# pwm_interleaved

--- src/rtl/pwm_pkg.sv ---
// Shared encodings and default clamp limits for the interleaved PWM generator.
package pwm_pkg;

  typedef enum logic [1:0] {
    ST_IDLE  = 2'd0,
    ST_SOFT  = 2'd1,
    ST_RUN   = 2'd2,
    ST_FAULT = 2'd3
  } pwm_state_t;

  typedef enum logic [1:0] {
    DT_OFF  = 2'd0,
    DT_DEAD = 2'd1,
    DT_ON   = 2'd2
  } dt_state_t;

  // 90 % of full scale, used when duty_max is 0.
  function automatic int unsigned default_duty_max(input int unsigned duty_bits);
    return (9 * (32'd1 << duty_bits)) / 10;
  endfunction

  // 5 % of full scale, used when duty_min is 0.
  function automatic int unsigned default_duty_min(input int unsigned duty_bits);
    return (32'd1 << duty_bits) / 20;
  endfunction

endpackage

--- src/rtl/pwm_deadtime.sv ---
// Per-phase dead-time insertion: any raw edge blanks both gates for dt_eff cycles
// before the side matching raw is driven; a further edge restarts the blanking.
module pwm_deadtime
  import pwm_pkg::*;
#(
  parameter int DT_BITS = 8
) (
  input  logic               clk,
  input  logic               rst_n,
  input  logic               raw,
  input  logic [DT_BITS-1:0] dt_eff,
  input  logic               force_off,
  output logic               gate_h,
  output logic               gate_l
);

  dt_state_t          state;
  logic               raw_q;
  logic [DT_BITS-1:0] dt_cnt;

  always_ff @(posedge clk or negedge rst_n) begin
    if (!rst_n) begin
      state  <= DT_OFF;
      raw_q  <= 1'b0;
      dt_cnt <= '0;
      gate_h <= 1'b0;
      gate_l <= 1'b0;
    end else begin
      raw_q <= raw;
      if (force_off) begin
        state  <= DT_OFF;
        dt_cnt <= '0;
        gate_h <= 1'b0;
        gate_l <= 1'b0;
      end else if (state == DT_OFF || raw != raw_q) begin
        // Coming out of OFF is treated like an edge so start-up also gets a dead window.
        state  <= DT_DEAD;
        dt_cnt <= dt_eff;
        gate_h <= 1'b0;
        gate_l <= 1'b0;
      end else if (state == DT_DEAD) begin
        if (dt_cnt <= DT_BITS'(1)) begin
          state  <= DT_ON;
          gate_h <= raw;
          gate_l <= ~raw;
        end else begin
          dt_cnt <= dt_cnt - 1'b1;
        end
      end
    end
  end

endmodule

--- src/rtl/pwm_interleaved.sv ---
// N-phase interleaved PWM with shadowed duty, clamping, power-of-two soft-start
// and a latched shutdown fault; phase k's carrier leads phase 0 by k*PERIOD/N.
module pwm_interleaved
  import pwm_pkg::*;
#(
  parameter int CLK_FREQ   = 50_000_000,
  parameter int PWM_FREQ   = 100_000,
  parameter int NUM_PHASES = 2,
  parameter int DUTY_BITS  = 10,
  parameter int DT_BITS    = 8,
  parameter int SS_SHIFT   = 10
) (
  input  logic                  clk,
  input  logic                  rst_n,
  input  logic                  enable,
  input  logic                  shutdown,
  input  logic                  fault_clear,
  input  logic [DUTY_BITS-1:0]  duty_cmd,
  input  logic                  duty_load,
  input  logic [DUTY_BITS-1:0]  duty_max,
  input  logic [DUTY_BITS-1:0]  duty_min,
  input  logic [DT_BITS-1:0]    dead_time,
  input  logic                  soft_start_en,
  output logic [NUM_PHASES-1:0] pwm_high,
  output logic [NUM_PHASES-1:0] pwm_low,
  output logic [DUTY_BITS-1:0]  duty_active,
  output logic                  period_start,
  output logic                  fault_latched,
  output logic [1:0]            state_o
);

  localparam int PERIOD  = CLK_FREQ / PWM_FREQ;
  localparam int CNT_W   = $clog2(PERIOD);
  localparam int PH_STEP = PERIOD / NUM_PHASES;
  localparam int PROD_W  = DUTY_BITS + CNT_W + 1;
  localparam int SS_W    = SS_SHIFT + 1;
  localparam int RAMP_W  = DUTY_BITS + SS_W;
  localparam logic [DUTY_BITS-1:0] DEF_MAX = DUTY_BITS'(default_duty_max(DUTY_BITS));
  localparam logic [DUTY_BITS-1:0] DEF_MIN = DUTY_BITS'(default_duty_min(DUTY_BITS));
  localparam logic [CNT_W-1:0]     LAST    = CNT_W'(PERIOD - 1);
  localparam logic [SS_W-1:0]      SS_END  = SS_W'(2 ** SS_SHIFT);

  pwm_state_t           state;
  logic [CNT_W-1:0]     cnt;
  logic [DUTY_BITS-1:0] duty_pend;
  logic [SS_W-1:0]      ss_cnt;
  logic [DT_BITS-1:0]   dt_reg;

  logic [DUTY_BITS-1:0] lim_max, lim_min, lim_lo, duty_clamped;
  logic [SS_W-1:0]      ss_next;
  logic [RAMP_W-1:0]    ramp_prod;
  logic [DUTY_BITS-1:0] ramp_duty;
  logic [PROD_W-1:0]    thr_prod;
  logic [CNT_W:0]       thr;
  logic [DT_BITS-1:0]   dt_eff;
  logic                 running, boundary, force_off;

  // When min exceeds max the upper limit wins.
  always_comb begin
    lim_max = (duty_max == '0) ? DEF_MAX : duty_max;
    lim_min = (duty_min == '0) ? DEF_MIN : duty_min;
    lim_lo  = (lim_min > lim_max) ? lim_max : lim_min;
    if (duty_pend > lim_max)     duty_clamped = lim_max;
    else if (duty_pend < lim_lo) duty_clamped = lim_lo;
    else                         duty_clamped = duty_pend;
  end

  assign ss_next   = ss_cnt + 1'b1;
  assign ramp_prod = RAMP_W'(duty_clamped) * RAMP_W'(ss_next);
  assign ramp_duty = DUTY_BITS'(ramp_prod >> SS_SHIFT);
  assign thr_prod  = PROD_W'(duty_active) * PROD_W'(PERIOD);
  assign thr       = (CNT_W + 1)'(thr_prod >> DUTY_BITS);
  assign dt_eff    = (dt_reg == '0) ? DT_BITS'(1) : dt_reg;

  assign running      = (state == ST_SOFT) || (state == ST_RUN);
  assign boundary     = running && (cnt == LAST);
  // Gates drop the cycle after shutdown or enable-low, ahead of the state change.
  assign force_off    = shutdown || !enable || !running;
  assign period_start = running && (cnt == '0);
  assign state_o      = state;

  always_ff @(posedge clk or negedge rst_n) begin
    if (!rst_n) begin
      state         <= ST_IDLE;
      cnt           <= '0;
      duty_pend     <= '0;
      duty_active   <= '0;
      ss_cnt        <= '0;
      dt_reg        <= '0;
      fault_latched <= 1'b0;
    end else begin
      if (duty_load) duty_pend <= duty_cmd;
      if (shutdown) begin
        state         <= ST_FAULT;
        fault_latched <= 1'b1;
        cnt           <= '0;
        duty_active   <= '0;
        ss_cnt        <= '0;
      end else begin
        case (state)
          ST_IDLE: begin
            if (enable && !fault_latched) begin
              dt_reg <= dead_time;
              cnt    <= '0;
              ss_cnt <= '0;
              if (soft_start_en) begin
                state       <= ST_SOFT;
                duty_active <= '0;
              end else begin
                state       <= ST_RUN;
                duty_active <= duty_clamped;
              end
            end
          end
          ST_SOFT, ST_RUN: begin
            if (!enable) begin
              state       <= ST_IDLE;
              cnt         <= '0;
              ss_cnt      <= '0;
              duty_active <= '0;
            end else begin
              cnt <= boundary ? '0 : cnt + 1'b1;
              if (boundary) begin
                dt_reg <= dead_time;
                if (state == ST_RUN) begin
                  duty_active <= duty_clamped;
                end else if (ss_next == SS_END) begin
                  state       <= ST_RUN;
                  ss_cnt      <= '0;
                  duty_active <= duty_clamped;
                end else begin
                  ss_cnt      <= ss_next;
                  duty_active <= ramp_duty;
                end
              end
            end
          end
          ST_FAULT: begin
            if (fault_clear) begin
              state         <= ST_IDLE;
              fault_latched <= 1'b0;
            end
          end
          default: state <= ST_IDLE;
        endcase
      end
    end
  end

  for (genvar k = 0; k < NUM_PHASES; k++) begin : g_phase
    localparam int OFFSET = k * PH_STEP;
    logic [CNT_W:0] sum, carrier;
    logic           raw;

    assign sum     = {1'b0, cnt} + (CNT_W + 1)'(OFFSET);
    assign carrier = (sum >= (CNT_W + 1)'(PERIOD)) ? sum - (CNT_W + 1)'(PERIOD) : sum;
    assign raw     = carrier < thr;

    pwm_deadtime #(.DT_BITS(DT_BITS)) u_dt (
      .clk       (clk),
      .rst_n     (rst_n),
      .raw       (raw),
      .dt_eff    (dt_eff),
      .force_off (force_off),
      .gate_h    (pwm_high[k]),
      .gate_l    (pwm_low[k])
    );
  end

endmodule

--- config.mk ---
export PLATFORM = sky130hd
export DESIGN_NAME = pwm_interleaved
export DESIGN_NICKNAME = d
export VERILOG_FILES = /design/src/rtl/pwm_pkg.sv /design/src/rtl/pwm_deadtime.sv /design/src/rtl/pwm_interleaved.sv
export SDC_FILE = /design/constraint.sdc
export NUM_CORES = 1
export LEC_CHECK = 0
export CORE_ASPECT_RATIO = 1.1
export CORE_MARGIN = 2
export CORE_UTILIZATION = 45
export DETAILED_ROUTE_END_ITERATION = 10
export SKIP_LAST_GASP = 1
export SLEW_MARGIN = 20
export SYNTH_ARGS = -nofsm -noshare
export SYNTH_HDL_FRONTEND = slang
export SYNTH_SLANG_ARGS = --single-unit
export TNS_END_PERCENT = 30
--- constraint.sdc ---
create_clock -name clk -period 9.5 [get_ports clk]
set_input_delay 2.85 -clock clk [delete_from_list [all_inputs] [get_ports clk]]
set_output_delay 2.85 -clock clk [all_outputs]
set_load 0.01 [all_outputs]
# disp_cmd_seq

<file path="config.mk">
export PLATFORM = sky130hd
export DESIGN_NAME = disp_cmd_seq
export DESIGN_NICKNAME = d
export VERILOG_FILES = /design/src/rtl/disp_cmd_seq.sv
export SDC_FILE = /design/constraint.sdc
export NUM_CORES = 1
export LEC_CHECK = 0
export ABC_AREA = 1
export CORE_MARGIN = 2
export CORE_UTILIZATION = 45
export DETAILED_ROUTE_END_ITERATION = 8
export DONT_BUFFER_PORTS = 1
export PLACE_DENSITY_LB_ADDON = 0.1
export SKIP_CTS_REPAIR_TIMING = 1
export SLEW_MARGIN = 40
export SYNTH_ARGS = -nofsm -noshare
export SYNTH_HDL_FRONTEND = slang
export SYNTH_SLANG_ARGS = --single-unit
export TNS_END_PERCENT = 100
</file>
<file path="constraint.sdc">
create_clock -name clk -period 4 [get_ports clk]
set_input_delay 0.4 -clock clk [delete_from_list [all_inputs] [get_ports clk]]
set_output_delay 0.4 -clock clk [all_outputs]
set_load 0.02 [all_outputs]
</file>
<file path="src/rtl/disp_cmd_seq.sv">
// rtl/disp_cmd_seq.sv - host command byte sequencer for framebuffer and config register writes
// Optional feature macro: CMDSEQ_ERRCNT_EN (unknown-opcode counter on err_count)
module disp_cmd_seq #(
    parameter int ADDR_W    = 16,
    parameter int REG_IDX_W = 4
) (
    input  logic                 clk,
    input  logic                 nrst,
    input  logic [7:0]           cmd_byte,
    input  logic                 cmd_avail,
    output logic                 cmd_ack,
    input  logic                 disp_busy,
    output logic                 mem_we,
    output logic [ADDR_W-1:0]    mem_addr,
    output logic [7:0]           mem_wdata,
    output logic                 reg_we,
    output logic [REG_IDX_W-1:0] reg_idx,
    output logic [7:0]           reg_wdata,
    output logic                 seq_busy,
    output logic [7:0]           err_count
);

    typedef enum logic [2:0] {
        S_IDLE,
        S_ADDR_LO,
        S_ADDR_HI,
        S_WR_LEN,
        S_WR_DATA,
        S_WR_COMMIT,
        S_REG_IDX,
        S_REG_VAL
    } state_t;

    state_t                 state_q, state_d;
    logic [ADDR_W-1:0]      addr_q, addr_d;
    logic [8:0]             count_q, count_d;
    logic [7:0]             lo_q, lo_d;
    logic [7:0]             data_q, data_d;
    logic [REG_IDX_W-1:0]   idx_q, idx_d;
    logic                   cmd_ack_q;
    logic                   mem_we_q, mem_we_d;
    logic [ADDR_W-1:0]      mem_addr_q, mem_addr_d;
    logic [7:0]             mem_wdata_q, mem_wdata_d;
    logic                   reg_we_q, reg_we_d;
    logic [REG_IDX_W-1:0]   reg_idx_q, reg_idx_d;
    logic [7:0]             reg_wdata_q, reg_wdata_d;
    logic                   seq_busy_q;
    logic                   accept;
    logic [15:0]            set_addr;

    // A byte is taken only outside the ack cycle and never while a write is pending
    assign accept   = cmd_avail && !cmd_ack_q && (state_q != S_WR_COMMIT);
    assign set_addr = {cmd_byte, lo_q};

`ifdef CMDSEQ_ERRCNT_EN
    logic [7:0] err_q, err_d;
    assign err_count = err_q;
`else
    assign err_count = 8'd0;
`endif

    // Next-state decode and datapath updates; scan-out keeps port priority in WR_COMMIT
    always_comb begin
        state_d     = state_q;
        addr_d      = addr_q;
        count_d     = count_q;
        lo_d        = lo_q;
        data_d      = data_q;
        idx_d       = idx_q;
        mem_we_d    = 1'b0;
        mem_addr_d  = mem_addr_q;
        mem_wdata_d = mem_wdata_q;
        reg_we_d    = 1'b0;
        reg_idx_d   = reg_idx_q;
        reg_wdata_d = reg_wdata_q;
`ifdef CMDSEQ_ERRCNT_EN
        err_d       = err_q;
`endif
        case (state_q)
            S_IDLE: if (accept) begin
                case (cmd_byte)
                    8'h00: state_d = S_IDLE;
                    8'h01: state_d = S_ADDR_LO;
                    8'h02: state_d = S_WR_LEN;
                    8'h03: state_d = S_REG_IDX;
                    default: begin
`ifdef CMDSEQ_ERRCNT_EN
                        if (err_q != 8'hFF) err_d = err_q + 8'd1;
`endif
                        state_d = S_IDLE;
                    end
                endcase
            end
            S_ADDR_LO: if (accept) begin
                lo_d    = cmd_byte;
                state_d = S_ADDR_HI;
            end
            S_ADDR_HI: if (accept) begin
                addr_d     = set_addr[ADDR_W-1:0];
                mem_addr_d = set_addr[ADDR_W-1:0];
                state_d    = S_IDLE;
            end
            S_WR_LEN: if (accept) begin
                count_d = (cmd_byte == 8'd0) ? 9'd256 : {1'b0, cmd_byte};
                state_d = S_WR_DATA;
            end
            S_WR_DATA: if (accept) begin
                data_d  = cmd_byte;
                state_d = S_WR_COMMIT;
            end
            S_WR_COMMIT: if (!disp_busy) begin
                mem_we_d    = 1'b1;
                mem_addr_d  = addr_q;
                mem_wdata_d = data_q;
                addr_d      = addr_q + ADDR_W'(1);
                count_d     = count_q - 9'd1;
                state_d     = (count_q != 9'd1) ? S_WR_DATA : S_IDLE;
            end
            S_REG_IDX: if (accept) begin
                idx_d   = cmd_byte[REG_IDX_W-1:0];
                state_d = S_REG_VAL;
            end
            S_REG_VAL: if (accept) begin
                reg_idx_d   = idx_q;
                reg_wdata_d = cmd_byte;
                reg_we_d    = 1'b1;
                state_d     = S_IDLE;
            end
            default: state_d = S_IDLE;
        endcase
    end

    // State and output registers; reset drops any partial command and strobes at once
    always_ff @(posedge clk or negedge nrst) begin
        if (!nrst) begin
            state_q     <= S_IDLE;
            addr_q      <= '0;
            count_q     <= '0;
            lo_q        <= '0;
            data_q      <= '0;
            idx_q       <= '0;
            cmd_ack_q   <= 1'b0;
            mem_we_q    <= 1'b0;
            mem_addr_q  <= '0;
            mem_wdata_q <= '0;
            reg_we_q    <= 1'b0;
            reg_idx_q   <= '0;
            reg_wdata_q <= '0;
            seq_busy_q  <= 1'b0;
`ifdef CMDSEQ_ERRCNT_EN
            err_q       <= '0;
`endif
        end else begin
            state_q     <= state_d;
            addr_q      <= addr_d;
            count_q     <= count_d;
            lo_q        <= lo_d;
            data_q      <= data_d;
            idx_q       <= idx_d;
            cmd_ack_q   <= accept;
            mem_we_q    <= mem_we_d;
            mem_addr_q  <= mem_addr_d;
            mem_wdata_q <= mem_wdata_d;
            reg_we_q    <= reg_we_d;
            reg_idx_q   <= reg_idx_d;
            reg_wdata_q <= reg_wdata_d;
            seq_busy_q  <= (state_d != S_IDLE);
`ifdef CMDSEQ_ERRCNT_EN
            err_q       <= err_d;
`endif
        end
    end

    assign cmd_ack   = cmd_ack_q;
    assign mem_we    = mem_we_q;
    assign mem_addr  = mem_addr_q;
    assign mem_wdata = mem_wdata_q;
    assign reg_we    = reg_we_q;
    assign reg_idx   = reg_idx_q;
    assign reg_wdata = reg_wdata_q;
    assign seq_busy  = seq_busy_q;

endmodule

</file>
# main_control_fsm_flat

`config.mk`:
```
export PLATFORM = sky130hd
export DESIGN_NAME = main_control_fsm_flat
export DESIGN_NICKNAME = d
export VERILOG_FILES = /design/src/rtl/cpu_ctrl_pkg.sv /design/src/rtl/main_control_fsm_if.sv /design/src/rtl/instr_class_decode.sv /design/src/rtl/main_control_fsm.sv /design/src/flat_wrapper.sv
export SDC_FILE = /design/constraint.sdc
export NUM_CORES = 1
export LEC_CHECK = 0
export CAP_MARGIN = 10
export CORE_AREA = 2 2 41 43
export DETAILED_ROUTE_END_ITERATION = 8
export DIE_AREA = 0 0 43 45
export PLACE_DENSITY_LB_ADDON = 0.2
export SLEW_MARGIN = 20
export SYNTH_ARGS = -nofsm -noshare
export SYNTH_HDL_FRONTEND = slang
export SYNTH_HIERARCHICAL = 1
export SYNTH_SLANG_ARGS = --single-unit
```
`constraint.sdc`:
```
create_clock -name clk -period 1.9 [get_ports clk]
set_input_delay 0.285 -clock clk [delete_from_list [all_inputs] [get_ports clk]]
set_output_delay 0.285 -clock clk [all_outputs]
set_load 0.03 [all_outputs]
```
`src/rtl/cpu_ctrl_pkg.sv`:
```
// cpu_ctrl_pkg: shared opcodes, FSM states, mux encodings and instruction class type
package cpu_ctrl_pkg;
  localparam int OPCODE_W = 4;
  localparam int ALUOP_W = 2;
  localparam logic [OPCODE_W-1:0] OP_R = 4'h0;
  localparam logic [OPCODE_W-1:0] OP_LD = 4'h1;
  localparam logic [OPCODE_W-1:0] OP_ST = 4'h2;
  localparam logic [OPCODE_W-1:0] OP_ADDI = 4'h3;
  localparam logic [OPCODE_W-1:0] OP_BEQ = 4'h4;
  localparam logic [OPCODE_W-1:0] OP_JMP = 4'h5;
  localparam logic [OPCODE_W-1:0] OP_HLT = 4'hF;
  localparam logic [ALUOP_W-1:0] ALU_ADD = 2'b00;
  localparam logic [ALUOP_W-1:0] ALU_SUB = 2'b01;
  localparam logic [ALUOP_W-1:0] ALU_FUNC = 2'b10;
  localparam logic [1:0] SRCB_REGB = 2'b00;
  localparam logic [1:0] SRCB_ONE = 2'b01;
  localparam logic [1:0] SRCB_IMM = 2'b10;
  localparam logic [1:0] PC_ALU = 2'b00;
  localparam logic [1:0] PC_BR = 2'b01;
  localparam logic [1:0] PC_JMP = 2'b10;
  typedef enum logic [3:0] {
    RST_IDLE, FETCH, DECODE, EXEC_R, EXEC_I, MEM_ADDR, MEM_RD,
    MEM_WR, WB_ALU, WB_MEM, BRANCH, JUMP, HALT
  } state_t;
  typedef struct packed {
    logic r, ld, st, addi, beq, jmp, hlt, ill;
  } iclass_t;
endpackage

```
`src/rtl/main_control_fsm_if.sv`:
```
// main_control_fsm_if: memory req/ready handshake (req, we, i_or_d to memory; ready back)
interface main_control_fsm_if;
  logic mem_req;
  logic mem_we;
  logic i_or_d;
  logic mem_ready;
  modport master(output mem_req, mem_we, i_or_d, input mem_ready);
  modport slave(input mem_req, mem_we, i_or_d, output mem_ready);
endinterface

```
`src/rtl/instr_class_decode.sv`:
```
// instr_class_decode: opcode_i -> one-hot instruction class cls_o
module instr_class_decode
  import cpu_ctrl_pkg::*;
(
  input  logic [OPCODE_W-1:0] opcode_i,
  output iclass_t             cls_o
);
  assign cls_o.r = opcode_i == OP_R;
  assign cls_o.ld = opcode_i == OP_LD;
  assign cls_o.st = opcode_i == OP_ST;
  assign cls_o.addi = opcode_i == OP_ADDI;
  assign cls_o.beq = opcode_i == OP_BEQ;
  assign cls_o.jmp = opcode_i == OP_JMP;
  assign cls_o.hlt = opcode_i == OP_HLT;
  assign cls_o.ill = ~|{cls_o.r, cls_o.ld, cls_o.st, cls_o.addi, cls_o.beq, cls_o.jmp, cls_o.hlt};
endmodule

```
`src/rtl/main_control_fsm.sv`:
```
// main_control_fsm: multi-cycle main control; clk/rst_n, opcode_i/zero_i in, memory handshake on mem, datapath controls out
module main_control_fsm
  import cpu_ctrl_pkg::*;
(
  input  logic                clk,
  input  logic                rst_n,
  input  logic [OPCODE_W-1:0] opcode_i,
  input  logic                zero_i,
  main_control_fsm_if.master  mem,
  output logic                ir_we_o,
  output logic                pc_we_o,
  output logic [1:0]          pc_src_o,
  output logic                reg_we_o,
  output logic                reg_dst_o,
  output logic                mem_to_reg_o,
  output logic                alu_src_a_o,
  output logic [1:0]          alu_src_b_o,
  output logic [ALUOP_W-1:0]  alu_op_o,
  output logic                halted_o,
  output logic                illegal_o
);
  state_t state_q, state_d;
  logic rdst_q, rdst_d, ill_q, ill_d;
  iclass_t cls;
  instr_class_decode u_dec (.opcode_i(opcode_i), .cls_o(cls));
  assign illegal_o = ill_q;
  always_ff @(posedge clk or negedge rst_n)
    if (!rst_n) begin
      state_q <= RST_IDLE;
      rdst_q <= 1'b0;
      ill_q <= 1'b0;
    end else begin
      state_q <= state_d;
      rdst_q <= rdst_d;
      ill_q <= ill_d;
    end
  always_comb begin
    state_d = state_q;
    rdst_d = rdst_q;
    ill_d = ill_q;
    mem.mem_req = 1'b0;
    mem.mem_we = 1'b0;
    mem.i_or_d = 1'b0;
    ir_we_o = 1'b0;
    pc_we_o = 1'b0;
    pc_src_o = PC_ALU;
    reg_we_o = 1'b0;
    reg_dst_o = 1'b0;
    mem_to_reg_o = 1'b0;
    alu_src_a_o = 1'b0;
    alu_src_b_o = SRCB_REGB;
    alu_op_o = ALU_ADD;
    halted_o = 1'b0;
    case (state_q)
      RST_IDLE: state_d = FETCH;
      FETCH: begin
        mem.mem_req = 1'b1;
        alu_src_b_o = SRCB_ONE;
        ir_we_o = mem.mem_ready;
        pc_we_o = mem.mem_ready;
        state_d = mem.mem_ready ? DECODE : FETCH;
      end
      DECODE: begin
        alu_src_b_o = SRCB_IMM;
        ill_d = ill_q | cls.ill;
        state_d = cls.r ? EXEC_R : (cls.ld | cls.st) ? MEM_ADDR : cls.addi ? EXEC_I :
                  cls.beq ? BRANCH : cls.jmp ? JUMP : HALT;
      end
      EXEC_R: begin
        alu_src_a_o = 1'b1;
        alu_op_o = ALU_FUNC;
        rdst_d = 1'b1;
        state_d = WB_ALU;
      end
      EXEC_I: begin
        alu_src_a_o = 1'b1;
        alu_src_b_o = SRCB_IMM;
        rdst_d = 1'b0;
        state_d = WB_ALU;
      end
      MEM_ADDR: begin
        alu_src_a_o = 1'b1;
        alu_src_b_o = SRCB_IMM;
        state_d = cls.st ? MEM_WR : MEM_RD;
      end
      MEM_RD: begin
        mem.mem_req = 1'b1;
        mem.i_or_d = 1'b1;
        state_d = mem.mem_ready ? WB_MEM : MEM_RD;
      end
      MEM_WR: begin
        mem.mem_req = 1'b1;
        mem.mem_we = 1'b1;
        mem.i_or_d = 1'b1;
        state_d = mem.mem_ready ? FETCH : MEM_WR;
      end
      WB_ALU: begin
        reg_we_o = 1'b1;
        reg_dst_o = rdst_q;
        state_d = FETCH;
      end
      WB_MEM: begin
        reg_we_o = 1'b1;
        mem_to_reg_o = 1'b1;
        state_d = FETCH;
      end
      BRANCH: begin
        alu_src_a_o = 1'b1;
        alu_op_o = ALU_SUB;
        pc_src_o = PC_BR;
        pc_we_o = zero_i;
        state_d = FETCH;
      end
      JUMP: begin
        pc_src_o = PC_JMP;
        pc_we_o = 1'b1;
        state_d = FETCH;
      end
      HALT: halted_o = 1'b1;
      default: state_d = RST_IDLE;
    endcase
  end
endmodule

```
`src/flat_wrapper.sv`:
```
// flat-port wrapper written by rule: the top's interface ports become plain ports
module main_control_fsm_flat import cpu_ctrl_pkg::*;
  (clk, rst_n, opcode_i, zero_i, ir_we_o, pc_we_o, pc_src_o, reg_we_o, reg_dst_o, mem_to_reg_o, alu_src_a_o, alu_src_b_o, alu_op_o, halted_o, illegal_o, mem_mem_req, mem_mem_we, mem_i_or_d, mem_mem_ready);
  main_control_fsm_if mem_i ();
  input  logic clk;
  input  logic rst_n;
  input  logic [OPCODE_W-1:0] opcode_i;
  input  logic zero_i;
  output logic ir_we_o;
  output logic pc_we_o;
  output logic [1:0] pc_src_o;
  output logic reg_we_o;
  output logic reg_dst_o;
  output logic mem_to_reg_o;
  output logic alu_src_a_o;
  output logic [1:0] alu_src_b_o;
  output logic [ALUOP_W-1:0] alu_op_o;
  output logic halted_o;
  output logic illegal_o;
  output wire logic [$bits(mem_i.mem_req)-1:0] mem_mem_req;
  output wire logic [$bits(mem_i.mem_we)-1:0] mem_mem_we;
  output wire logic [$bits(mem_i.i_or_d)-1:0] mem_i_or_d;
  input wire logic [$bits(mem_i.mem_ready)-1:0] mem_mem_ready;
  assign mem_mem_req = mem_i.mem_req;
  assign mem_mem_we = mem_i.mem_we;
  assign mem_i_or_d = mem_i.i_or_d;
  assign mem_i.mem_ready = mem_mem_ready;
  main_control_fsm u_core (.clk(clk), .rst_n(rst_n), .opcode_i(opcode_i), .zero_i(zero_i), .mem(mem_i), .ir_we_o(ir_we_o), .pc_we_o(pc_we_o), .pc_src_o(pc_src_o), .reg_we_o(reg_we_o), .reg_dst_o(reg_dst_o), .mem_to_reg_o(mem_to_reg_o), .alu_src_a_o(alu_src_a_o), .alu_src_b_o(alu_src_b_o), .alu_op_o(alu_op_o), .halted_o(halted_o), .illegal_o(illegal_o));
endmodule
```
**disp_cmd_seq: the clock network**

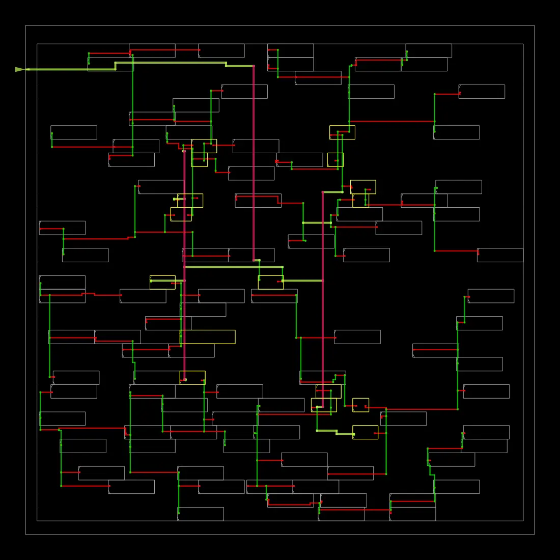
clock sinks: 88
number of buffers created by CTS: 9
worst-skew pair later-pin latency: 0.36 ns
Clock Skews: 0.00994 ns
final sequential cell count: 88

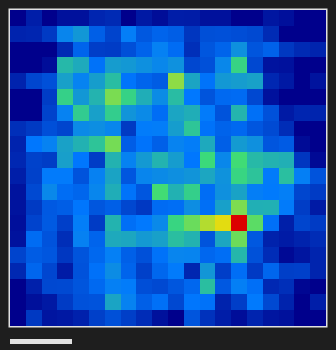
**Above:** disp_cmd_seq (routed metal per tile).
The bar under the picture is 20 µm long. 20 x 20 tiles, from dark blue (low) to red (high), scaled to the fullest tile. Values are wire area over tile area, all layers added.
nearly empty tiles = 9.8%
mean over tiles = 0.15
tiles over half the peak = 3.0%

==> notes.md, disp_cmd_seq <==
Flow results follow.

In the layout the commonest cells are sky130_fd_sc_hd__nand2_1 (194), sky130_fd_sc_hd__dfrtp_1 (88), sky130_fd_sc_hd__o21ai_0 (59), sky130_fd_sc_hd__nor2_1 (51), sky130_fd_sc_hd__inv_1 (50). The final max-slew violation count is 0. In this run, placement finished with an instance count of 663. Internal power comes to 1.92 mW. The end of the worst register-to-register path is addr_q[6]. The global routing report lists met3 layer usage as 0.0414. The detail-routed via count per cell is 5.02. The finished cells cover 0.00457 mm². The detailed router placed 3418 vias in this run.

The category of cells accounting for the largest share of critical-path delay is buffers and inverters. The detailed placer's ending HPWL is 6.86 mm. The combinational power is 982 µW. After detailed placement, the total cell area comes to 0.00432 mm².

The pin count of the biggest net entering global routing is 89. The deepest clock path buffer count is 2. The chip footprint is 0.0103 mm². The run finished with clean final reports.

The share of total power dissipated in the clock network is 0.196. Pin placement for this block handled 60 I/O pins. Leaving out fill and tap cells, the most frequent cell in the layout is sky130_fd_sc_hd__nand2_1. The sequential group share of total power is 0.516. The clock tree from TritonCTS is yes. Per the layout report, the design carries 4 non-clock buffers.

In this run the critical path is formed by inv_2 > nand3_2 > nor2_2 > inv_2 > o21ai_4 > buf_4 > inv_2 > nand2_1 > nand3_1. Derived from the worst setup path, the maximum achievable clock frequency is 435 MHz. The launch point of the worst reg-to-reg path is state_q[1]. Ranked by total area, the top cell class in this layout is flip-flops and latches.
==> disp_cmd_seq: logic make-up after synthesis <==
kind of cell / count (synthesis) / share of synthesized area
AOI/OAI and AO/OA: 80 / 0.103
xor gates and xnor gates: 3 / 0.00613
adders and majority gates: 3 / 0.00876
buffers and inverters: 80 / 0.0873
DFF: 88 / 0.514
other: 1 / 0.000875
and+or+nand+nor: 296 / 0.281
==> disp_cmd_seq: cells in the mapped netlist (4+ instances only) <==
cell type	count	area share
sky130_fd_sc_hd__buf_2	8	0.0093
sky130_fd_sc_hd__dfrtp_1	88	0.51
sky130_fd_sc_hd__clkbuf_1	4	0.0035
sky130_fd_sc_hd__nand3_1	30	0.035
sky130_fd_sc_hd__a21oi_1	4	0.0047
sky130_fd_sc_hd__nor2_1	51	0.045
sky130_fd_sc_hd__nand2_1	194	0.17
sky130_fd_sc_hd__o21ai_0	59	0.069
sky130_fd_sc_hd__inv_2	4	0.0035
sky130_fd_sc_hd__nand4_1	10	0.015
sky130_fd_sc_hd__inv_1	50	0.044
sky130_fd_sc_hd__buf_4	11	0.019
sky130_fd_sc_hd__a31oi_1	9	0.013
sky130_fd_sc_hd__or2_2	4	0.0058
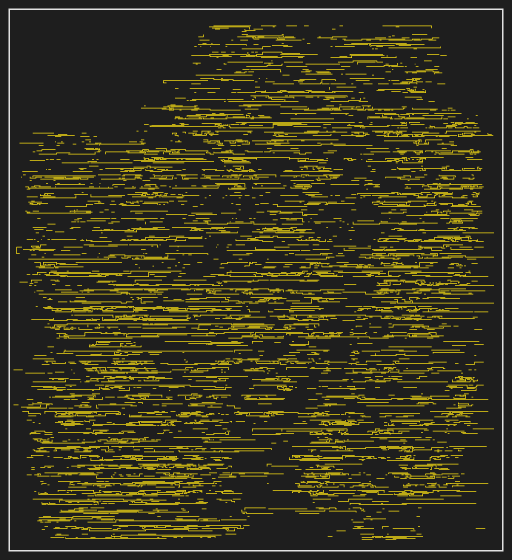
**Above:** pwm_interleaved (M1 wires).
nets with wire on the layer = 1588
wire length on this layer = 13000 µm
longest straight run = 52.4 µm

==> notes.md, pwm_interleaved <==
Flow results follow.

The run finished, with violations left. The checks that failed: setup timing. The standby leakage power is 6.93 nW. The initial antenna violation count was 0. Among all cell types in the netlist, the one instantiated most often is sky130_fd_sc_hd__ha_1. The register containing the most flip-flops in the final layout is g_phase.u_dt.dt_cnt. Across all setup checks in the final design, the least slack found is -1.97 ns. In this run, the synthesized area fraction spent on xor and xnor cells is recorded as 0.0416. Summed over all nets, wire length on met3 after detailed routing comes to 1.07 mm. Timing would allow up to 87.2 MHz. The fraction of synthesized area in multiplexers is 0.0343. The final timing report counts setup violations totalling 10.

The number of clock buffers inserted by TritonCTS is 9. Per the post-synthesis report, the nets total 1542. In this run, the number of DRC markers left after iteration 0 of detailed routing was 460.

The detailed router used layers up to and including met4. The power report attributes to the clock group a share of 0.143. The top power consumer group is combinational logic. The combinational power is 1.72 mW. The net switching fraction of the power is 0.469. The synthesis report gives the async set-or-reset register share as 1.00. The leading area contributor after synthesis is sky130_fd_sc_hd__fa_1. The floorplan step records an initial core utilization of 0.461. The final power report lists total power as 2.59 mW. The worst hold path cell count is 1.

The minimum hold slack is 0.493 ns. The count of hold buffers inserted by post-cts repair is 0. The flop-to-flop setup slack is 2.02 ns.

In the per-layer breakdown of the detailed-route log, met1 shows 13.0 mm.
[pwm_interleaved: repair_timing]
item | CTS | global route
resized | 121 | 35
cloned | 1 | 0
hold endpoints to repair | 0 | 0
buffers inserted | 28 | 14
pin swaps | 60 | 38
endpoints found under the setup margin | 10 | 10
[pwm_interleaved: layout by cell type (no fill, tap or decap), drive strengths merged, types with 8 or more instances in the layout]
cell,n
a31o,8
nand4,10
a211oi,9
or2,9
a31oi,10
nor4,13
inv,143
nand3,20
o31ai,10
clkbuf,10
a22o,8
buf,185
o21ai,70
nor2,101
clkdlybuf4s50,41
nand2,129
nand2b,22
dfrtp,77
ha,153
mux2i,15
fa,97
nor2b,14
mux2,20
o22ai,8
nor3,21
o21a,8
or3,10
xnor2,35
and2,10
a21o,22
xor2,17
a21oi,51
[pwm_interleaved: area by class of cell]
| class | instances | area [µm²] |
|---|---|---|
| Timing Repair Buffer | 235 | 1910 |
| Tap cell | 305 | 382 |
| Clock buffer | 10 | 239 |
| Sequential cell | 77 | 1930 |
| Multi-Input combinational cell | 984 | 8730 |
| Inverter | 140 | 526 |
| Clock inverter | 6 | 75.1 |
| Fill cell | 2122 | 9980 |
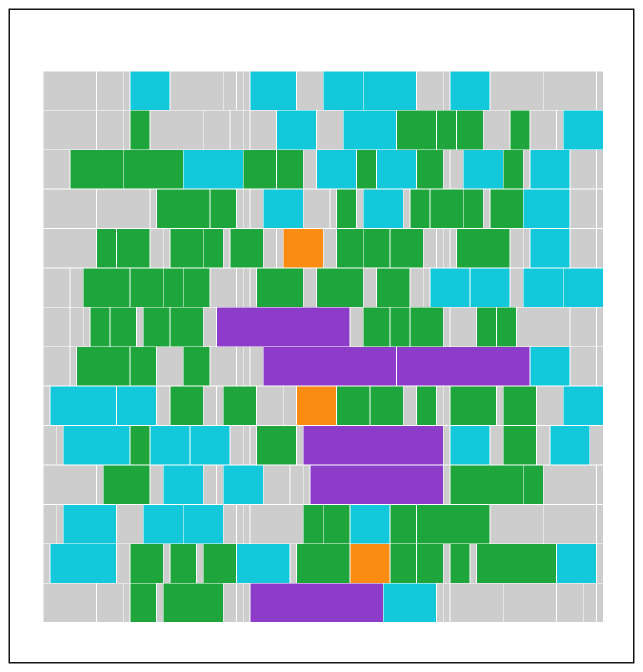
**Above:** main_control_fsm_flat (cells colored by class).
Fill, decap, tap and diode cells in gray.
clock-net drivers -> orange  # cells 3, share of their area 2.3%
sequential cells -> purple  # cells 6, share of their area 16%
remaining buffers and delay cells -> cyan  # cells 40, share of their area 35%
remaining logic cells -> green  # cells 74, share of their area 47%

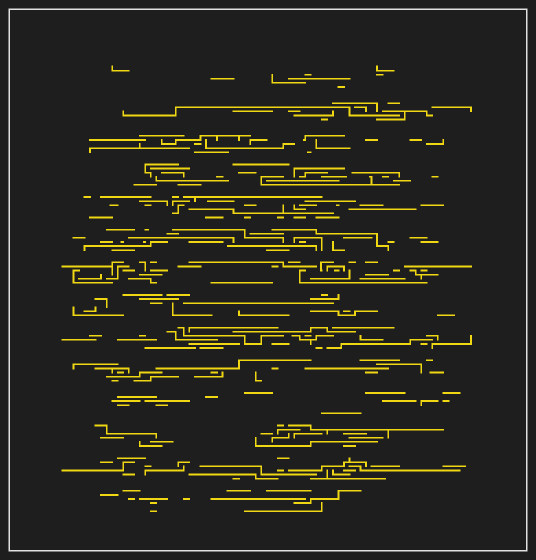
**Above:** main_control_fsm_flat (M1 wires).
nets with wire on the layer = 110
main direction = horizontal
share of all routed wire = 40%
wire length on this layer = 756 µm
grt met1 use: 0.255
Detailed Route WL: 1.88 mm
Vias: 815

==> notes.md, main_control_fsm_flat <==
Flow results follow.

Clock tree synthesis found a total of 6 sinks. In this run the standard cell core region covers 0.00147 mm². The aoi/oai-family share of the synthesized area is 0.212. In this run the count of I/O pins placed on the die edge is 25. The footprint of the multi-input gates is 443 µm². The y dimension of the die is 45 µm.

The final hold violation count recorded for this run is 0. The total design power is 1.59 mW. The script logs the mean routed wire length per placed instance as 13.5 µm. The element type at the critical path end is an output port. In this run the mean area of a mapped cell was 7.12 µm².

The run finished with clean final reports. The gate count of the mapped netlist is 87. As logged by OpenROAD, the buffers inserted on ports number 24. The clock-pin slew reported for the worst setup and hold paths after clock tree synthesis is 0.04 ns. Setup repair after global routing left no endpoint under its margin. The arrival time at the worst endpoint is 1.54 ns. The diode insertion count for antenna repair is 0. The dominant register cell is sky130_fd_sc_hd__dfrtp_1. Of the total standard cell area in the layout, the multi-input combinational portion is 0.449. The first global-routing pass estimated 3.19 mm of wire.

The design received a total of 16 well taps at floorplan. The xor and xnor area share after synthesis is 0.0141. No sink is reached through more buffers than the 2 on the longest clock path. Per Yosys stat, the portion of area used by sequential elements is 0.242.

The final setup skew is 0.00129 ns. The net switching fraction of the power is 0.514. The capture point of the critical path was reported as mem_mem_req.
[main_control_fsm_flat: registers in the layout (all words and copies together) (netlist names)]
register          count
u_core/state_q        4
u_core/illegal_o      1
u_core/rdst_q         1
[main_control_fsm_flat: metrics by stage]
stage | setup WS (ns) | TNS (ns) | hold slack [ns] | area, µm²
after detailed placement | -0.160 | -0.246 | 0.455 | 926
after floorplan | 0.0694 | 0 | -0.0106 | 631
after global routing | 0.00612 | 0 | 0.295 | 986
after CTS | 0.00339 | 0 | 0.280 | 946
after global placement | -0.0367 | -0.0373 | 0.450 | 926
final | 0.0749 | 0 | 0.281 | 986
[main_control_fsm_flat: cells in the mapped netlist (all sizes together), types with 2 or more instances]
cell type,count,area (µm²)
nor2,11,43.8
nand2b,8,57.6
nor3,7,35.0
a21oi,6,30.0
dfrtp,6,150
nand2,6,22.5
o21ai,6,30.0
buf,5,27.5
nor4,5,31.3
inv,4,15.0
clkbuf,2,7.51
nor4b,2,17.5
o211ai,2,15.0
o22ai,2,12.5
[main_control_fsm_flat: timing repair]
| action | CTS | global route |
|---|---|---|
| resized | 2 | 8 |
| endpoints found under the setup margin | 2 | 4 |
| hold buffers | 0 | 0 |
| buffers inserted | 0 | 2 |

# layer_mapper_stream_flat

**layer_mapper_stream_flat: M1 wires**

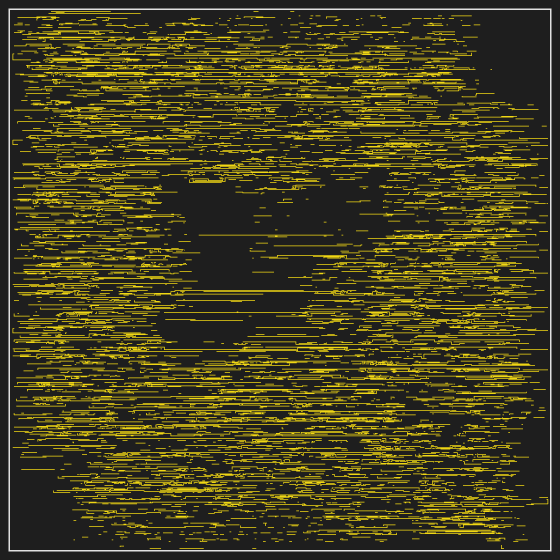

<file path="config.mk">
export PLATFORM = sky130hd
export DESIGN_NAME = layer_mapper_stream_flat
export DESIGN_NICKNAME = d
export VERILOG_FILES = /design/src/rtl/layer_mapper_stream_if.sv /design/src/rtl/layer_mapper_stream.sv /design/src/flat_wrapper.sv
export SDC_FILE = /design/constraint.sdc
export NUM_CORES = 1
export LEC_CHECK = 0
export CORE_UTILIZATION = 49
export DETAILED_ROUTE_END_ITERATION = 16
export PLACE_DENSITY = 0.76
export SETUP_SLACK_MARGIN = 0.5
export SYNTH_ARGS = -nofsm -noshare
export SYNTH_HDL_FRONTEND = slang
export SYNTH_SLANG_ARGS = --single-unit
</file>
<file path="constraint.sdc">
create_clock -name clk -period 2.7 [get_ports clk]
set_clock_uncertainty 0.05 [all_clocks]
set_input_delay 0.54 -clock clk [delete_from_list [all_inputs] [get_ports clk]]
set_output_delay 0.54 -clock clk [all_outputs]
set_load 0.02 [all_outputs]
</file>
<file path="src/rtl/layer_mapper_stream_if.sv">
`default_nettype none
// ============================================================================
//  Module   : layer_mapper_stream_if
//  Purpose  : Symbol-in / layer-vector-out bundle for layer_mapper_stream.
//             Carries the input symbol handshake (in_*) and the output
//             layer-vector handshake (out_*).
//  Ports    : slave  - mapper side (consumes in_*, produces out_*)
//             master - source/sink side (produces in_*, consumes out_*)
//  Revision : 1.0 - initial release
// ============================================================================
interface layer_mapper_stream_if #(
  parameter int SYM_W      = 32,
  parameter int MAX_LAYERS = 8
);
  logic                          in_valid;
  logic                          in_ready;
  logic [SYM_W-1:0]              in_sym;
  logic                          in_cw;
  logic                          in_last;
  logic                          out_valid;
  logic                          out_ready;
  logic [MAX_LAYERS*SYM_W-1:0]   out_data;
  logic [MAX_LAYERS-1:0]         out_mask;
  logic                          out_last;
  logic                          out_err;

  modport slave (
    input  in_valid, in_sym, in_cw, in_last, out_ready,
    output in_ready, out_valid, out_data, out_mask, out_last, out_err
  );

  modport master (
    output in_valid, in_sym, in_cw, in_last, out_ready,
    input  in_ready, out_valid, out_data, out_mask, out_last, out_err
  );
endinterface
`default_nettype wire

</file>
<file path="src/rtl/layer_mapper_stream.sv">
`default_nettype none
// ============================================================================
//  Module   : layer_mapper_stream
//  Purpose  : Streaming PDSCH layer mapper. Collects one symbol per accepted
//             beat into a row of L layers (codeword 0 on layers 0..L0-1,
//             codeword 1 on layers L0..L-1) and emits one layer vector per
//             completed row. Early block end zero-pads the row and flags it.
//  Ports    : clk        - rising-edge clock
//             rst_n      - asynchronous active-low reset
//             cfg_layers - layer count L, sampled on the first symbol of a block
//             busy       - a block is being filled
//             bus        - symbol input / layer-vector output handshakes
//  Revision : 1.0 - initial release
// ============================================================================
module layer_mapper_stream #(
  parameter int SYM_W      = 32,
  parameter int MAX_LAYERS = 8,
  parameter int LW         = $clog2(MAX_LAYERS + 1)
) (
  input  wire logic              clk,
  input  wire logic              rst_n,
  input  wire logic [LW-1:0]     cfg_layers,
  output logic                   busy,
  layer_mapper_stream_if.slave   bus
);

  localparam int DW   = MAX_LAYERS * SYM_W;
  localparam int HALF = MAX_LAYERS / 2;

  typedef enum logic [0:0] {
    S_IDLE = 1'b0,
    S_FILL = 1'b1
  } state_t;

  state_t              r_state;
  state_t              w_state_nxt;
  logic [LW-1:0]       r_L;
  logic [LW-1:0]       r_k;
  logic                r_in_ready;

  // Fill row (row under construction, or completed and waiting)
  logic [DW-1:0]         r_row;
  logic [MAX_LAYERS-1:0] r_row_mask;
  logic                  r_row_err;
  logic                  r_row_last;
  logic                  r_row_full;

  // Output register
  logic [DW-1:0]         r_out_data;
  logic [MAX_LAYERS-1:0] r_out_mask;
  logic                  r_out_err;
  logic                  r_out_last;
  logic                  r_out_valid;

  logic                  w_cfg_ok;
  logic [LW-1:0]         w_L;
  logic [LW-1:0]         w_L0;
  logic [MAX_LAYERS-1:0] w_mask;
  logic                  w_in_ready;
  logic                  w_acc;
  logic                  w_row_done;
  logic                  w_tag_bad;
  logic                  w_pad;
  logic                  w_xfer;
  logic                  w_row_full_nxt;
  logic                  w_out_valid_nxt;

  assign w_cfg_ok = (cfg_layers != '0) && (cfg_layers <= LW'(MAX_LAYERS));

  // In IDLE the row being started uses the live configuration; it is latched
  // on that same handshake and held for the rest of the block.
  assign w_L  = (r_state == S_IDLE) ? cfg_layers : r_L;
  assign w_L0 = (w_L <= LW'(HALF)) ? w_L : (w_L >> 1);

  for (genvar j = 0; j < MAX_LAYERS; j++) begin : g_mask
    assign w_mask[j] = (LW'(j) < w_L);
  end

  // Registered ready, additionally gated so no symbol slips in under an
  // illegal layer count while idle.
  assign w_in_ready = r_in_ready && ((r_state == S_FILL) || w_cfg_ok);
  assign w_acc      = bus.in_valid && w_in_ready;
  assign w_row_done = w_acc && ((r_k == w_L - LW'(1)) || bus.in_last);
  assign w_tag_bad  = (bus.in_cw != (r_k >= w_L0));
  assign w_pad      = bus.in_last && (r_k != w_L - LW'(1));

  assign w_xfer          = r_row_full && (!r_out_valid || bus.out_ready);
  assign w_row_full_nxt  = w_row_done || (r_row_full && !w_xfer);
  assign w_out_valid_nxt = w_xfer || (r_out_valid && !bus.out_ready);

  always_ff @(posedge clk or negedge rst_n) begin
    if (!rst_n) begin
      r_state <= S_IDLE;
    end else begin
      r_state <= w_state_nxt;
    end
  end

  always_comb begin
    w_state_nxt = r_state;
    case (r_state)
      S_IDLE: if (w_acc && !(w_row_done && bus.in_last)) w_state_nxt = S_FILL;
      S_FILL: if (w_row_done && bus.in_last)             w_state_nxt = S_IDLE;
      default: w_state_nxt = S_IDLE;
    endcase
  end

  always_ff @(posedge clk or negedge rst_n) begin
    if (!rst_n) begin
      r_L         <= '0;
      r_k         <= '0;
      r_in_ready  <= 1'b0;
      r_row       <= '0;
      r_row_mask  <= '0;
      r_row_err   <= 1'b0;
      r_row_last  <= 1'b0;
      r_row_full  <= 1'b0;
      r_out_data  <= '0;
      r_out_mask  <= '0;
      r_out_err   <= 1'b0;
      r_out_last  <= 1'b0;
      r_out_valid <= 1'b0;
    end else begin
      // Stall only when both stages will be occupied next cycle; a pending
      // row with an empty output stage is guaranteed to move on the next edge,
      // which frees the fill row for the incoming k=0 symbol.
      r_in_ready <= !(w_row_full_nxt && w_out_valid_nxt);

      if (w_acc) begin
        if (r_state == S_IDLE) begin
          r_L <= cfg_layers;
        end
        if (r_k == '0) begin
          // New row: clear all slots so unwritten and inactive layers read 0.
          r_row      <= '0;
          r_row_mask <= w_mask;
          r_row_err  <= w_tag_bad | w_pad;
        end else begin
          r_row_err  <= r_row_err | w_tag_bad | w_pad;
        end
        r_row[r_k*SYM_W +: SYM_W] <= bus.in_sym;
        r_row_last <= bus.in_last;
        r_k        <= w_row_done ? '0 : r_k + LW'(1);
      end

      r_row_full  <= w_row_full_nxt;
      r_out_valid <= w_out_valid_nxt;
      if (w_xfer) begin
        r_out_data <= r_row;
        r_out_mask <= r_row_mask;
        r_out_err  <= r_row_err;
        r_out_last <= r_row_last;
      end
    end
  end

  assign bus.in_ready  = w_in_ready;
  assign bus.out_valid = r_out_valid;
  assign bus.out_data  = r_out_data;
  assign bus.out_mask  = r_out_mask;
  assign bus.out_last  = r_out_last;
  assign bus.out_err   = r_out_err;
  assign busy          = (r_state == S_FILL);

endmodule
`default_nettype wire

</file>
<file path="src/flat_wrapper.sv">
// flat-port wrapper written by rule: the top's interface ports become plain ports
module layer_mapper_stream_flat 
#(
  parameter int SYM_W      = 32,
  parameter int MAX_LAYERS = 8,
  parameter int LW         = $clog2(MAX_LAYERS + 1)
)
  (clk, rst_n, cfg_layers, busy, bus_in_valid, bus_in_sym, bus_in_cw, bus_in_last, bus_out_ready, bus_in_ready, bus_out_valid, bus_out_data, bus_out_mask, bus_out_last, bus_out_err);
  layer_mapper_stream_if #(.SYM_W(SYM_W), .MAX_LAYERS(MAX_LAYERS)) bus_i ();
  input  wire logic clk;
  input  wire logic rst_n;
  input  wire logic [LW-1:0] cfg_layers;
  output logic busy;
  input wire logic [$bits(bus_i.in_valid)-1:0] bus_in_valid;
  input wire logic [$bits(bus_i.in_sym)-1:0] bus_in_sym;
  input wire logic [$bits(bus_i.in_cw)-1:0] bus_in_cw;
  input wire logic [$bits(bus_i.in_last)-1:0] bus_in_last;
  input wire logic [$bits(bus_i.out_ready)-1:0] bus_out_ready;
  output wire logic [$bits(bus_i.in_ready)-1:0] bus_in_ready;
  output wire logic [$bits(bus_i.out_valid)-1:0] bus_out_valid;
  output wire logic [$bits(bus_i.out_data)-1:0] bus_out_data;
  output wire logic [$bits(bus_i.out_mask)-1:0] bus_out_mask;
  output wire logic [$bits(bus_i.out_last)-1:0] bus_out_last;
  output wire logic [$bits(bus_i.out_err)-1:0] bus_out_err;
  assign bus_i.in_valid = bus_in_valid;
  assign bus_i.in_sym = bus_in_sym;
  assign bus_i.in_cw = bus_in_cw;
  assign bus_i.in_last = bus_in_last;
  assign bus_i.out_ready = bus_out_ready;
  assign bus_in_ready = bus_i.in_ready;
  assign bus_out_valid = bus_i.out_valid;
  assign bus_out_data = bus_i.out_data;
  assign bus_out_mask = bus_i.out_mask;
  assign bus_out_last = bus_i.out_last;
  assign bus_out_err = bus_i.out_err;
  layer_mapper_stream #(.SYM_W(SYM_W), .MAX_LAYERS(MAX_LAYERS), .LW(LW)) u_core (.clk(clk), .rst_n(rst_n), .cfg_layers(cfg_layers), .busy(busy), .bus(bus_i));
endmodule
</file>
# operator_arbiter_flat

<file path="config.mk">
export PLATFORM = sky130hd
export DESIGN_NAME = operator_arbiter_flat
export DESIGN_NICKNAME = d
export VERILOG_FILES = /design/src/rtl/op_pkg.sv /design/src/rtl/operator_arbiter_if.sv /design/src/rtl/operator_bank.sv /design/src/rtl/operator_arbiter.sv /design/src/flat_wrapper.sv
export SDC_FILE = /design/constraint.sdc
export NUM_CORES = 1
export LEC_CHECK = 0
export CAP_MARGIN = 10
export CORE_UTILIZATION = 59
export CTS_BUF_LIST = sky130_fd_sc_hd__clkbuf_2
export DETAILED_ROUTE_END_ITERATION = 16
export GPL_TIMING_DRIVEN = 0
export PLACE_DENSITY = 0.84
export SLEW_MARGIN = 0
export SYNTH_ARGS = -nofsm -noshare
export SYNTH_HDL_FRONTEND = slang
export SYNTH_HIERARCHICAL = 1
export SYNTH_SLANG_ARGS = --single-unit
</file>
<file path="constraint.sdc">
create_clock -name clk -period 12.21 [get_ports clk]
set_clock_uncertainty 0.2 [all_clocks]
set_input_delay 2.442 -clock clk [delete_from_list [all_inputs] [get_ports clk]]
set_output_delay 2.442 -clock clk [all_outputs]
set_load 0.01 [all_outputs]
</file>
<file path="src/rtl/op_pkg.sv">
// op_pkg: shared constants for the operator_arbiter slice.
// Opcode encodings, FSM state encoding and the datapath word width.
package op_pkg;

    localparam int WORD_W = 16;

    localparam logic [1:0] OP_FIX_ADD = 2'b00;
    localparam logic [1:0] OP_FIX_MUL = 2'b01;
    localparam logic [1:0] OP_FLO_ADD = 2'b10;
    localparam logic [1:0] OP_FLO_MUL = 2'b11;

    typedef enum logic [1:0] {
        S_IDLE = 2'b00,
        S_EXEC = 2'b01,
        S_DONE = 2'b10
    } state_e;

endpackage

</file>
<file path="src/rtl/operator_arbiter_if.sv">
// operator_arbiter_if: request and result handshake bundle.
// res_prec_lost exists only when PRECISION_FLAG_EN is defined.
interface operator_arbiter_if;
    import op_pkg::*;

    logic [1:0]        req_valid;
    logic [1:0]        req_ready;
    logic [1:0]        req_op0;
    logic [1:0]        req_op1;
    logic [WORD_W-1:0] req_a0;
    logic [WORD_W-1:0] req_a1;
    logic [WORD_W-1:0] req_b0;
    logic [WORD_W-1:0] req_b1;
    logic              res_valid;
    logic              res_ready;
    logic [WORD_W-1:0] res_data;
    logic              res_ovf;
    logic              res_id;
`ifdef PRECISION_FLAG_EN
    logic              res_prec_lost;
`endif

    modport master (
        output req_valid, req_op0, req_op1,
        output req_a0, req_a1, req_b0, req_b1,
        output res_ready,
        input  req_ready,
        input  res_valid, res_data, res_ovf, res_id
`ifdef PRECISION_FLAG_EN
        , input res_prec_lost
`endif
    );

    modport slave (
        input  req_valid, req_op0, req_op1,
        input  req_a0, req_a1, req_b0, req_b1,
        input  res_ready,
        output req_ready,
        output res_valid, res_data, res_ovf, res_id
`ifdef PRECISION_FLAG_EN
        , output res_prec_lost
`endif
    );

endinterface

</file>
<file path="src/rtl/operator_bank.sv">
// operator_bank: four combinational cores plus result/overflow mux.
// prec_lost_o exists only when PRECISION_FLAG_EN is defined.
module operator_bank
    import op_pkg::*;
(
    input  logic [WORD_W-1:0] a_i,
    input  logic [WORD_W-1:0] b_i,
    input  logic [1:0]        op_i,
    output logic [WORD_W-1:0] data_o,
    output logic              ovf_o
`ifdef PRECISION_FLAG_EN
    , output logic            prec_lost_o
`endif
);

    function automatic logic [16:0] fix_add(input logic [15:0] a,
                                            input logic [15:0] b);
        logic [15:0] s;
        s = a + b;
        return {(a[15] == b[15]) && (s[15] != a[15]), s};
    endfunction

    // Signed 8.8 product truncated back to 8.8: {prec, ovf, data}.
    function automatic logic [17:0] fix_mul(input logic [15:0] a,
                                            input logic [15:0] b);
        logic [31:0] p;
        p = {{16{a[15]}}, a} * {{16{b[15]}}, b};
        return {|p[7:0], p[31:23] != {9{p[31]}}, p[23:8]};
    endfunction

    function automatic logic [16:0] flo_mul(input logic [15:0] a,
                                            input logic [15:0] b);
        logic        s;
        logic [11:0] hi;
        logic [9:0]  lo_unused;
        logic [9:0]  m;
        int          e;
        s = a[15] ^ b[15];
        {hi, lo_unused} = {11'd0, 1'b1, a[9:0]} * {11'd0, 1'b1, b[9:0]};
        e = int'(a[14:10]) + int'(b[14:10]) - 15;
        m = hi[11] ? hi[10:1] : hi[9:0];
        if (hi[11]) e = e + 1;
        if (a[14:10] == 5'd0 || b[14:10] == 5'd0) return {1'b0, s, 15'd0};
        if (a[14:10] == 5'h1f || b[14:10] == 5'h1f || e >= 31)
            return {1'b1, s, 5'h1f, 10'd0};
        if (e <= 0) return {1'b0, s, 15'd0};
        return {1'b0, s, e[4:0], m};
    endfunction

    // Denormals flush to zero; rounding is truncation.
    function automatic logic [16:0] flo_add(input logic [15:0] a,
                                            input logic [15:0] b);
        logic [15:0] x;
        logic [15:0] y;
        logic [11:0] mx;
        logic [11:0] my;
        logic [11:0] sum;
        int          ex;
        int          d;
        if (a[14:0] >= b[14:0]) begin
            x = a;
            y = b;
        end else begin
            x = b;
            y = a;
        end
        mx = (x[14:10] == 5'd0) ? 12'd0 : {2'b01, x[9:0]};
        my = (y[14:10] == 5'd0) ? 12'd0 : {2'b01, y[9:0]};
        ex = int'(x[14:10]);
        d = ex - int'(y[14:10]);
        my = my >> d;
        sum = (x[15] == y[15]) ? mx + my : mx - my;
        if (sum[11]) begin
            sum = sum >> 1;
            ex = ex + 1;
        end
        for (int i = 0; i < 11; i++) begin
            if (sum != 12'd0 && !sum[10]) begin
                sum = sum << 1;
                ex = ex - 1;
            end
        end
        if (x[14:10] == 5'h1f || ex >= 31) return {1'b1, x[15], 5'h1f, 10'd0};
        if (sum == 12'd0 || ex <= 0) return 17'd0;
        return {1'b0, x[15], ex[4:0], sum[9:0]};
    endfunction

    logic [WORD_W:0]   r_xadd;
    logic [WORD_W+1:0] r_xmul;
    logic [WORD_W:0]   r_fadd;
    logic [WORD_W:0]   r_fmul;
    logic [WORD_W:0]   sel;

    assign r_xadd = fix_add(a_i, b_i);
    assign r_xmul = fix_mul(a_i, b_i);
    assign r_fadd = flo_add(a_i, b_i);
    assign r_fmul = flo_mul(a_i, b_i);

    always_comb begin
        sel = r_xadd;
        case (op_i)
            OP_FIX_MUL: sel = r_xmul[WORD_W:0];
            OP_FLO_ADD: sel = r_fadd;
            OP_FLO_MUL: sel = r_fmul;
            default:    sel = r_xadd;
        endcase
    end

    assign {ovf_o, data_o} = sel;

`ifdef PRECISION_FLAG_EN
    assign prec_lost_o = (op_i == OP_FIX_MUL) && r_xmul[WORD_W+1];
`else
    logic prec_unused;
    assign prec_unused = r_xmul[WORD_W+1];
`endif

endmodule

</file>
<file path="src/rtl/operator_arbiter.sv">
// operator_arbiter: round-robin two-port sequencer for the core bank.
// Optional res_prec_lost output under PRECISION_FLAG_EN.
module operator_arbiter
    import op_pkg::*;
#(
    parameter int EXEC_CYCLES = 2
) (
    input  logic              clk,
    input  logic              rst,
    operator_arbiter_if.slave bus
);

    localparam logic [3:0] CNT_LOAD = 4'(EXEC_CYCLES - 1);

    state_e            state_q, state_d;
    logic [3:0]        cnt_q, cnt_d;
    logic              last_q;
    logic              id_q;
    logic [1:0]        op_q;
    logic [WORD_W-1:0] a_q;
    logic [WORD_W-1:0] b_q;
    logic              res_valid_q;
    logic [WORD_W-1:0] res_data_q;
    logic              res_ovf_q;
    logic              res_id_q;

    logic              gnt;
    logic [1:0]        ready;
    logic              hs;
    logic              cap;
    logic              res_hs;
    logic [WORD_W-1:0] bank_data;
    logic              bank_ovf;

`ifdef PRECISION_FLAG_EN
    logic              res_prec_q;
    logic              bank_prec;
`endif

    operator_bank u_bank (
        .a_i    (a_q),
        .b_i    (b_q),
        .op_i   (op_q),
        .data_o (bank_data),
        .ovf_o  (bank_ovf)
`ifdef PRECISION_FLAG_EN
        , .prec_lost_o (bank_prec)
`endif
    );

    always_ff @(posedge clk) begin
        if (rst) begin
            state_q <= S_IDLE;
            cnt_q   <= 4'd0;
        end else begin
            state_q <= state_d;
            cnt_q   <= cnt_d;
        end
    end

    always_comb begin
        state_d = state_q;
        cnt_d   = cnt_q;
        case (state_q)
            S_IDLE: if (hs) begin
                state_d = S_EXEC;
                cnt_d   = CNT_LOAD;
            end
            S_EXEC: if (cnt_q == 4'd0) state_d = S_DONE;
                    else cnt_d = cnt_q - 4'd1;
            S_DONE: if (res_hs) state_d = S_IDLE;
            default: state_d = S_IDLE;
        endcase
    end

    // On a tie the requester that did not win last time is granted.
    always_comb begin
        case (bus.req_valid)
            2'b10:   gnt = 1'b1;
            2'b11:   gnt = ~last_q;
            default: gnt = 1'b0;
        endcase
        ready = 2'b00;
        if (state_q == S_IDLE && bus.req_valid != 2'b00)
            ready = gnt ? 2'b10 : 2'b01;
        hs     = (bus.req_valid & ready) != 2'b00;
        cap    = (state_q == S_EXEC) && (cnt_q == 4'd0);
        res_hs = res_valid_q && bus.res_ready;
    end

    always_ff @(posedge clk) begin
        if (rst) begin
            last_q      <= 1'b1;
            id_q        <= 1'b0;
            op_q        <= OP_FIX_ADD;
            a_q         <= '0;
            b_q         <= '0;
            res_valid_q <= 1'b0;
            res_data_q  <= '0;
            res_ovf_q   <= 1'b0;
            res_id_q    <= 1'b0;
`ifdef PRECISION_FLAG_EN
            res_prec_q  <= 1'b0;
`endif
        end else begin
            if (hs) begin
                last_q <= gnt;
                id_q   <= gnt;
                op_q   <= gnt ? bus.req_op1 : bus.req_op0;
                a_q    <= gnt ? bus.req_a1 : bus.req_a0;
                b_q    <= gnt ? bus.req_b1 : bus.req_b0;
            end
            if (cap) begin
                res_valid_q <= 1'b1;
                res_data_q  <= bank_data;
                res_ovf_q   <= bank_ovf;
                res_id_q    <= id_q;
`ifdef PRECISION_FLAG_EN
                res_prec_q  <= bank_prec;
`endif
            end else if (res_hs) begin
                res_valid_q <= 1'b0;
            end
        end
    end

    assign bus.req_ready = ready;
    assign bus.res_valid = res_valid_q;
    assign bus.res_data  = res_data_q;
    assign bus.res_ovf   = res_ovf_q;
    assign bus.res_id    = res_id_q;
`ifdef PRECISION_FLAG_EN
    assign bus.res_prec_lost = res_prec_q;
`endif

endmodule

</file>
<file path="src/flat_wrapper.sv">
// flat-port wrapper written by rule: the top's interface ports become plain ports
module operator_arbiter_flat import op_pkg::*;
#(
    parameter int EXEC_CYCLES = 2
)
  (clk, rst, bus_req_valid, bus_req_op0, bus_req_op1, bus_req_a0, bus_req_a1, bus_req_b0, bus_req_b1, bus_res_ready, bus_req_ready, bus_res_valid, bus_res_data, bus_res_ovf, bus_res_id);
  operator_arbiter_if bus_i ();
  input  logic clk;
  input  logic rst;
  input wire logic [$bits(bus_i.req_valid)-1:0] bus_req_valid;
  input wire logic [$bits(bus_i.req_op0)-1:0] bus_req_op0;
  input wire logic [$bits(bus_i.req_op1)-1:0] bus_req_op1;
  input wire logic [$bits(bus_i.req_a0)-1:0] bus_req_a0;
  input wire logic [$bits(bus_i.req_a1)-1:0] bus_req_a1;
  input wire logic [$bits(bus_i.req_b0)-1:0] bus_req_b0;
  input wire logic [$bits(bus_i.req_b1)-1:0] bus_req_b1;
  input wire logic [$bits(bus_i.res_ready)-1:0] bus_res_ready;
  output wire logic [$bits(bus_i.req_ready)-1:0] bus_req_ready;
  output wire logic [$bits(bus_i.res_valid)-1:0] bus_res_valid;
  output wire logic [$bits(bus_i.res_data)-1:0] bus_res_data;
  output wire logic [$bits(bus_i.res_ovf)-1:0] bus_res_ovf;
  output wire logic [$bits(bus_i.res_id)-1:0] bus_res_id;
  assign bus_i.req_valid = bus_req_valid;
  assign bus_i.req_op0 = bus_req_op0;
  assign bus_i.req_op1 = bus_req_op1;
  assign bus_i.req_a0 = bus_req_a0;
  assign bus_i.req_a1 = bus_req_a1;
  assign bus_i.req_b0 = bus_req_b0;
  assign bus_i.req_b1 = bus_req_b1;
  assign bus_i.res_ready = bus_res_ready;
  assign bus_req_ready = bus_i.req_ready;
  assign bus_res_valid = bus_i.res_valid;
  assign bus_res_data = bus_i.res_data;
  assign bus_res_ovf = bus_i.res_ovf;
  assign bus_res_id = bus_i.res_id;
  operator_arbiter #(.EXEC_CYCLES(EXEC_CYCLES)) u_core (.clk(clk), .rst(rst), .bus(bus_i));
endmodule
</file>
# hr_tx_word_sched

[src/rtl/hr_tx_word_sched.sv]
// hr_tx_word_sched: builds the 16-bit parallel word for the half-rate 16:4
// serializer mux. Sequences OFF -> TRAIN -> RUN and, in RUN, picks the word
// source (user FIFO, PRBS or idle fill) one word clock ahead of the mux.
//
// state | meaning
// ------+-------------------------------------------------------------
// OFF   | link disabled, din held at zero, FIFO kept empty
// TRAIN | emitting TRAIN_PAT, counter tracks position inside the burst
// RUN   | per-word source chosen by mode; train_req returns to TRAIN
//
// din is chosen from the state being entered, so the word on din always
// belongs to the state shown on the state output.
module hr_tx_word_sched #(
  parameter int          FIFO_DEPTH = 4,
  parameter int          TRAIN_LEN  = 64,
  parameter logic [15:0] TRAIN_PAT  = 16'hAAAA,
  parameter logic [15:0] IDLE_PAT   = 16'h0F0F
) (
  input  logic                          clk_prbs,
  input  logic                          rstb,
  input  logic                          en,
  input  logic                          train_req,
  input  logic [1:0]                    mode,
  input  logic [15:0]                   prbs_word,
  input  logic [15:0]                   user_data,
  input  logic                          user_valid,
  output logic                          user_ready,
  output logic [15:0]                   din,
  output logic [1:0]                    state,
  output logic                          train_done,
  output logic                          underflow,
  output logic [$clog2(FIFO_DEPTH):0]   fifo_level
);

  localparam int AW = $clog2(FIFO_DEPTH);
  localparam int LW = AW + 1;
  localparam int CW = $clog2(TRAIN_LEN);

  typedef enum logic [1:0] {
    ST_OFF   = 2'd0,
    ST_TRAIN = 2'd1,
    ST_RUN   = 2'd2
  } state_t;

  state_t          cur_state;
  state_t          nxt_state;
  logic [CW-1:0]   cnt;
  logic [CW-1:0]   cnt_nxt;
  logic            burst_end;

  logic [15:0]     mem [FIFO_DEPTH];
  logic [AW-1:0]   wr_ptr;
  logic [AW-1:0]   rd_ptr;
  logic            fifo_empty;
  logic            push;
  logic            pop;
  logic            starve;
  logic [15:0]     din_nxt;

  assign state      = cur_state;
  assign fifo_empty = (fifo_level == '0);

  // Ready is gated by reset so nothing can be accepted while the block is held.
  assign user_ready = rstb && en && (fifo_level < LW'(FIFO_DEPTH));
  assign push       = user_valid && user_ready;

  // State register.
  always_ff @(posedge clk_prbs or negedge rstb) begin
    if (!rstb) begin
      cur_state <= ST_OFF;
    end else begin
      cur_state <= nxt_state;
    end
  end

  // Next-state decode; en low wins over everything including train_req.
  always_comb begin
    nxt_state = cur_state;
    burst_end = 1'b0;
    case (cur_state)
      ST_OFF: begin
        nxt_state = ST_TRAIN;
      end
      ST_TRAIN: begin
        if (!train_req && (cnt == CW'(TRAIN_LEN - 1))) begin
          nxt_state = ST_RUN;
          burst_end = 1'b1;
        end
      end
      ST_RUN: begin
        if (train_req) begin
          nxt_state = ST_TRAIN;
        end
      end
      default: begin
        nxt_state = ST_OFF;
      end
    endcase
    if (!en) begin
      nxt_state = ST_OFF;
      burst_end = 1'b0;
    end
  end

  // Burst counter only advances while staying in TRAIN without a restart.
  always_comb begin
    cnt_nxt = '0;
    if ((cur_state == ST_TRAIN) && (nxt_state == ST_TRAIN) && !train_req) begin
      cnt_nxt = cnt + CW'(1);
    end
  end

  // Word select for the state being entered; a pop only happens on a RUN word.
  always_comb begin
    din_nxt = '0;
    pop     = 1'b0;
    starve  = 1'b0;
    case (nxt_state)
      ST_TRAIN: begin
        din_nxt = TRAIN_PAT;
      end
      ST_RUN: begin
        case (mode)
          2'd0: begin
            if (fifo_empty) begin
              din_nxt = IDLE_PAT;
              starve  = 1'b1;
            end else begin
              din_nxt = mem[rd_ptr];
              pop     = 1'b1;
            end
          end
          2'd1: begin
            din_nxt = prbs_word;
          end
          default: begin
            din_nxt = IDLE_PAT;
          end
        endcase
      end
      default: begin
        din_nxt = '0;
      end
    endcase
  end

  // Registered word, burst counter and status pulses.
  always_ff @(posedge clk_prbs or negedge rstb) begin
    if (!rstb) begin
      din        <= '0;
      cnt        <= '0;
      train_done <= 1'b0;
      underflow  <= 1'b0;
    end else begin
      din        <= din_nxt;
      cnt        <= cnt_nxt;
      train_done <= burst_end;
      underflow  <= starve;
    end
  end

  // FIFO pointers and occupancy; en low flushes. Pop decisions use the
  // pre-edge level, so a push into an empty FIFO is never popped the same cycle.
  always_ff @(posedge clk_prbs or negedge rstb) begin
    if (!rstb) begin
      wr_ptr     <= '0;
      rd_ptr     <= '0;
      fifo_level <= '0;
    end else if (!en) begin
      wr_ptr     <= '0;
      rd_ptr     <= '0;
      fifo_level <= '0;
    end else begin
      if (push) begin
        wr_ptr <= wr_ptr + AW'(1);
      end
      if (pop) begin
        rd_ptr <= rd_ptr + AW'(1);
      end
      case ({push, pop})
        2'b10:   fifo_level <= fifo_level + LW'(1);
        2'b01:   fifo_level <= fifo_level - LW'(1);
        default: fifo_level <= fifo_level;
      endcase
    end
  end

  // FIFO storage; contents are unreachable after a flush because level is zero.
  always_ff @(posedge clk_prbs) begin
    if (push) begin
      mem[wr_ptr] <= user_data;
    end
  end

endmodule

[config.mk]
export PLATFORM = sky130hd
export DESIGN_NAME = hr_tx_word_sched
export DESIGN_NICKNAME = d
export VERILOG_FILES = /design/src/rtl/hr_tx_word_sched.sv
export SDC_FILE = /design/constraint.sdc
export NUM_CORES = 1
export LEC_CHECK = 0
export CAP_MARGIN = 10
export CELL_PAD_IN_SITES_DETAIL_PLACEMENT = 0
export CELL_PAD_IN_SITES_GLOBAL_PLACEMENT = 1
export CORE_UTILIZATION = 40
export DETAILED_ROUTE_END_ITERATION = 8
export PLACE_DENSITY = 0.72
export SLEW_MARGIN = 40
export SYNTH_ARGS = -nofsm -noshare
export SYNTH_HDL_FRONTEND = slang
export SYNTH_SLANG_ARGS = --single-unit
[constraint.sdc]
create_clock -name clk_prbs -period 2.8 [get_ports clk_prbs]
set_input_delay 0.84 -clock clk_prbs [delete_from_list [all_inputs] [get_ports clk_prbs]]
set_output_delay 0.84 -clock clk_prbs [all_outputs]
set_load 0.05 [all_outputs]
**hr_tx_word_sched: M1 wires**

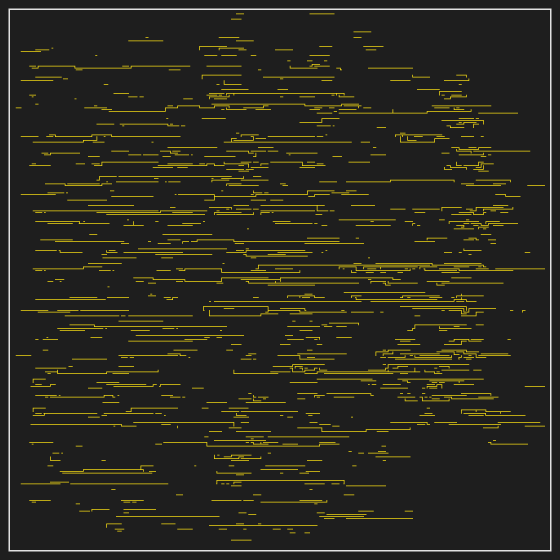
longest straight run = 32.2 µm
nets with wire on the layer = 338
Vias: 2468
Detailed Route WL: 8.12 mm

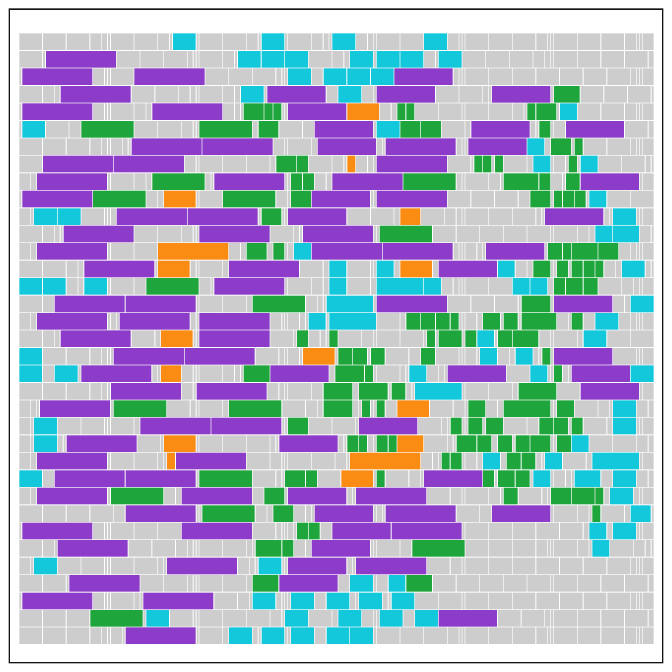
**Above:** hr_tx_word_sched (cells colored by class).
Fill, decap, tap and diode cells in gray.
clock drivers and dummy loads -> orange  # cells 16, share of their area 4.3%
remaining buffers and delay cells -> cyan  # cells 94, share of their area 18%
remaining logic cells -> green  # cells 136, share of their area 23%
sequential cells -> purple  # cells 97, share of their area 54%
Floorplan Core Area: 0.00942 mm²
final core area utilization: 0.556

==> notes.md, hr_tx_word_sched <==
Flow results follow.

The met3 demand-to-capacity share in global routing is 0.0262. The flow ran to the end, and the final reports show no timing, DRC or antenna violations. STA reports a reg2reg setup slack of 0.09 ns. The CTS report gives the tree buffer count as 9. The main area contributors are sky130_fd_sc_hd__edfxtp_1 (49%), sky130_fd_sc_hd__dfrtp_1 (21%), sky130_fd_sc_hd__mux4_2 (9.1%), sky130_fd_sc_hd__ha_1 (2.2%), sky130_fd_sc_hd__a32oi_1 (1.8%). The pin count of the biggest net entering global routing is 35.

The max-slew check reports its worst relative slack as 0.629. The smallest clock period supported by the final layout is computed as 2.75 ns. In this run, the synthesized area fraction spent on xor and xnor cells is recorded as 0.00663. In the routed layout, each cell is associated on average with a via count of 5.23. The count of max-cap constraint violations is 0. The detailed-route wire length per cell is 17.2 µm. The register with the most flip-flops in the layout has 64 of them. Yosys stat counts 246 cells in the synthesized netlist. The post-synthesis share of cell area spent on full adders, half adders and majority gates is 0.0272.

In the synthesized netlist, the cells that appear most often are sky130_fd_sc_hd__edfxtp_1 (64), sky130_fd_sc_hd__dfrtp_1 (33), sky130_fd_sc_hd__mux4_2 (16), sky130_fd_sc_hd__nor2_1 (12), sky130_fd_sc_hd__o21ai_0 (12). The number of I/O pins is 63.
[hr_tx_word_sched: critical path, cell delays in order]
cell                      delay (ns)
sky130_fd_sc_hd__buf_6          0.09
sky130_fd_sc_hd__and3b_1        0.22
sky130_fd_sc_hd__and4_4         0.23
sky130_fd_sc_hd__o21a_1         0.13
sky130_fd_sc_hd__ha_2           0.18
sky130_fd_sc_hd__or3b_4         0.39
sky130_fd_sc_hd__nor3_4         0.17
sky130_fd_sc_hd__fa_1           0.43
sky130_fd_sc_hd__nand2_1        0.10
sky130_fd_sc_hd__or4_1          0.11
sky130_fd_sc_hd__nand4_1        0.09
[hr_tx_word_sched: what timing repair did]
item	4_1_cts	5_1_grt
cloned	0	0
pin swaps	6	7
gates resized	11	2
endpoints found under the setup margin	3	1
buffers inserted	5	1
hold buffers	0	0
[hr_tx_word_sched: per-stage QoR]
step           setup WS (ns)  cells
2_1_floorplan         -0.169    246
3_5_place_dp          -0.649    450
3_3_place_gp          -0.615    450
4_1_cts              -0.0276    471
6_report              0.0511    472
5_1_grt              -0.0396    472
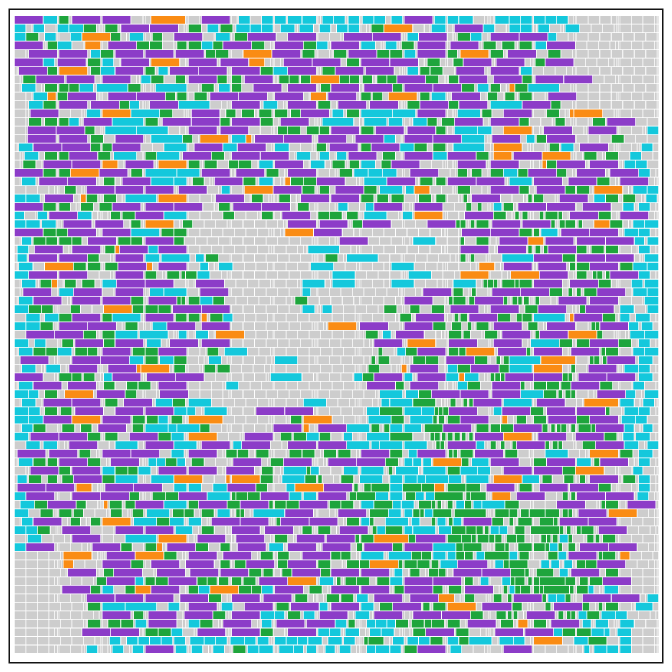
**Above:** layer_mapper_stream_flat (cells colored by class).
Fill, decap, tap and diode cells in gray.
remaining logic cells -> green  # cells 770, share of their area 24%
remaining buffers and delay cells -> cyan  # cells 532, share of their area 23%
clock drivers and dummy loads -> orange  # cells 97, share of their area 6.3%
sequential cells -> purple  # cells 544, share of their area 47%

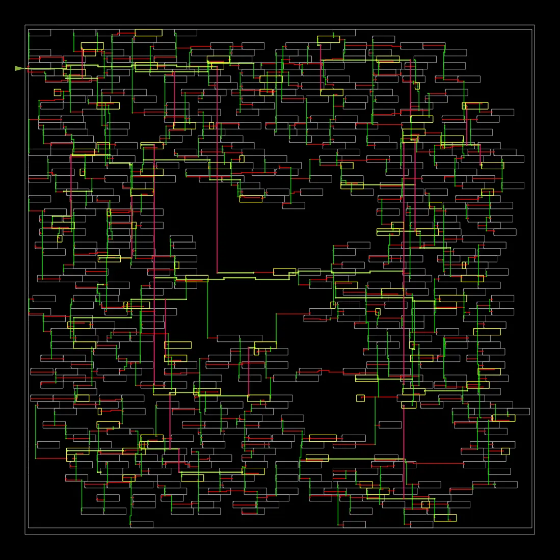
**Above:** layer_mapper_stream_flat (the clock network).
tally of clock buffers in the finished layout: 73
worst-skew pair later-pin latency: 0.62 ns
final sequential cell count: 544

About 'M1 wires' of layer_mapper_stream_flat:
share of all routed wire = 40%
longest straight run = 68.5 µm
nets with wire on the layer = 1786
main direction = horizontal
wire length on this layer = 26.0 mm
Vias: 14.4k
Detailed Route WL: 64.3 mm
grt met1 use: 0.389

==> notes.md, layer_mapper_stream_flat <==
Flow results follow.

The flow ran to the end, and the final reports show no timing, DRC or antenna violations. The flop share of the area is 0.456. The final weighted congestion of routability-driven global placement is 0.821. The chip area from the yosys synthesis statistics is 0.0209 mm². The count of hold buffers inserted by post-cts repair is 1. Yosys attributes the largest share of cell area to sky130_fd_sc_hd__dfrtp_1 (65%), sky130_fd_sc_hd__mux2_2 (14%), sky130_fd_sc_hd__a22o_1 (5.8%), sky130_fd_sc_hd__a32o_1 (3.0%), sky130_fd_sc_hd__nand2_1 (2.0%). The most common cell in the synthesized netlist is sky130_fd_sc_hd__dfrtp_1. The element type at the critical path end is a flop. The worst-margin pin slew is 0.849 ns. The number of clock buffers inserted by TritonCTS is 54. The footprint of the flip-flops and latches is 0.0136 mm². The start point of the worst hold path is u_core.r_row[18]. The final worst-path cycle share is 0.963. Ranking logic cells in the layout by count gives the top entries sky130_fd_sc_hd__dfrtp_1 (541), sky130_fd_sc_hd__mux2_2 (267), sky130_fd_sc_hd__clkdlybuf4s50_1 (140), sky130_fd_sc_hd__a22o_1 (138), sky130_fd_sc_hd__dlymetal6s2s_1 (129).

The diode insertion count for antenna repair is 0. Counting the fill cells in the layout gives 2666. The initial antenna violation count is 0. Looking at the post-CTS report, the setup buffer insertion count equals 70. The final timing report lists a hold violation count of 0. The buffer-and-inverter tally for the worst setup path is 8. The share of the Yosys chip area taken by registers is 0.651.

Using the TritonRoute via totals, the vias-per-cell ratio works out to 5.81. The setup TNS is 0 ns. The maximum clock rate is 385 MHz. The residual antenna-violating net count after detailed routing is 0.
==> layer_mapper_stream_flat: cell families after synthesis <==
| group | synth area share |
|---|---|
| flops | 0.651 |
| mux | 0.153 |
| compound gates | 0.112 |
| simple gates | 0.0380 |
| buf+inv | 0.0362 |
| fa+ha+maj | 0.00712 |
| xor+xnor | 0.00251 |
| other cells | 0.000179 |
==> layer_mapper_stream_flat: metal layers <==
layer | part of all wire | track usage
met1 | 0.40 | 0.389
met3 | 0.066 | 0.0586
met4 | 0.027 | 0.0940
met2 | 0.50 | 0.474
met5 | 0 | 0
==> layer_mapper_stream_flat: registers in the layout, summed over array words and instances (netlist names), named ones only <==
register,count
u_core.bus.out_data,256
u_core.r_row,256
u_core.bus.out_mask,8
u_core.r_row_mask,8
u_core.r_L,4
u_core.r_k,4
u_core.bus.out_err,1
u_core.bus.out_last,1
u_core.bus.out_valid,1
u_core.r_in_ready,1
u_core.r_row_err,1
u_core.r_row_full,1
u_core.r_row_last,1
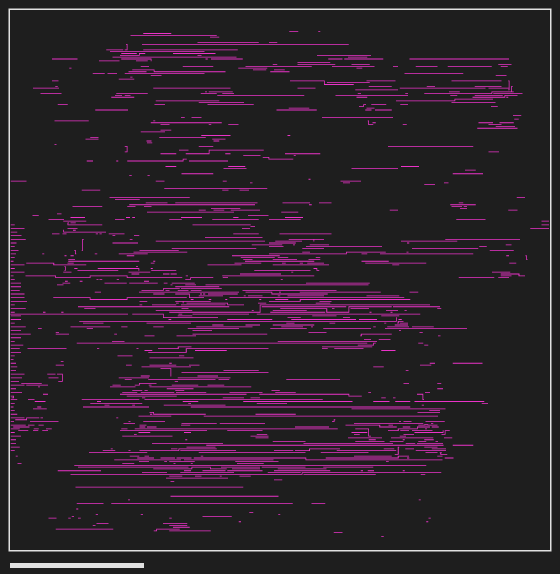
**Above:** operator_arbiter_flat (M3 wires).
The bar under the picture is 50 µm long.
longest straight run = 131 µm
wire length on this layer = 8180 µm
main direction = horizontal
share of all routed wire = 10%
global-route met3 utilization: 0.0912
Detailed Route WL: 82.0 mm
Vias: 22.5k

==> notes.md, operator_arbiter_flat <==
Flow results follow.

The flow ran to the end, but the final reports show violations. The checks that failed: setup timing. The core utilization before placement is 0.604. The startpoint type of the worst setup path is a flop.

The hold-critical path endpoint is u_core/bus.res_data[5]. The chip area from the yosys synthesis statistics is 0.0235 mm². The final non-filler cell area is 0.0274 mm². From the final report, the count of setup violators was given as 17. The worst setup slack after layout is -0.895 ns.

In this run the critical register-to-register path is captured at u_core/bus.res_data[2]. The synthesis stats list as the most numerous cell sky130_fd_sc_hd__inv_1. The cell class with the largest area share is logic gates. Counting flops with a built-in enable in the synthesized netlist gives 0. The worst pin sits at a relative slew slack of 0.366. The deepest clock path buffer count is 2.

The pin count of the biggest net entering global routing is 13. The total routing usage reported by global routing is 0.408. Counting only logic cells after layout, the most numerous master is sky130_fd_sc_hd__inv_1.

On the worst path, the slowest cell contributes a delay of 0.47 ns.
==> operator_arbiter_flat: layer usage <==
metal,vias to the layer above,track usage,share of wire
met1,11000,0.507,0.38
met5,-,0,0
met4,0,0.265,0.074
li1,9882,-,-
met2,1346,0.642,0.45
met3,328,0.0912,0.10
==> operator_arbiter_flat: flip-flops by register name (all words and copies together), names as in the netlist <==
register and count:
u_core/cnt_q 4, u_core/last_q 1, u_core/bus.res_ovf 1, u_core/op_q 2, u_core/bus.res_valid 1, u_core/state_q 2, u_core/bus.res_id 1, u_core/b_q 16
u_core/id_q 1, u_core/bus.res_data 16, u_core/a_q 16

==> screenshots <==
Routed metal per tile.
Plate I
The bar under the picture is 50 µm long. 21 x 21 tiles, from dark blue (low) to red (high), scaled to the fullest tile. Values are wire area over tile area, all layers added.
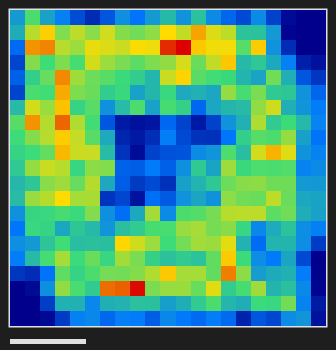
Plate II
The bar under the picture is 50 µm long. 20 x 20 tiles, from dark blue (low) to red (high), scaled to the fullest tile. Values are wire area over tile area, all layers added.
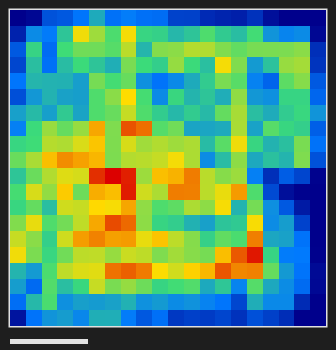
Plate III
The bar under the picture is 20 µm long. 20 x 20 tiles, from dark blue (low) to red (high), scaled to the fullest tile. Values are wire area over tile area, all layers added.
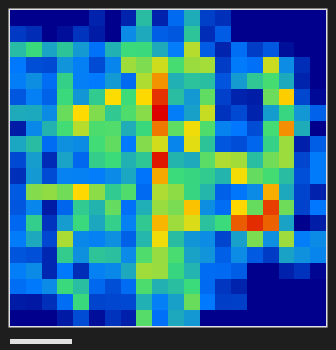
| picture | from |
|---|---|
| Plate I | layer_mapper_stream_flat |
| Plate II | operator_arbiter_flat |
| Plate III | hr_tx_word_sched |



==> layout pictures side by side <==
The clock network.
(a)
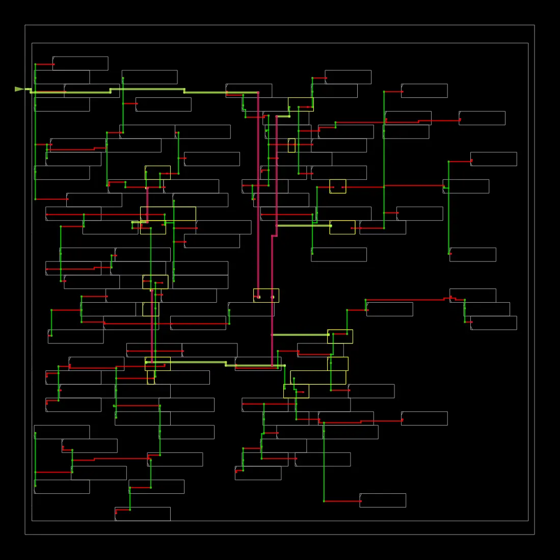
(b)
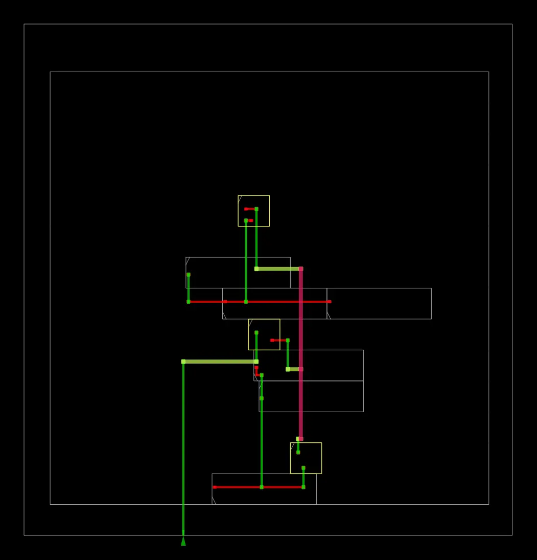
(c)
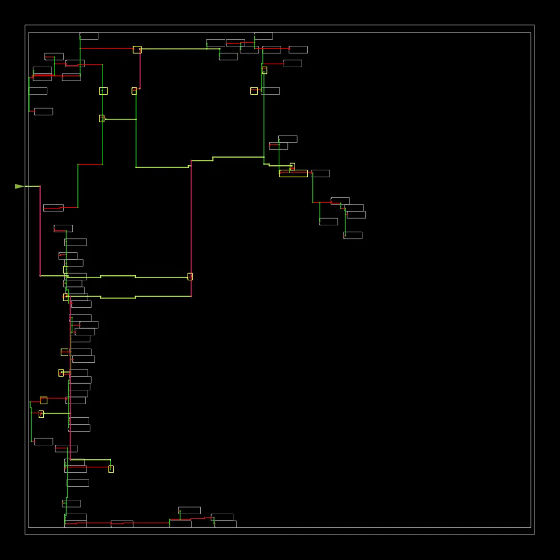
(d)
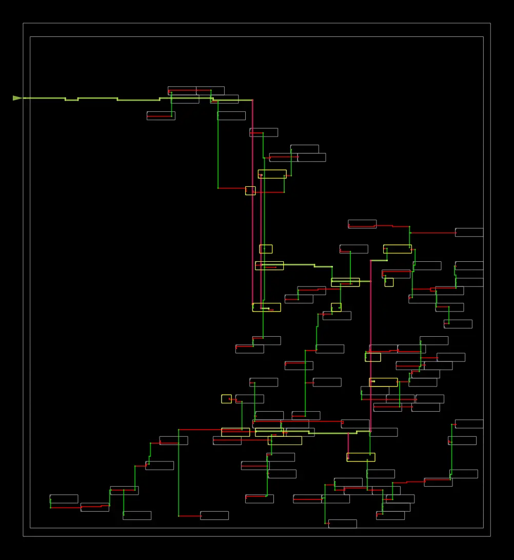
Of these, fewest sequential cells: (b)
Of these, most sequential cells: (a)
| from | picture |
|---|---|
| pwm_interleaved | (d) |
| operator_arbiter_flat | (c) |
| hr_tx_word_sched | (a) |
| main_control_fsm_flat | (b) |


==> gallery <==
M3 wires.
panel A
The bar under the picture is 20 µm long.
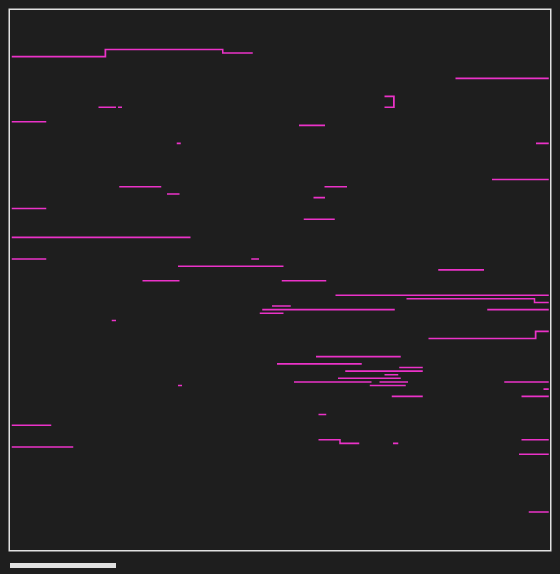
panel B
The bar under the picture is 50 µm long.
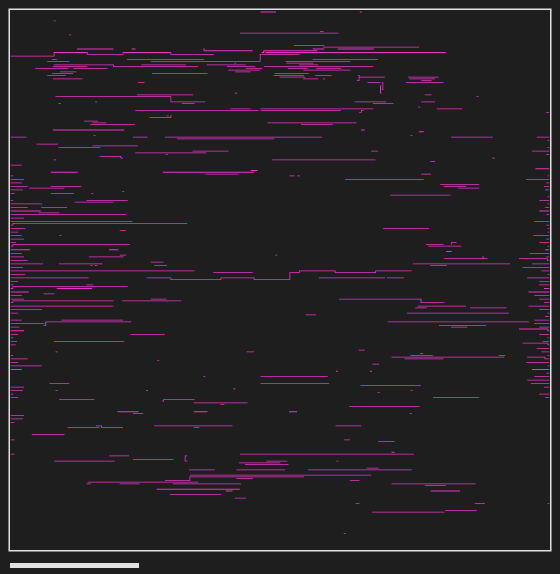
panel C
The bar under the picture is 20 µm long.
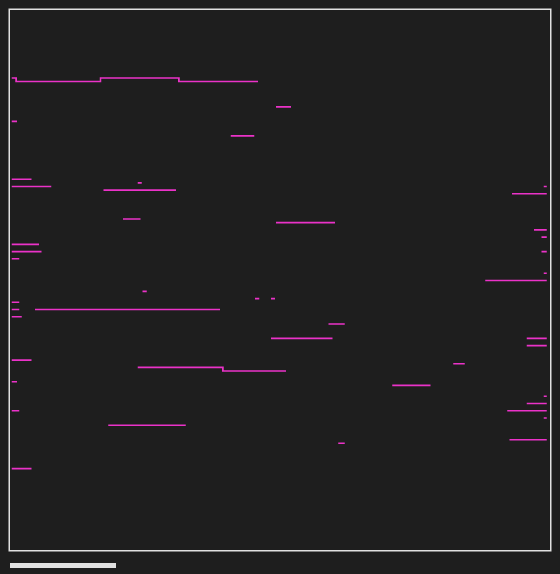
panel D
The bar under the picture is 50 µm long.
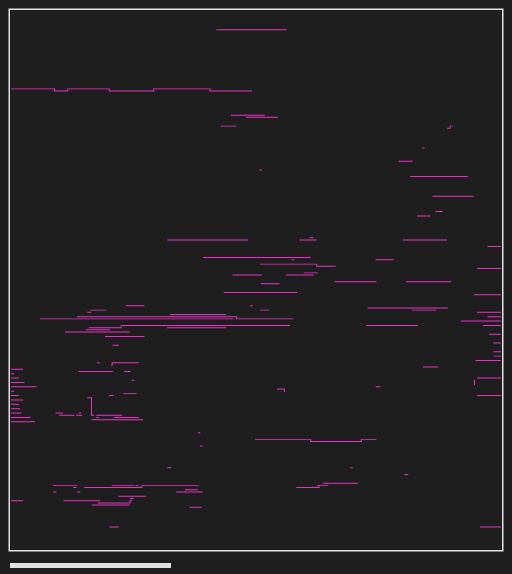
panel E
The bar under the picture is 10 µm long.
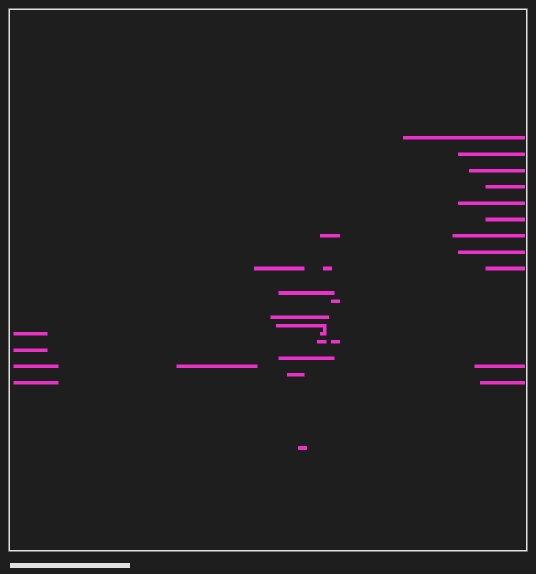
- hr_tx_word_sched = panel C
- layer_mapper_stream_flat = panel B
- pwm_interleaved = panel D
- main_control_fsm_flat = panel E
- disp_cmd_seq = panel A

Key to panel B:
main direction = horizontal
longest straight run = 70.6 µm
nets with wire on the layer = 262

Power is estimated from default activity; no workload was simulated.
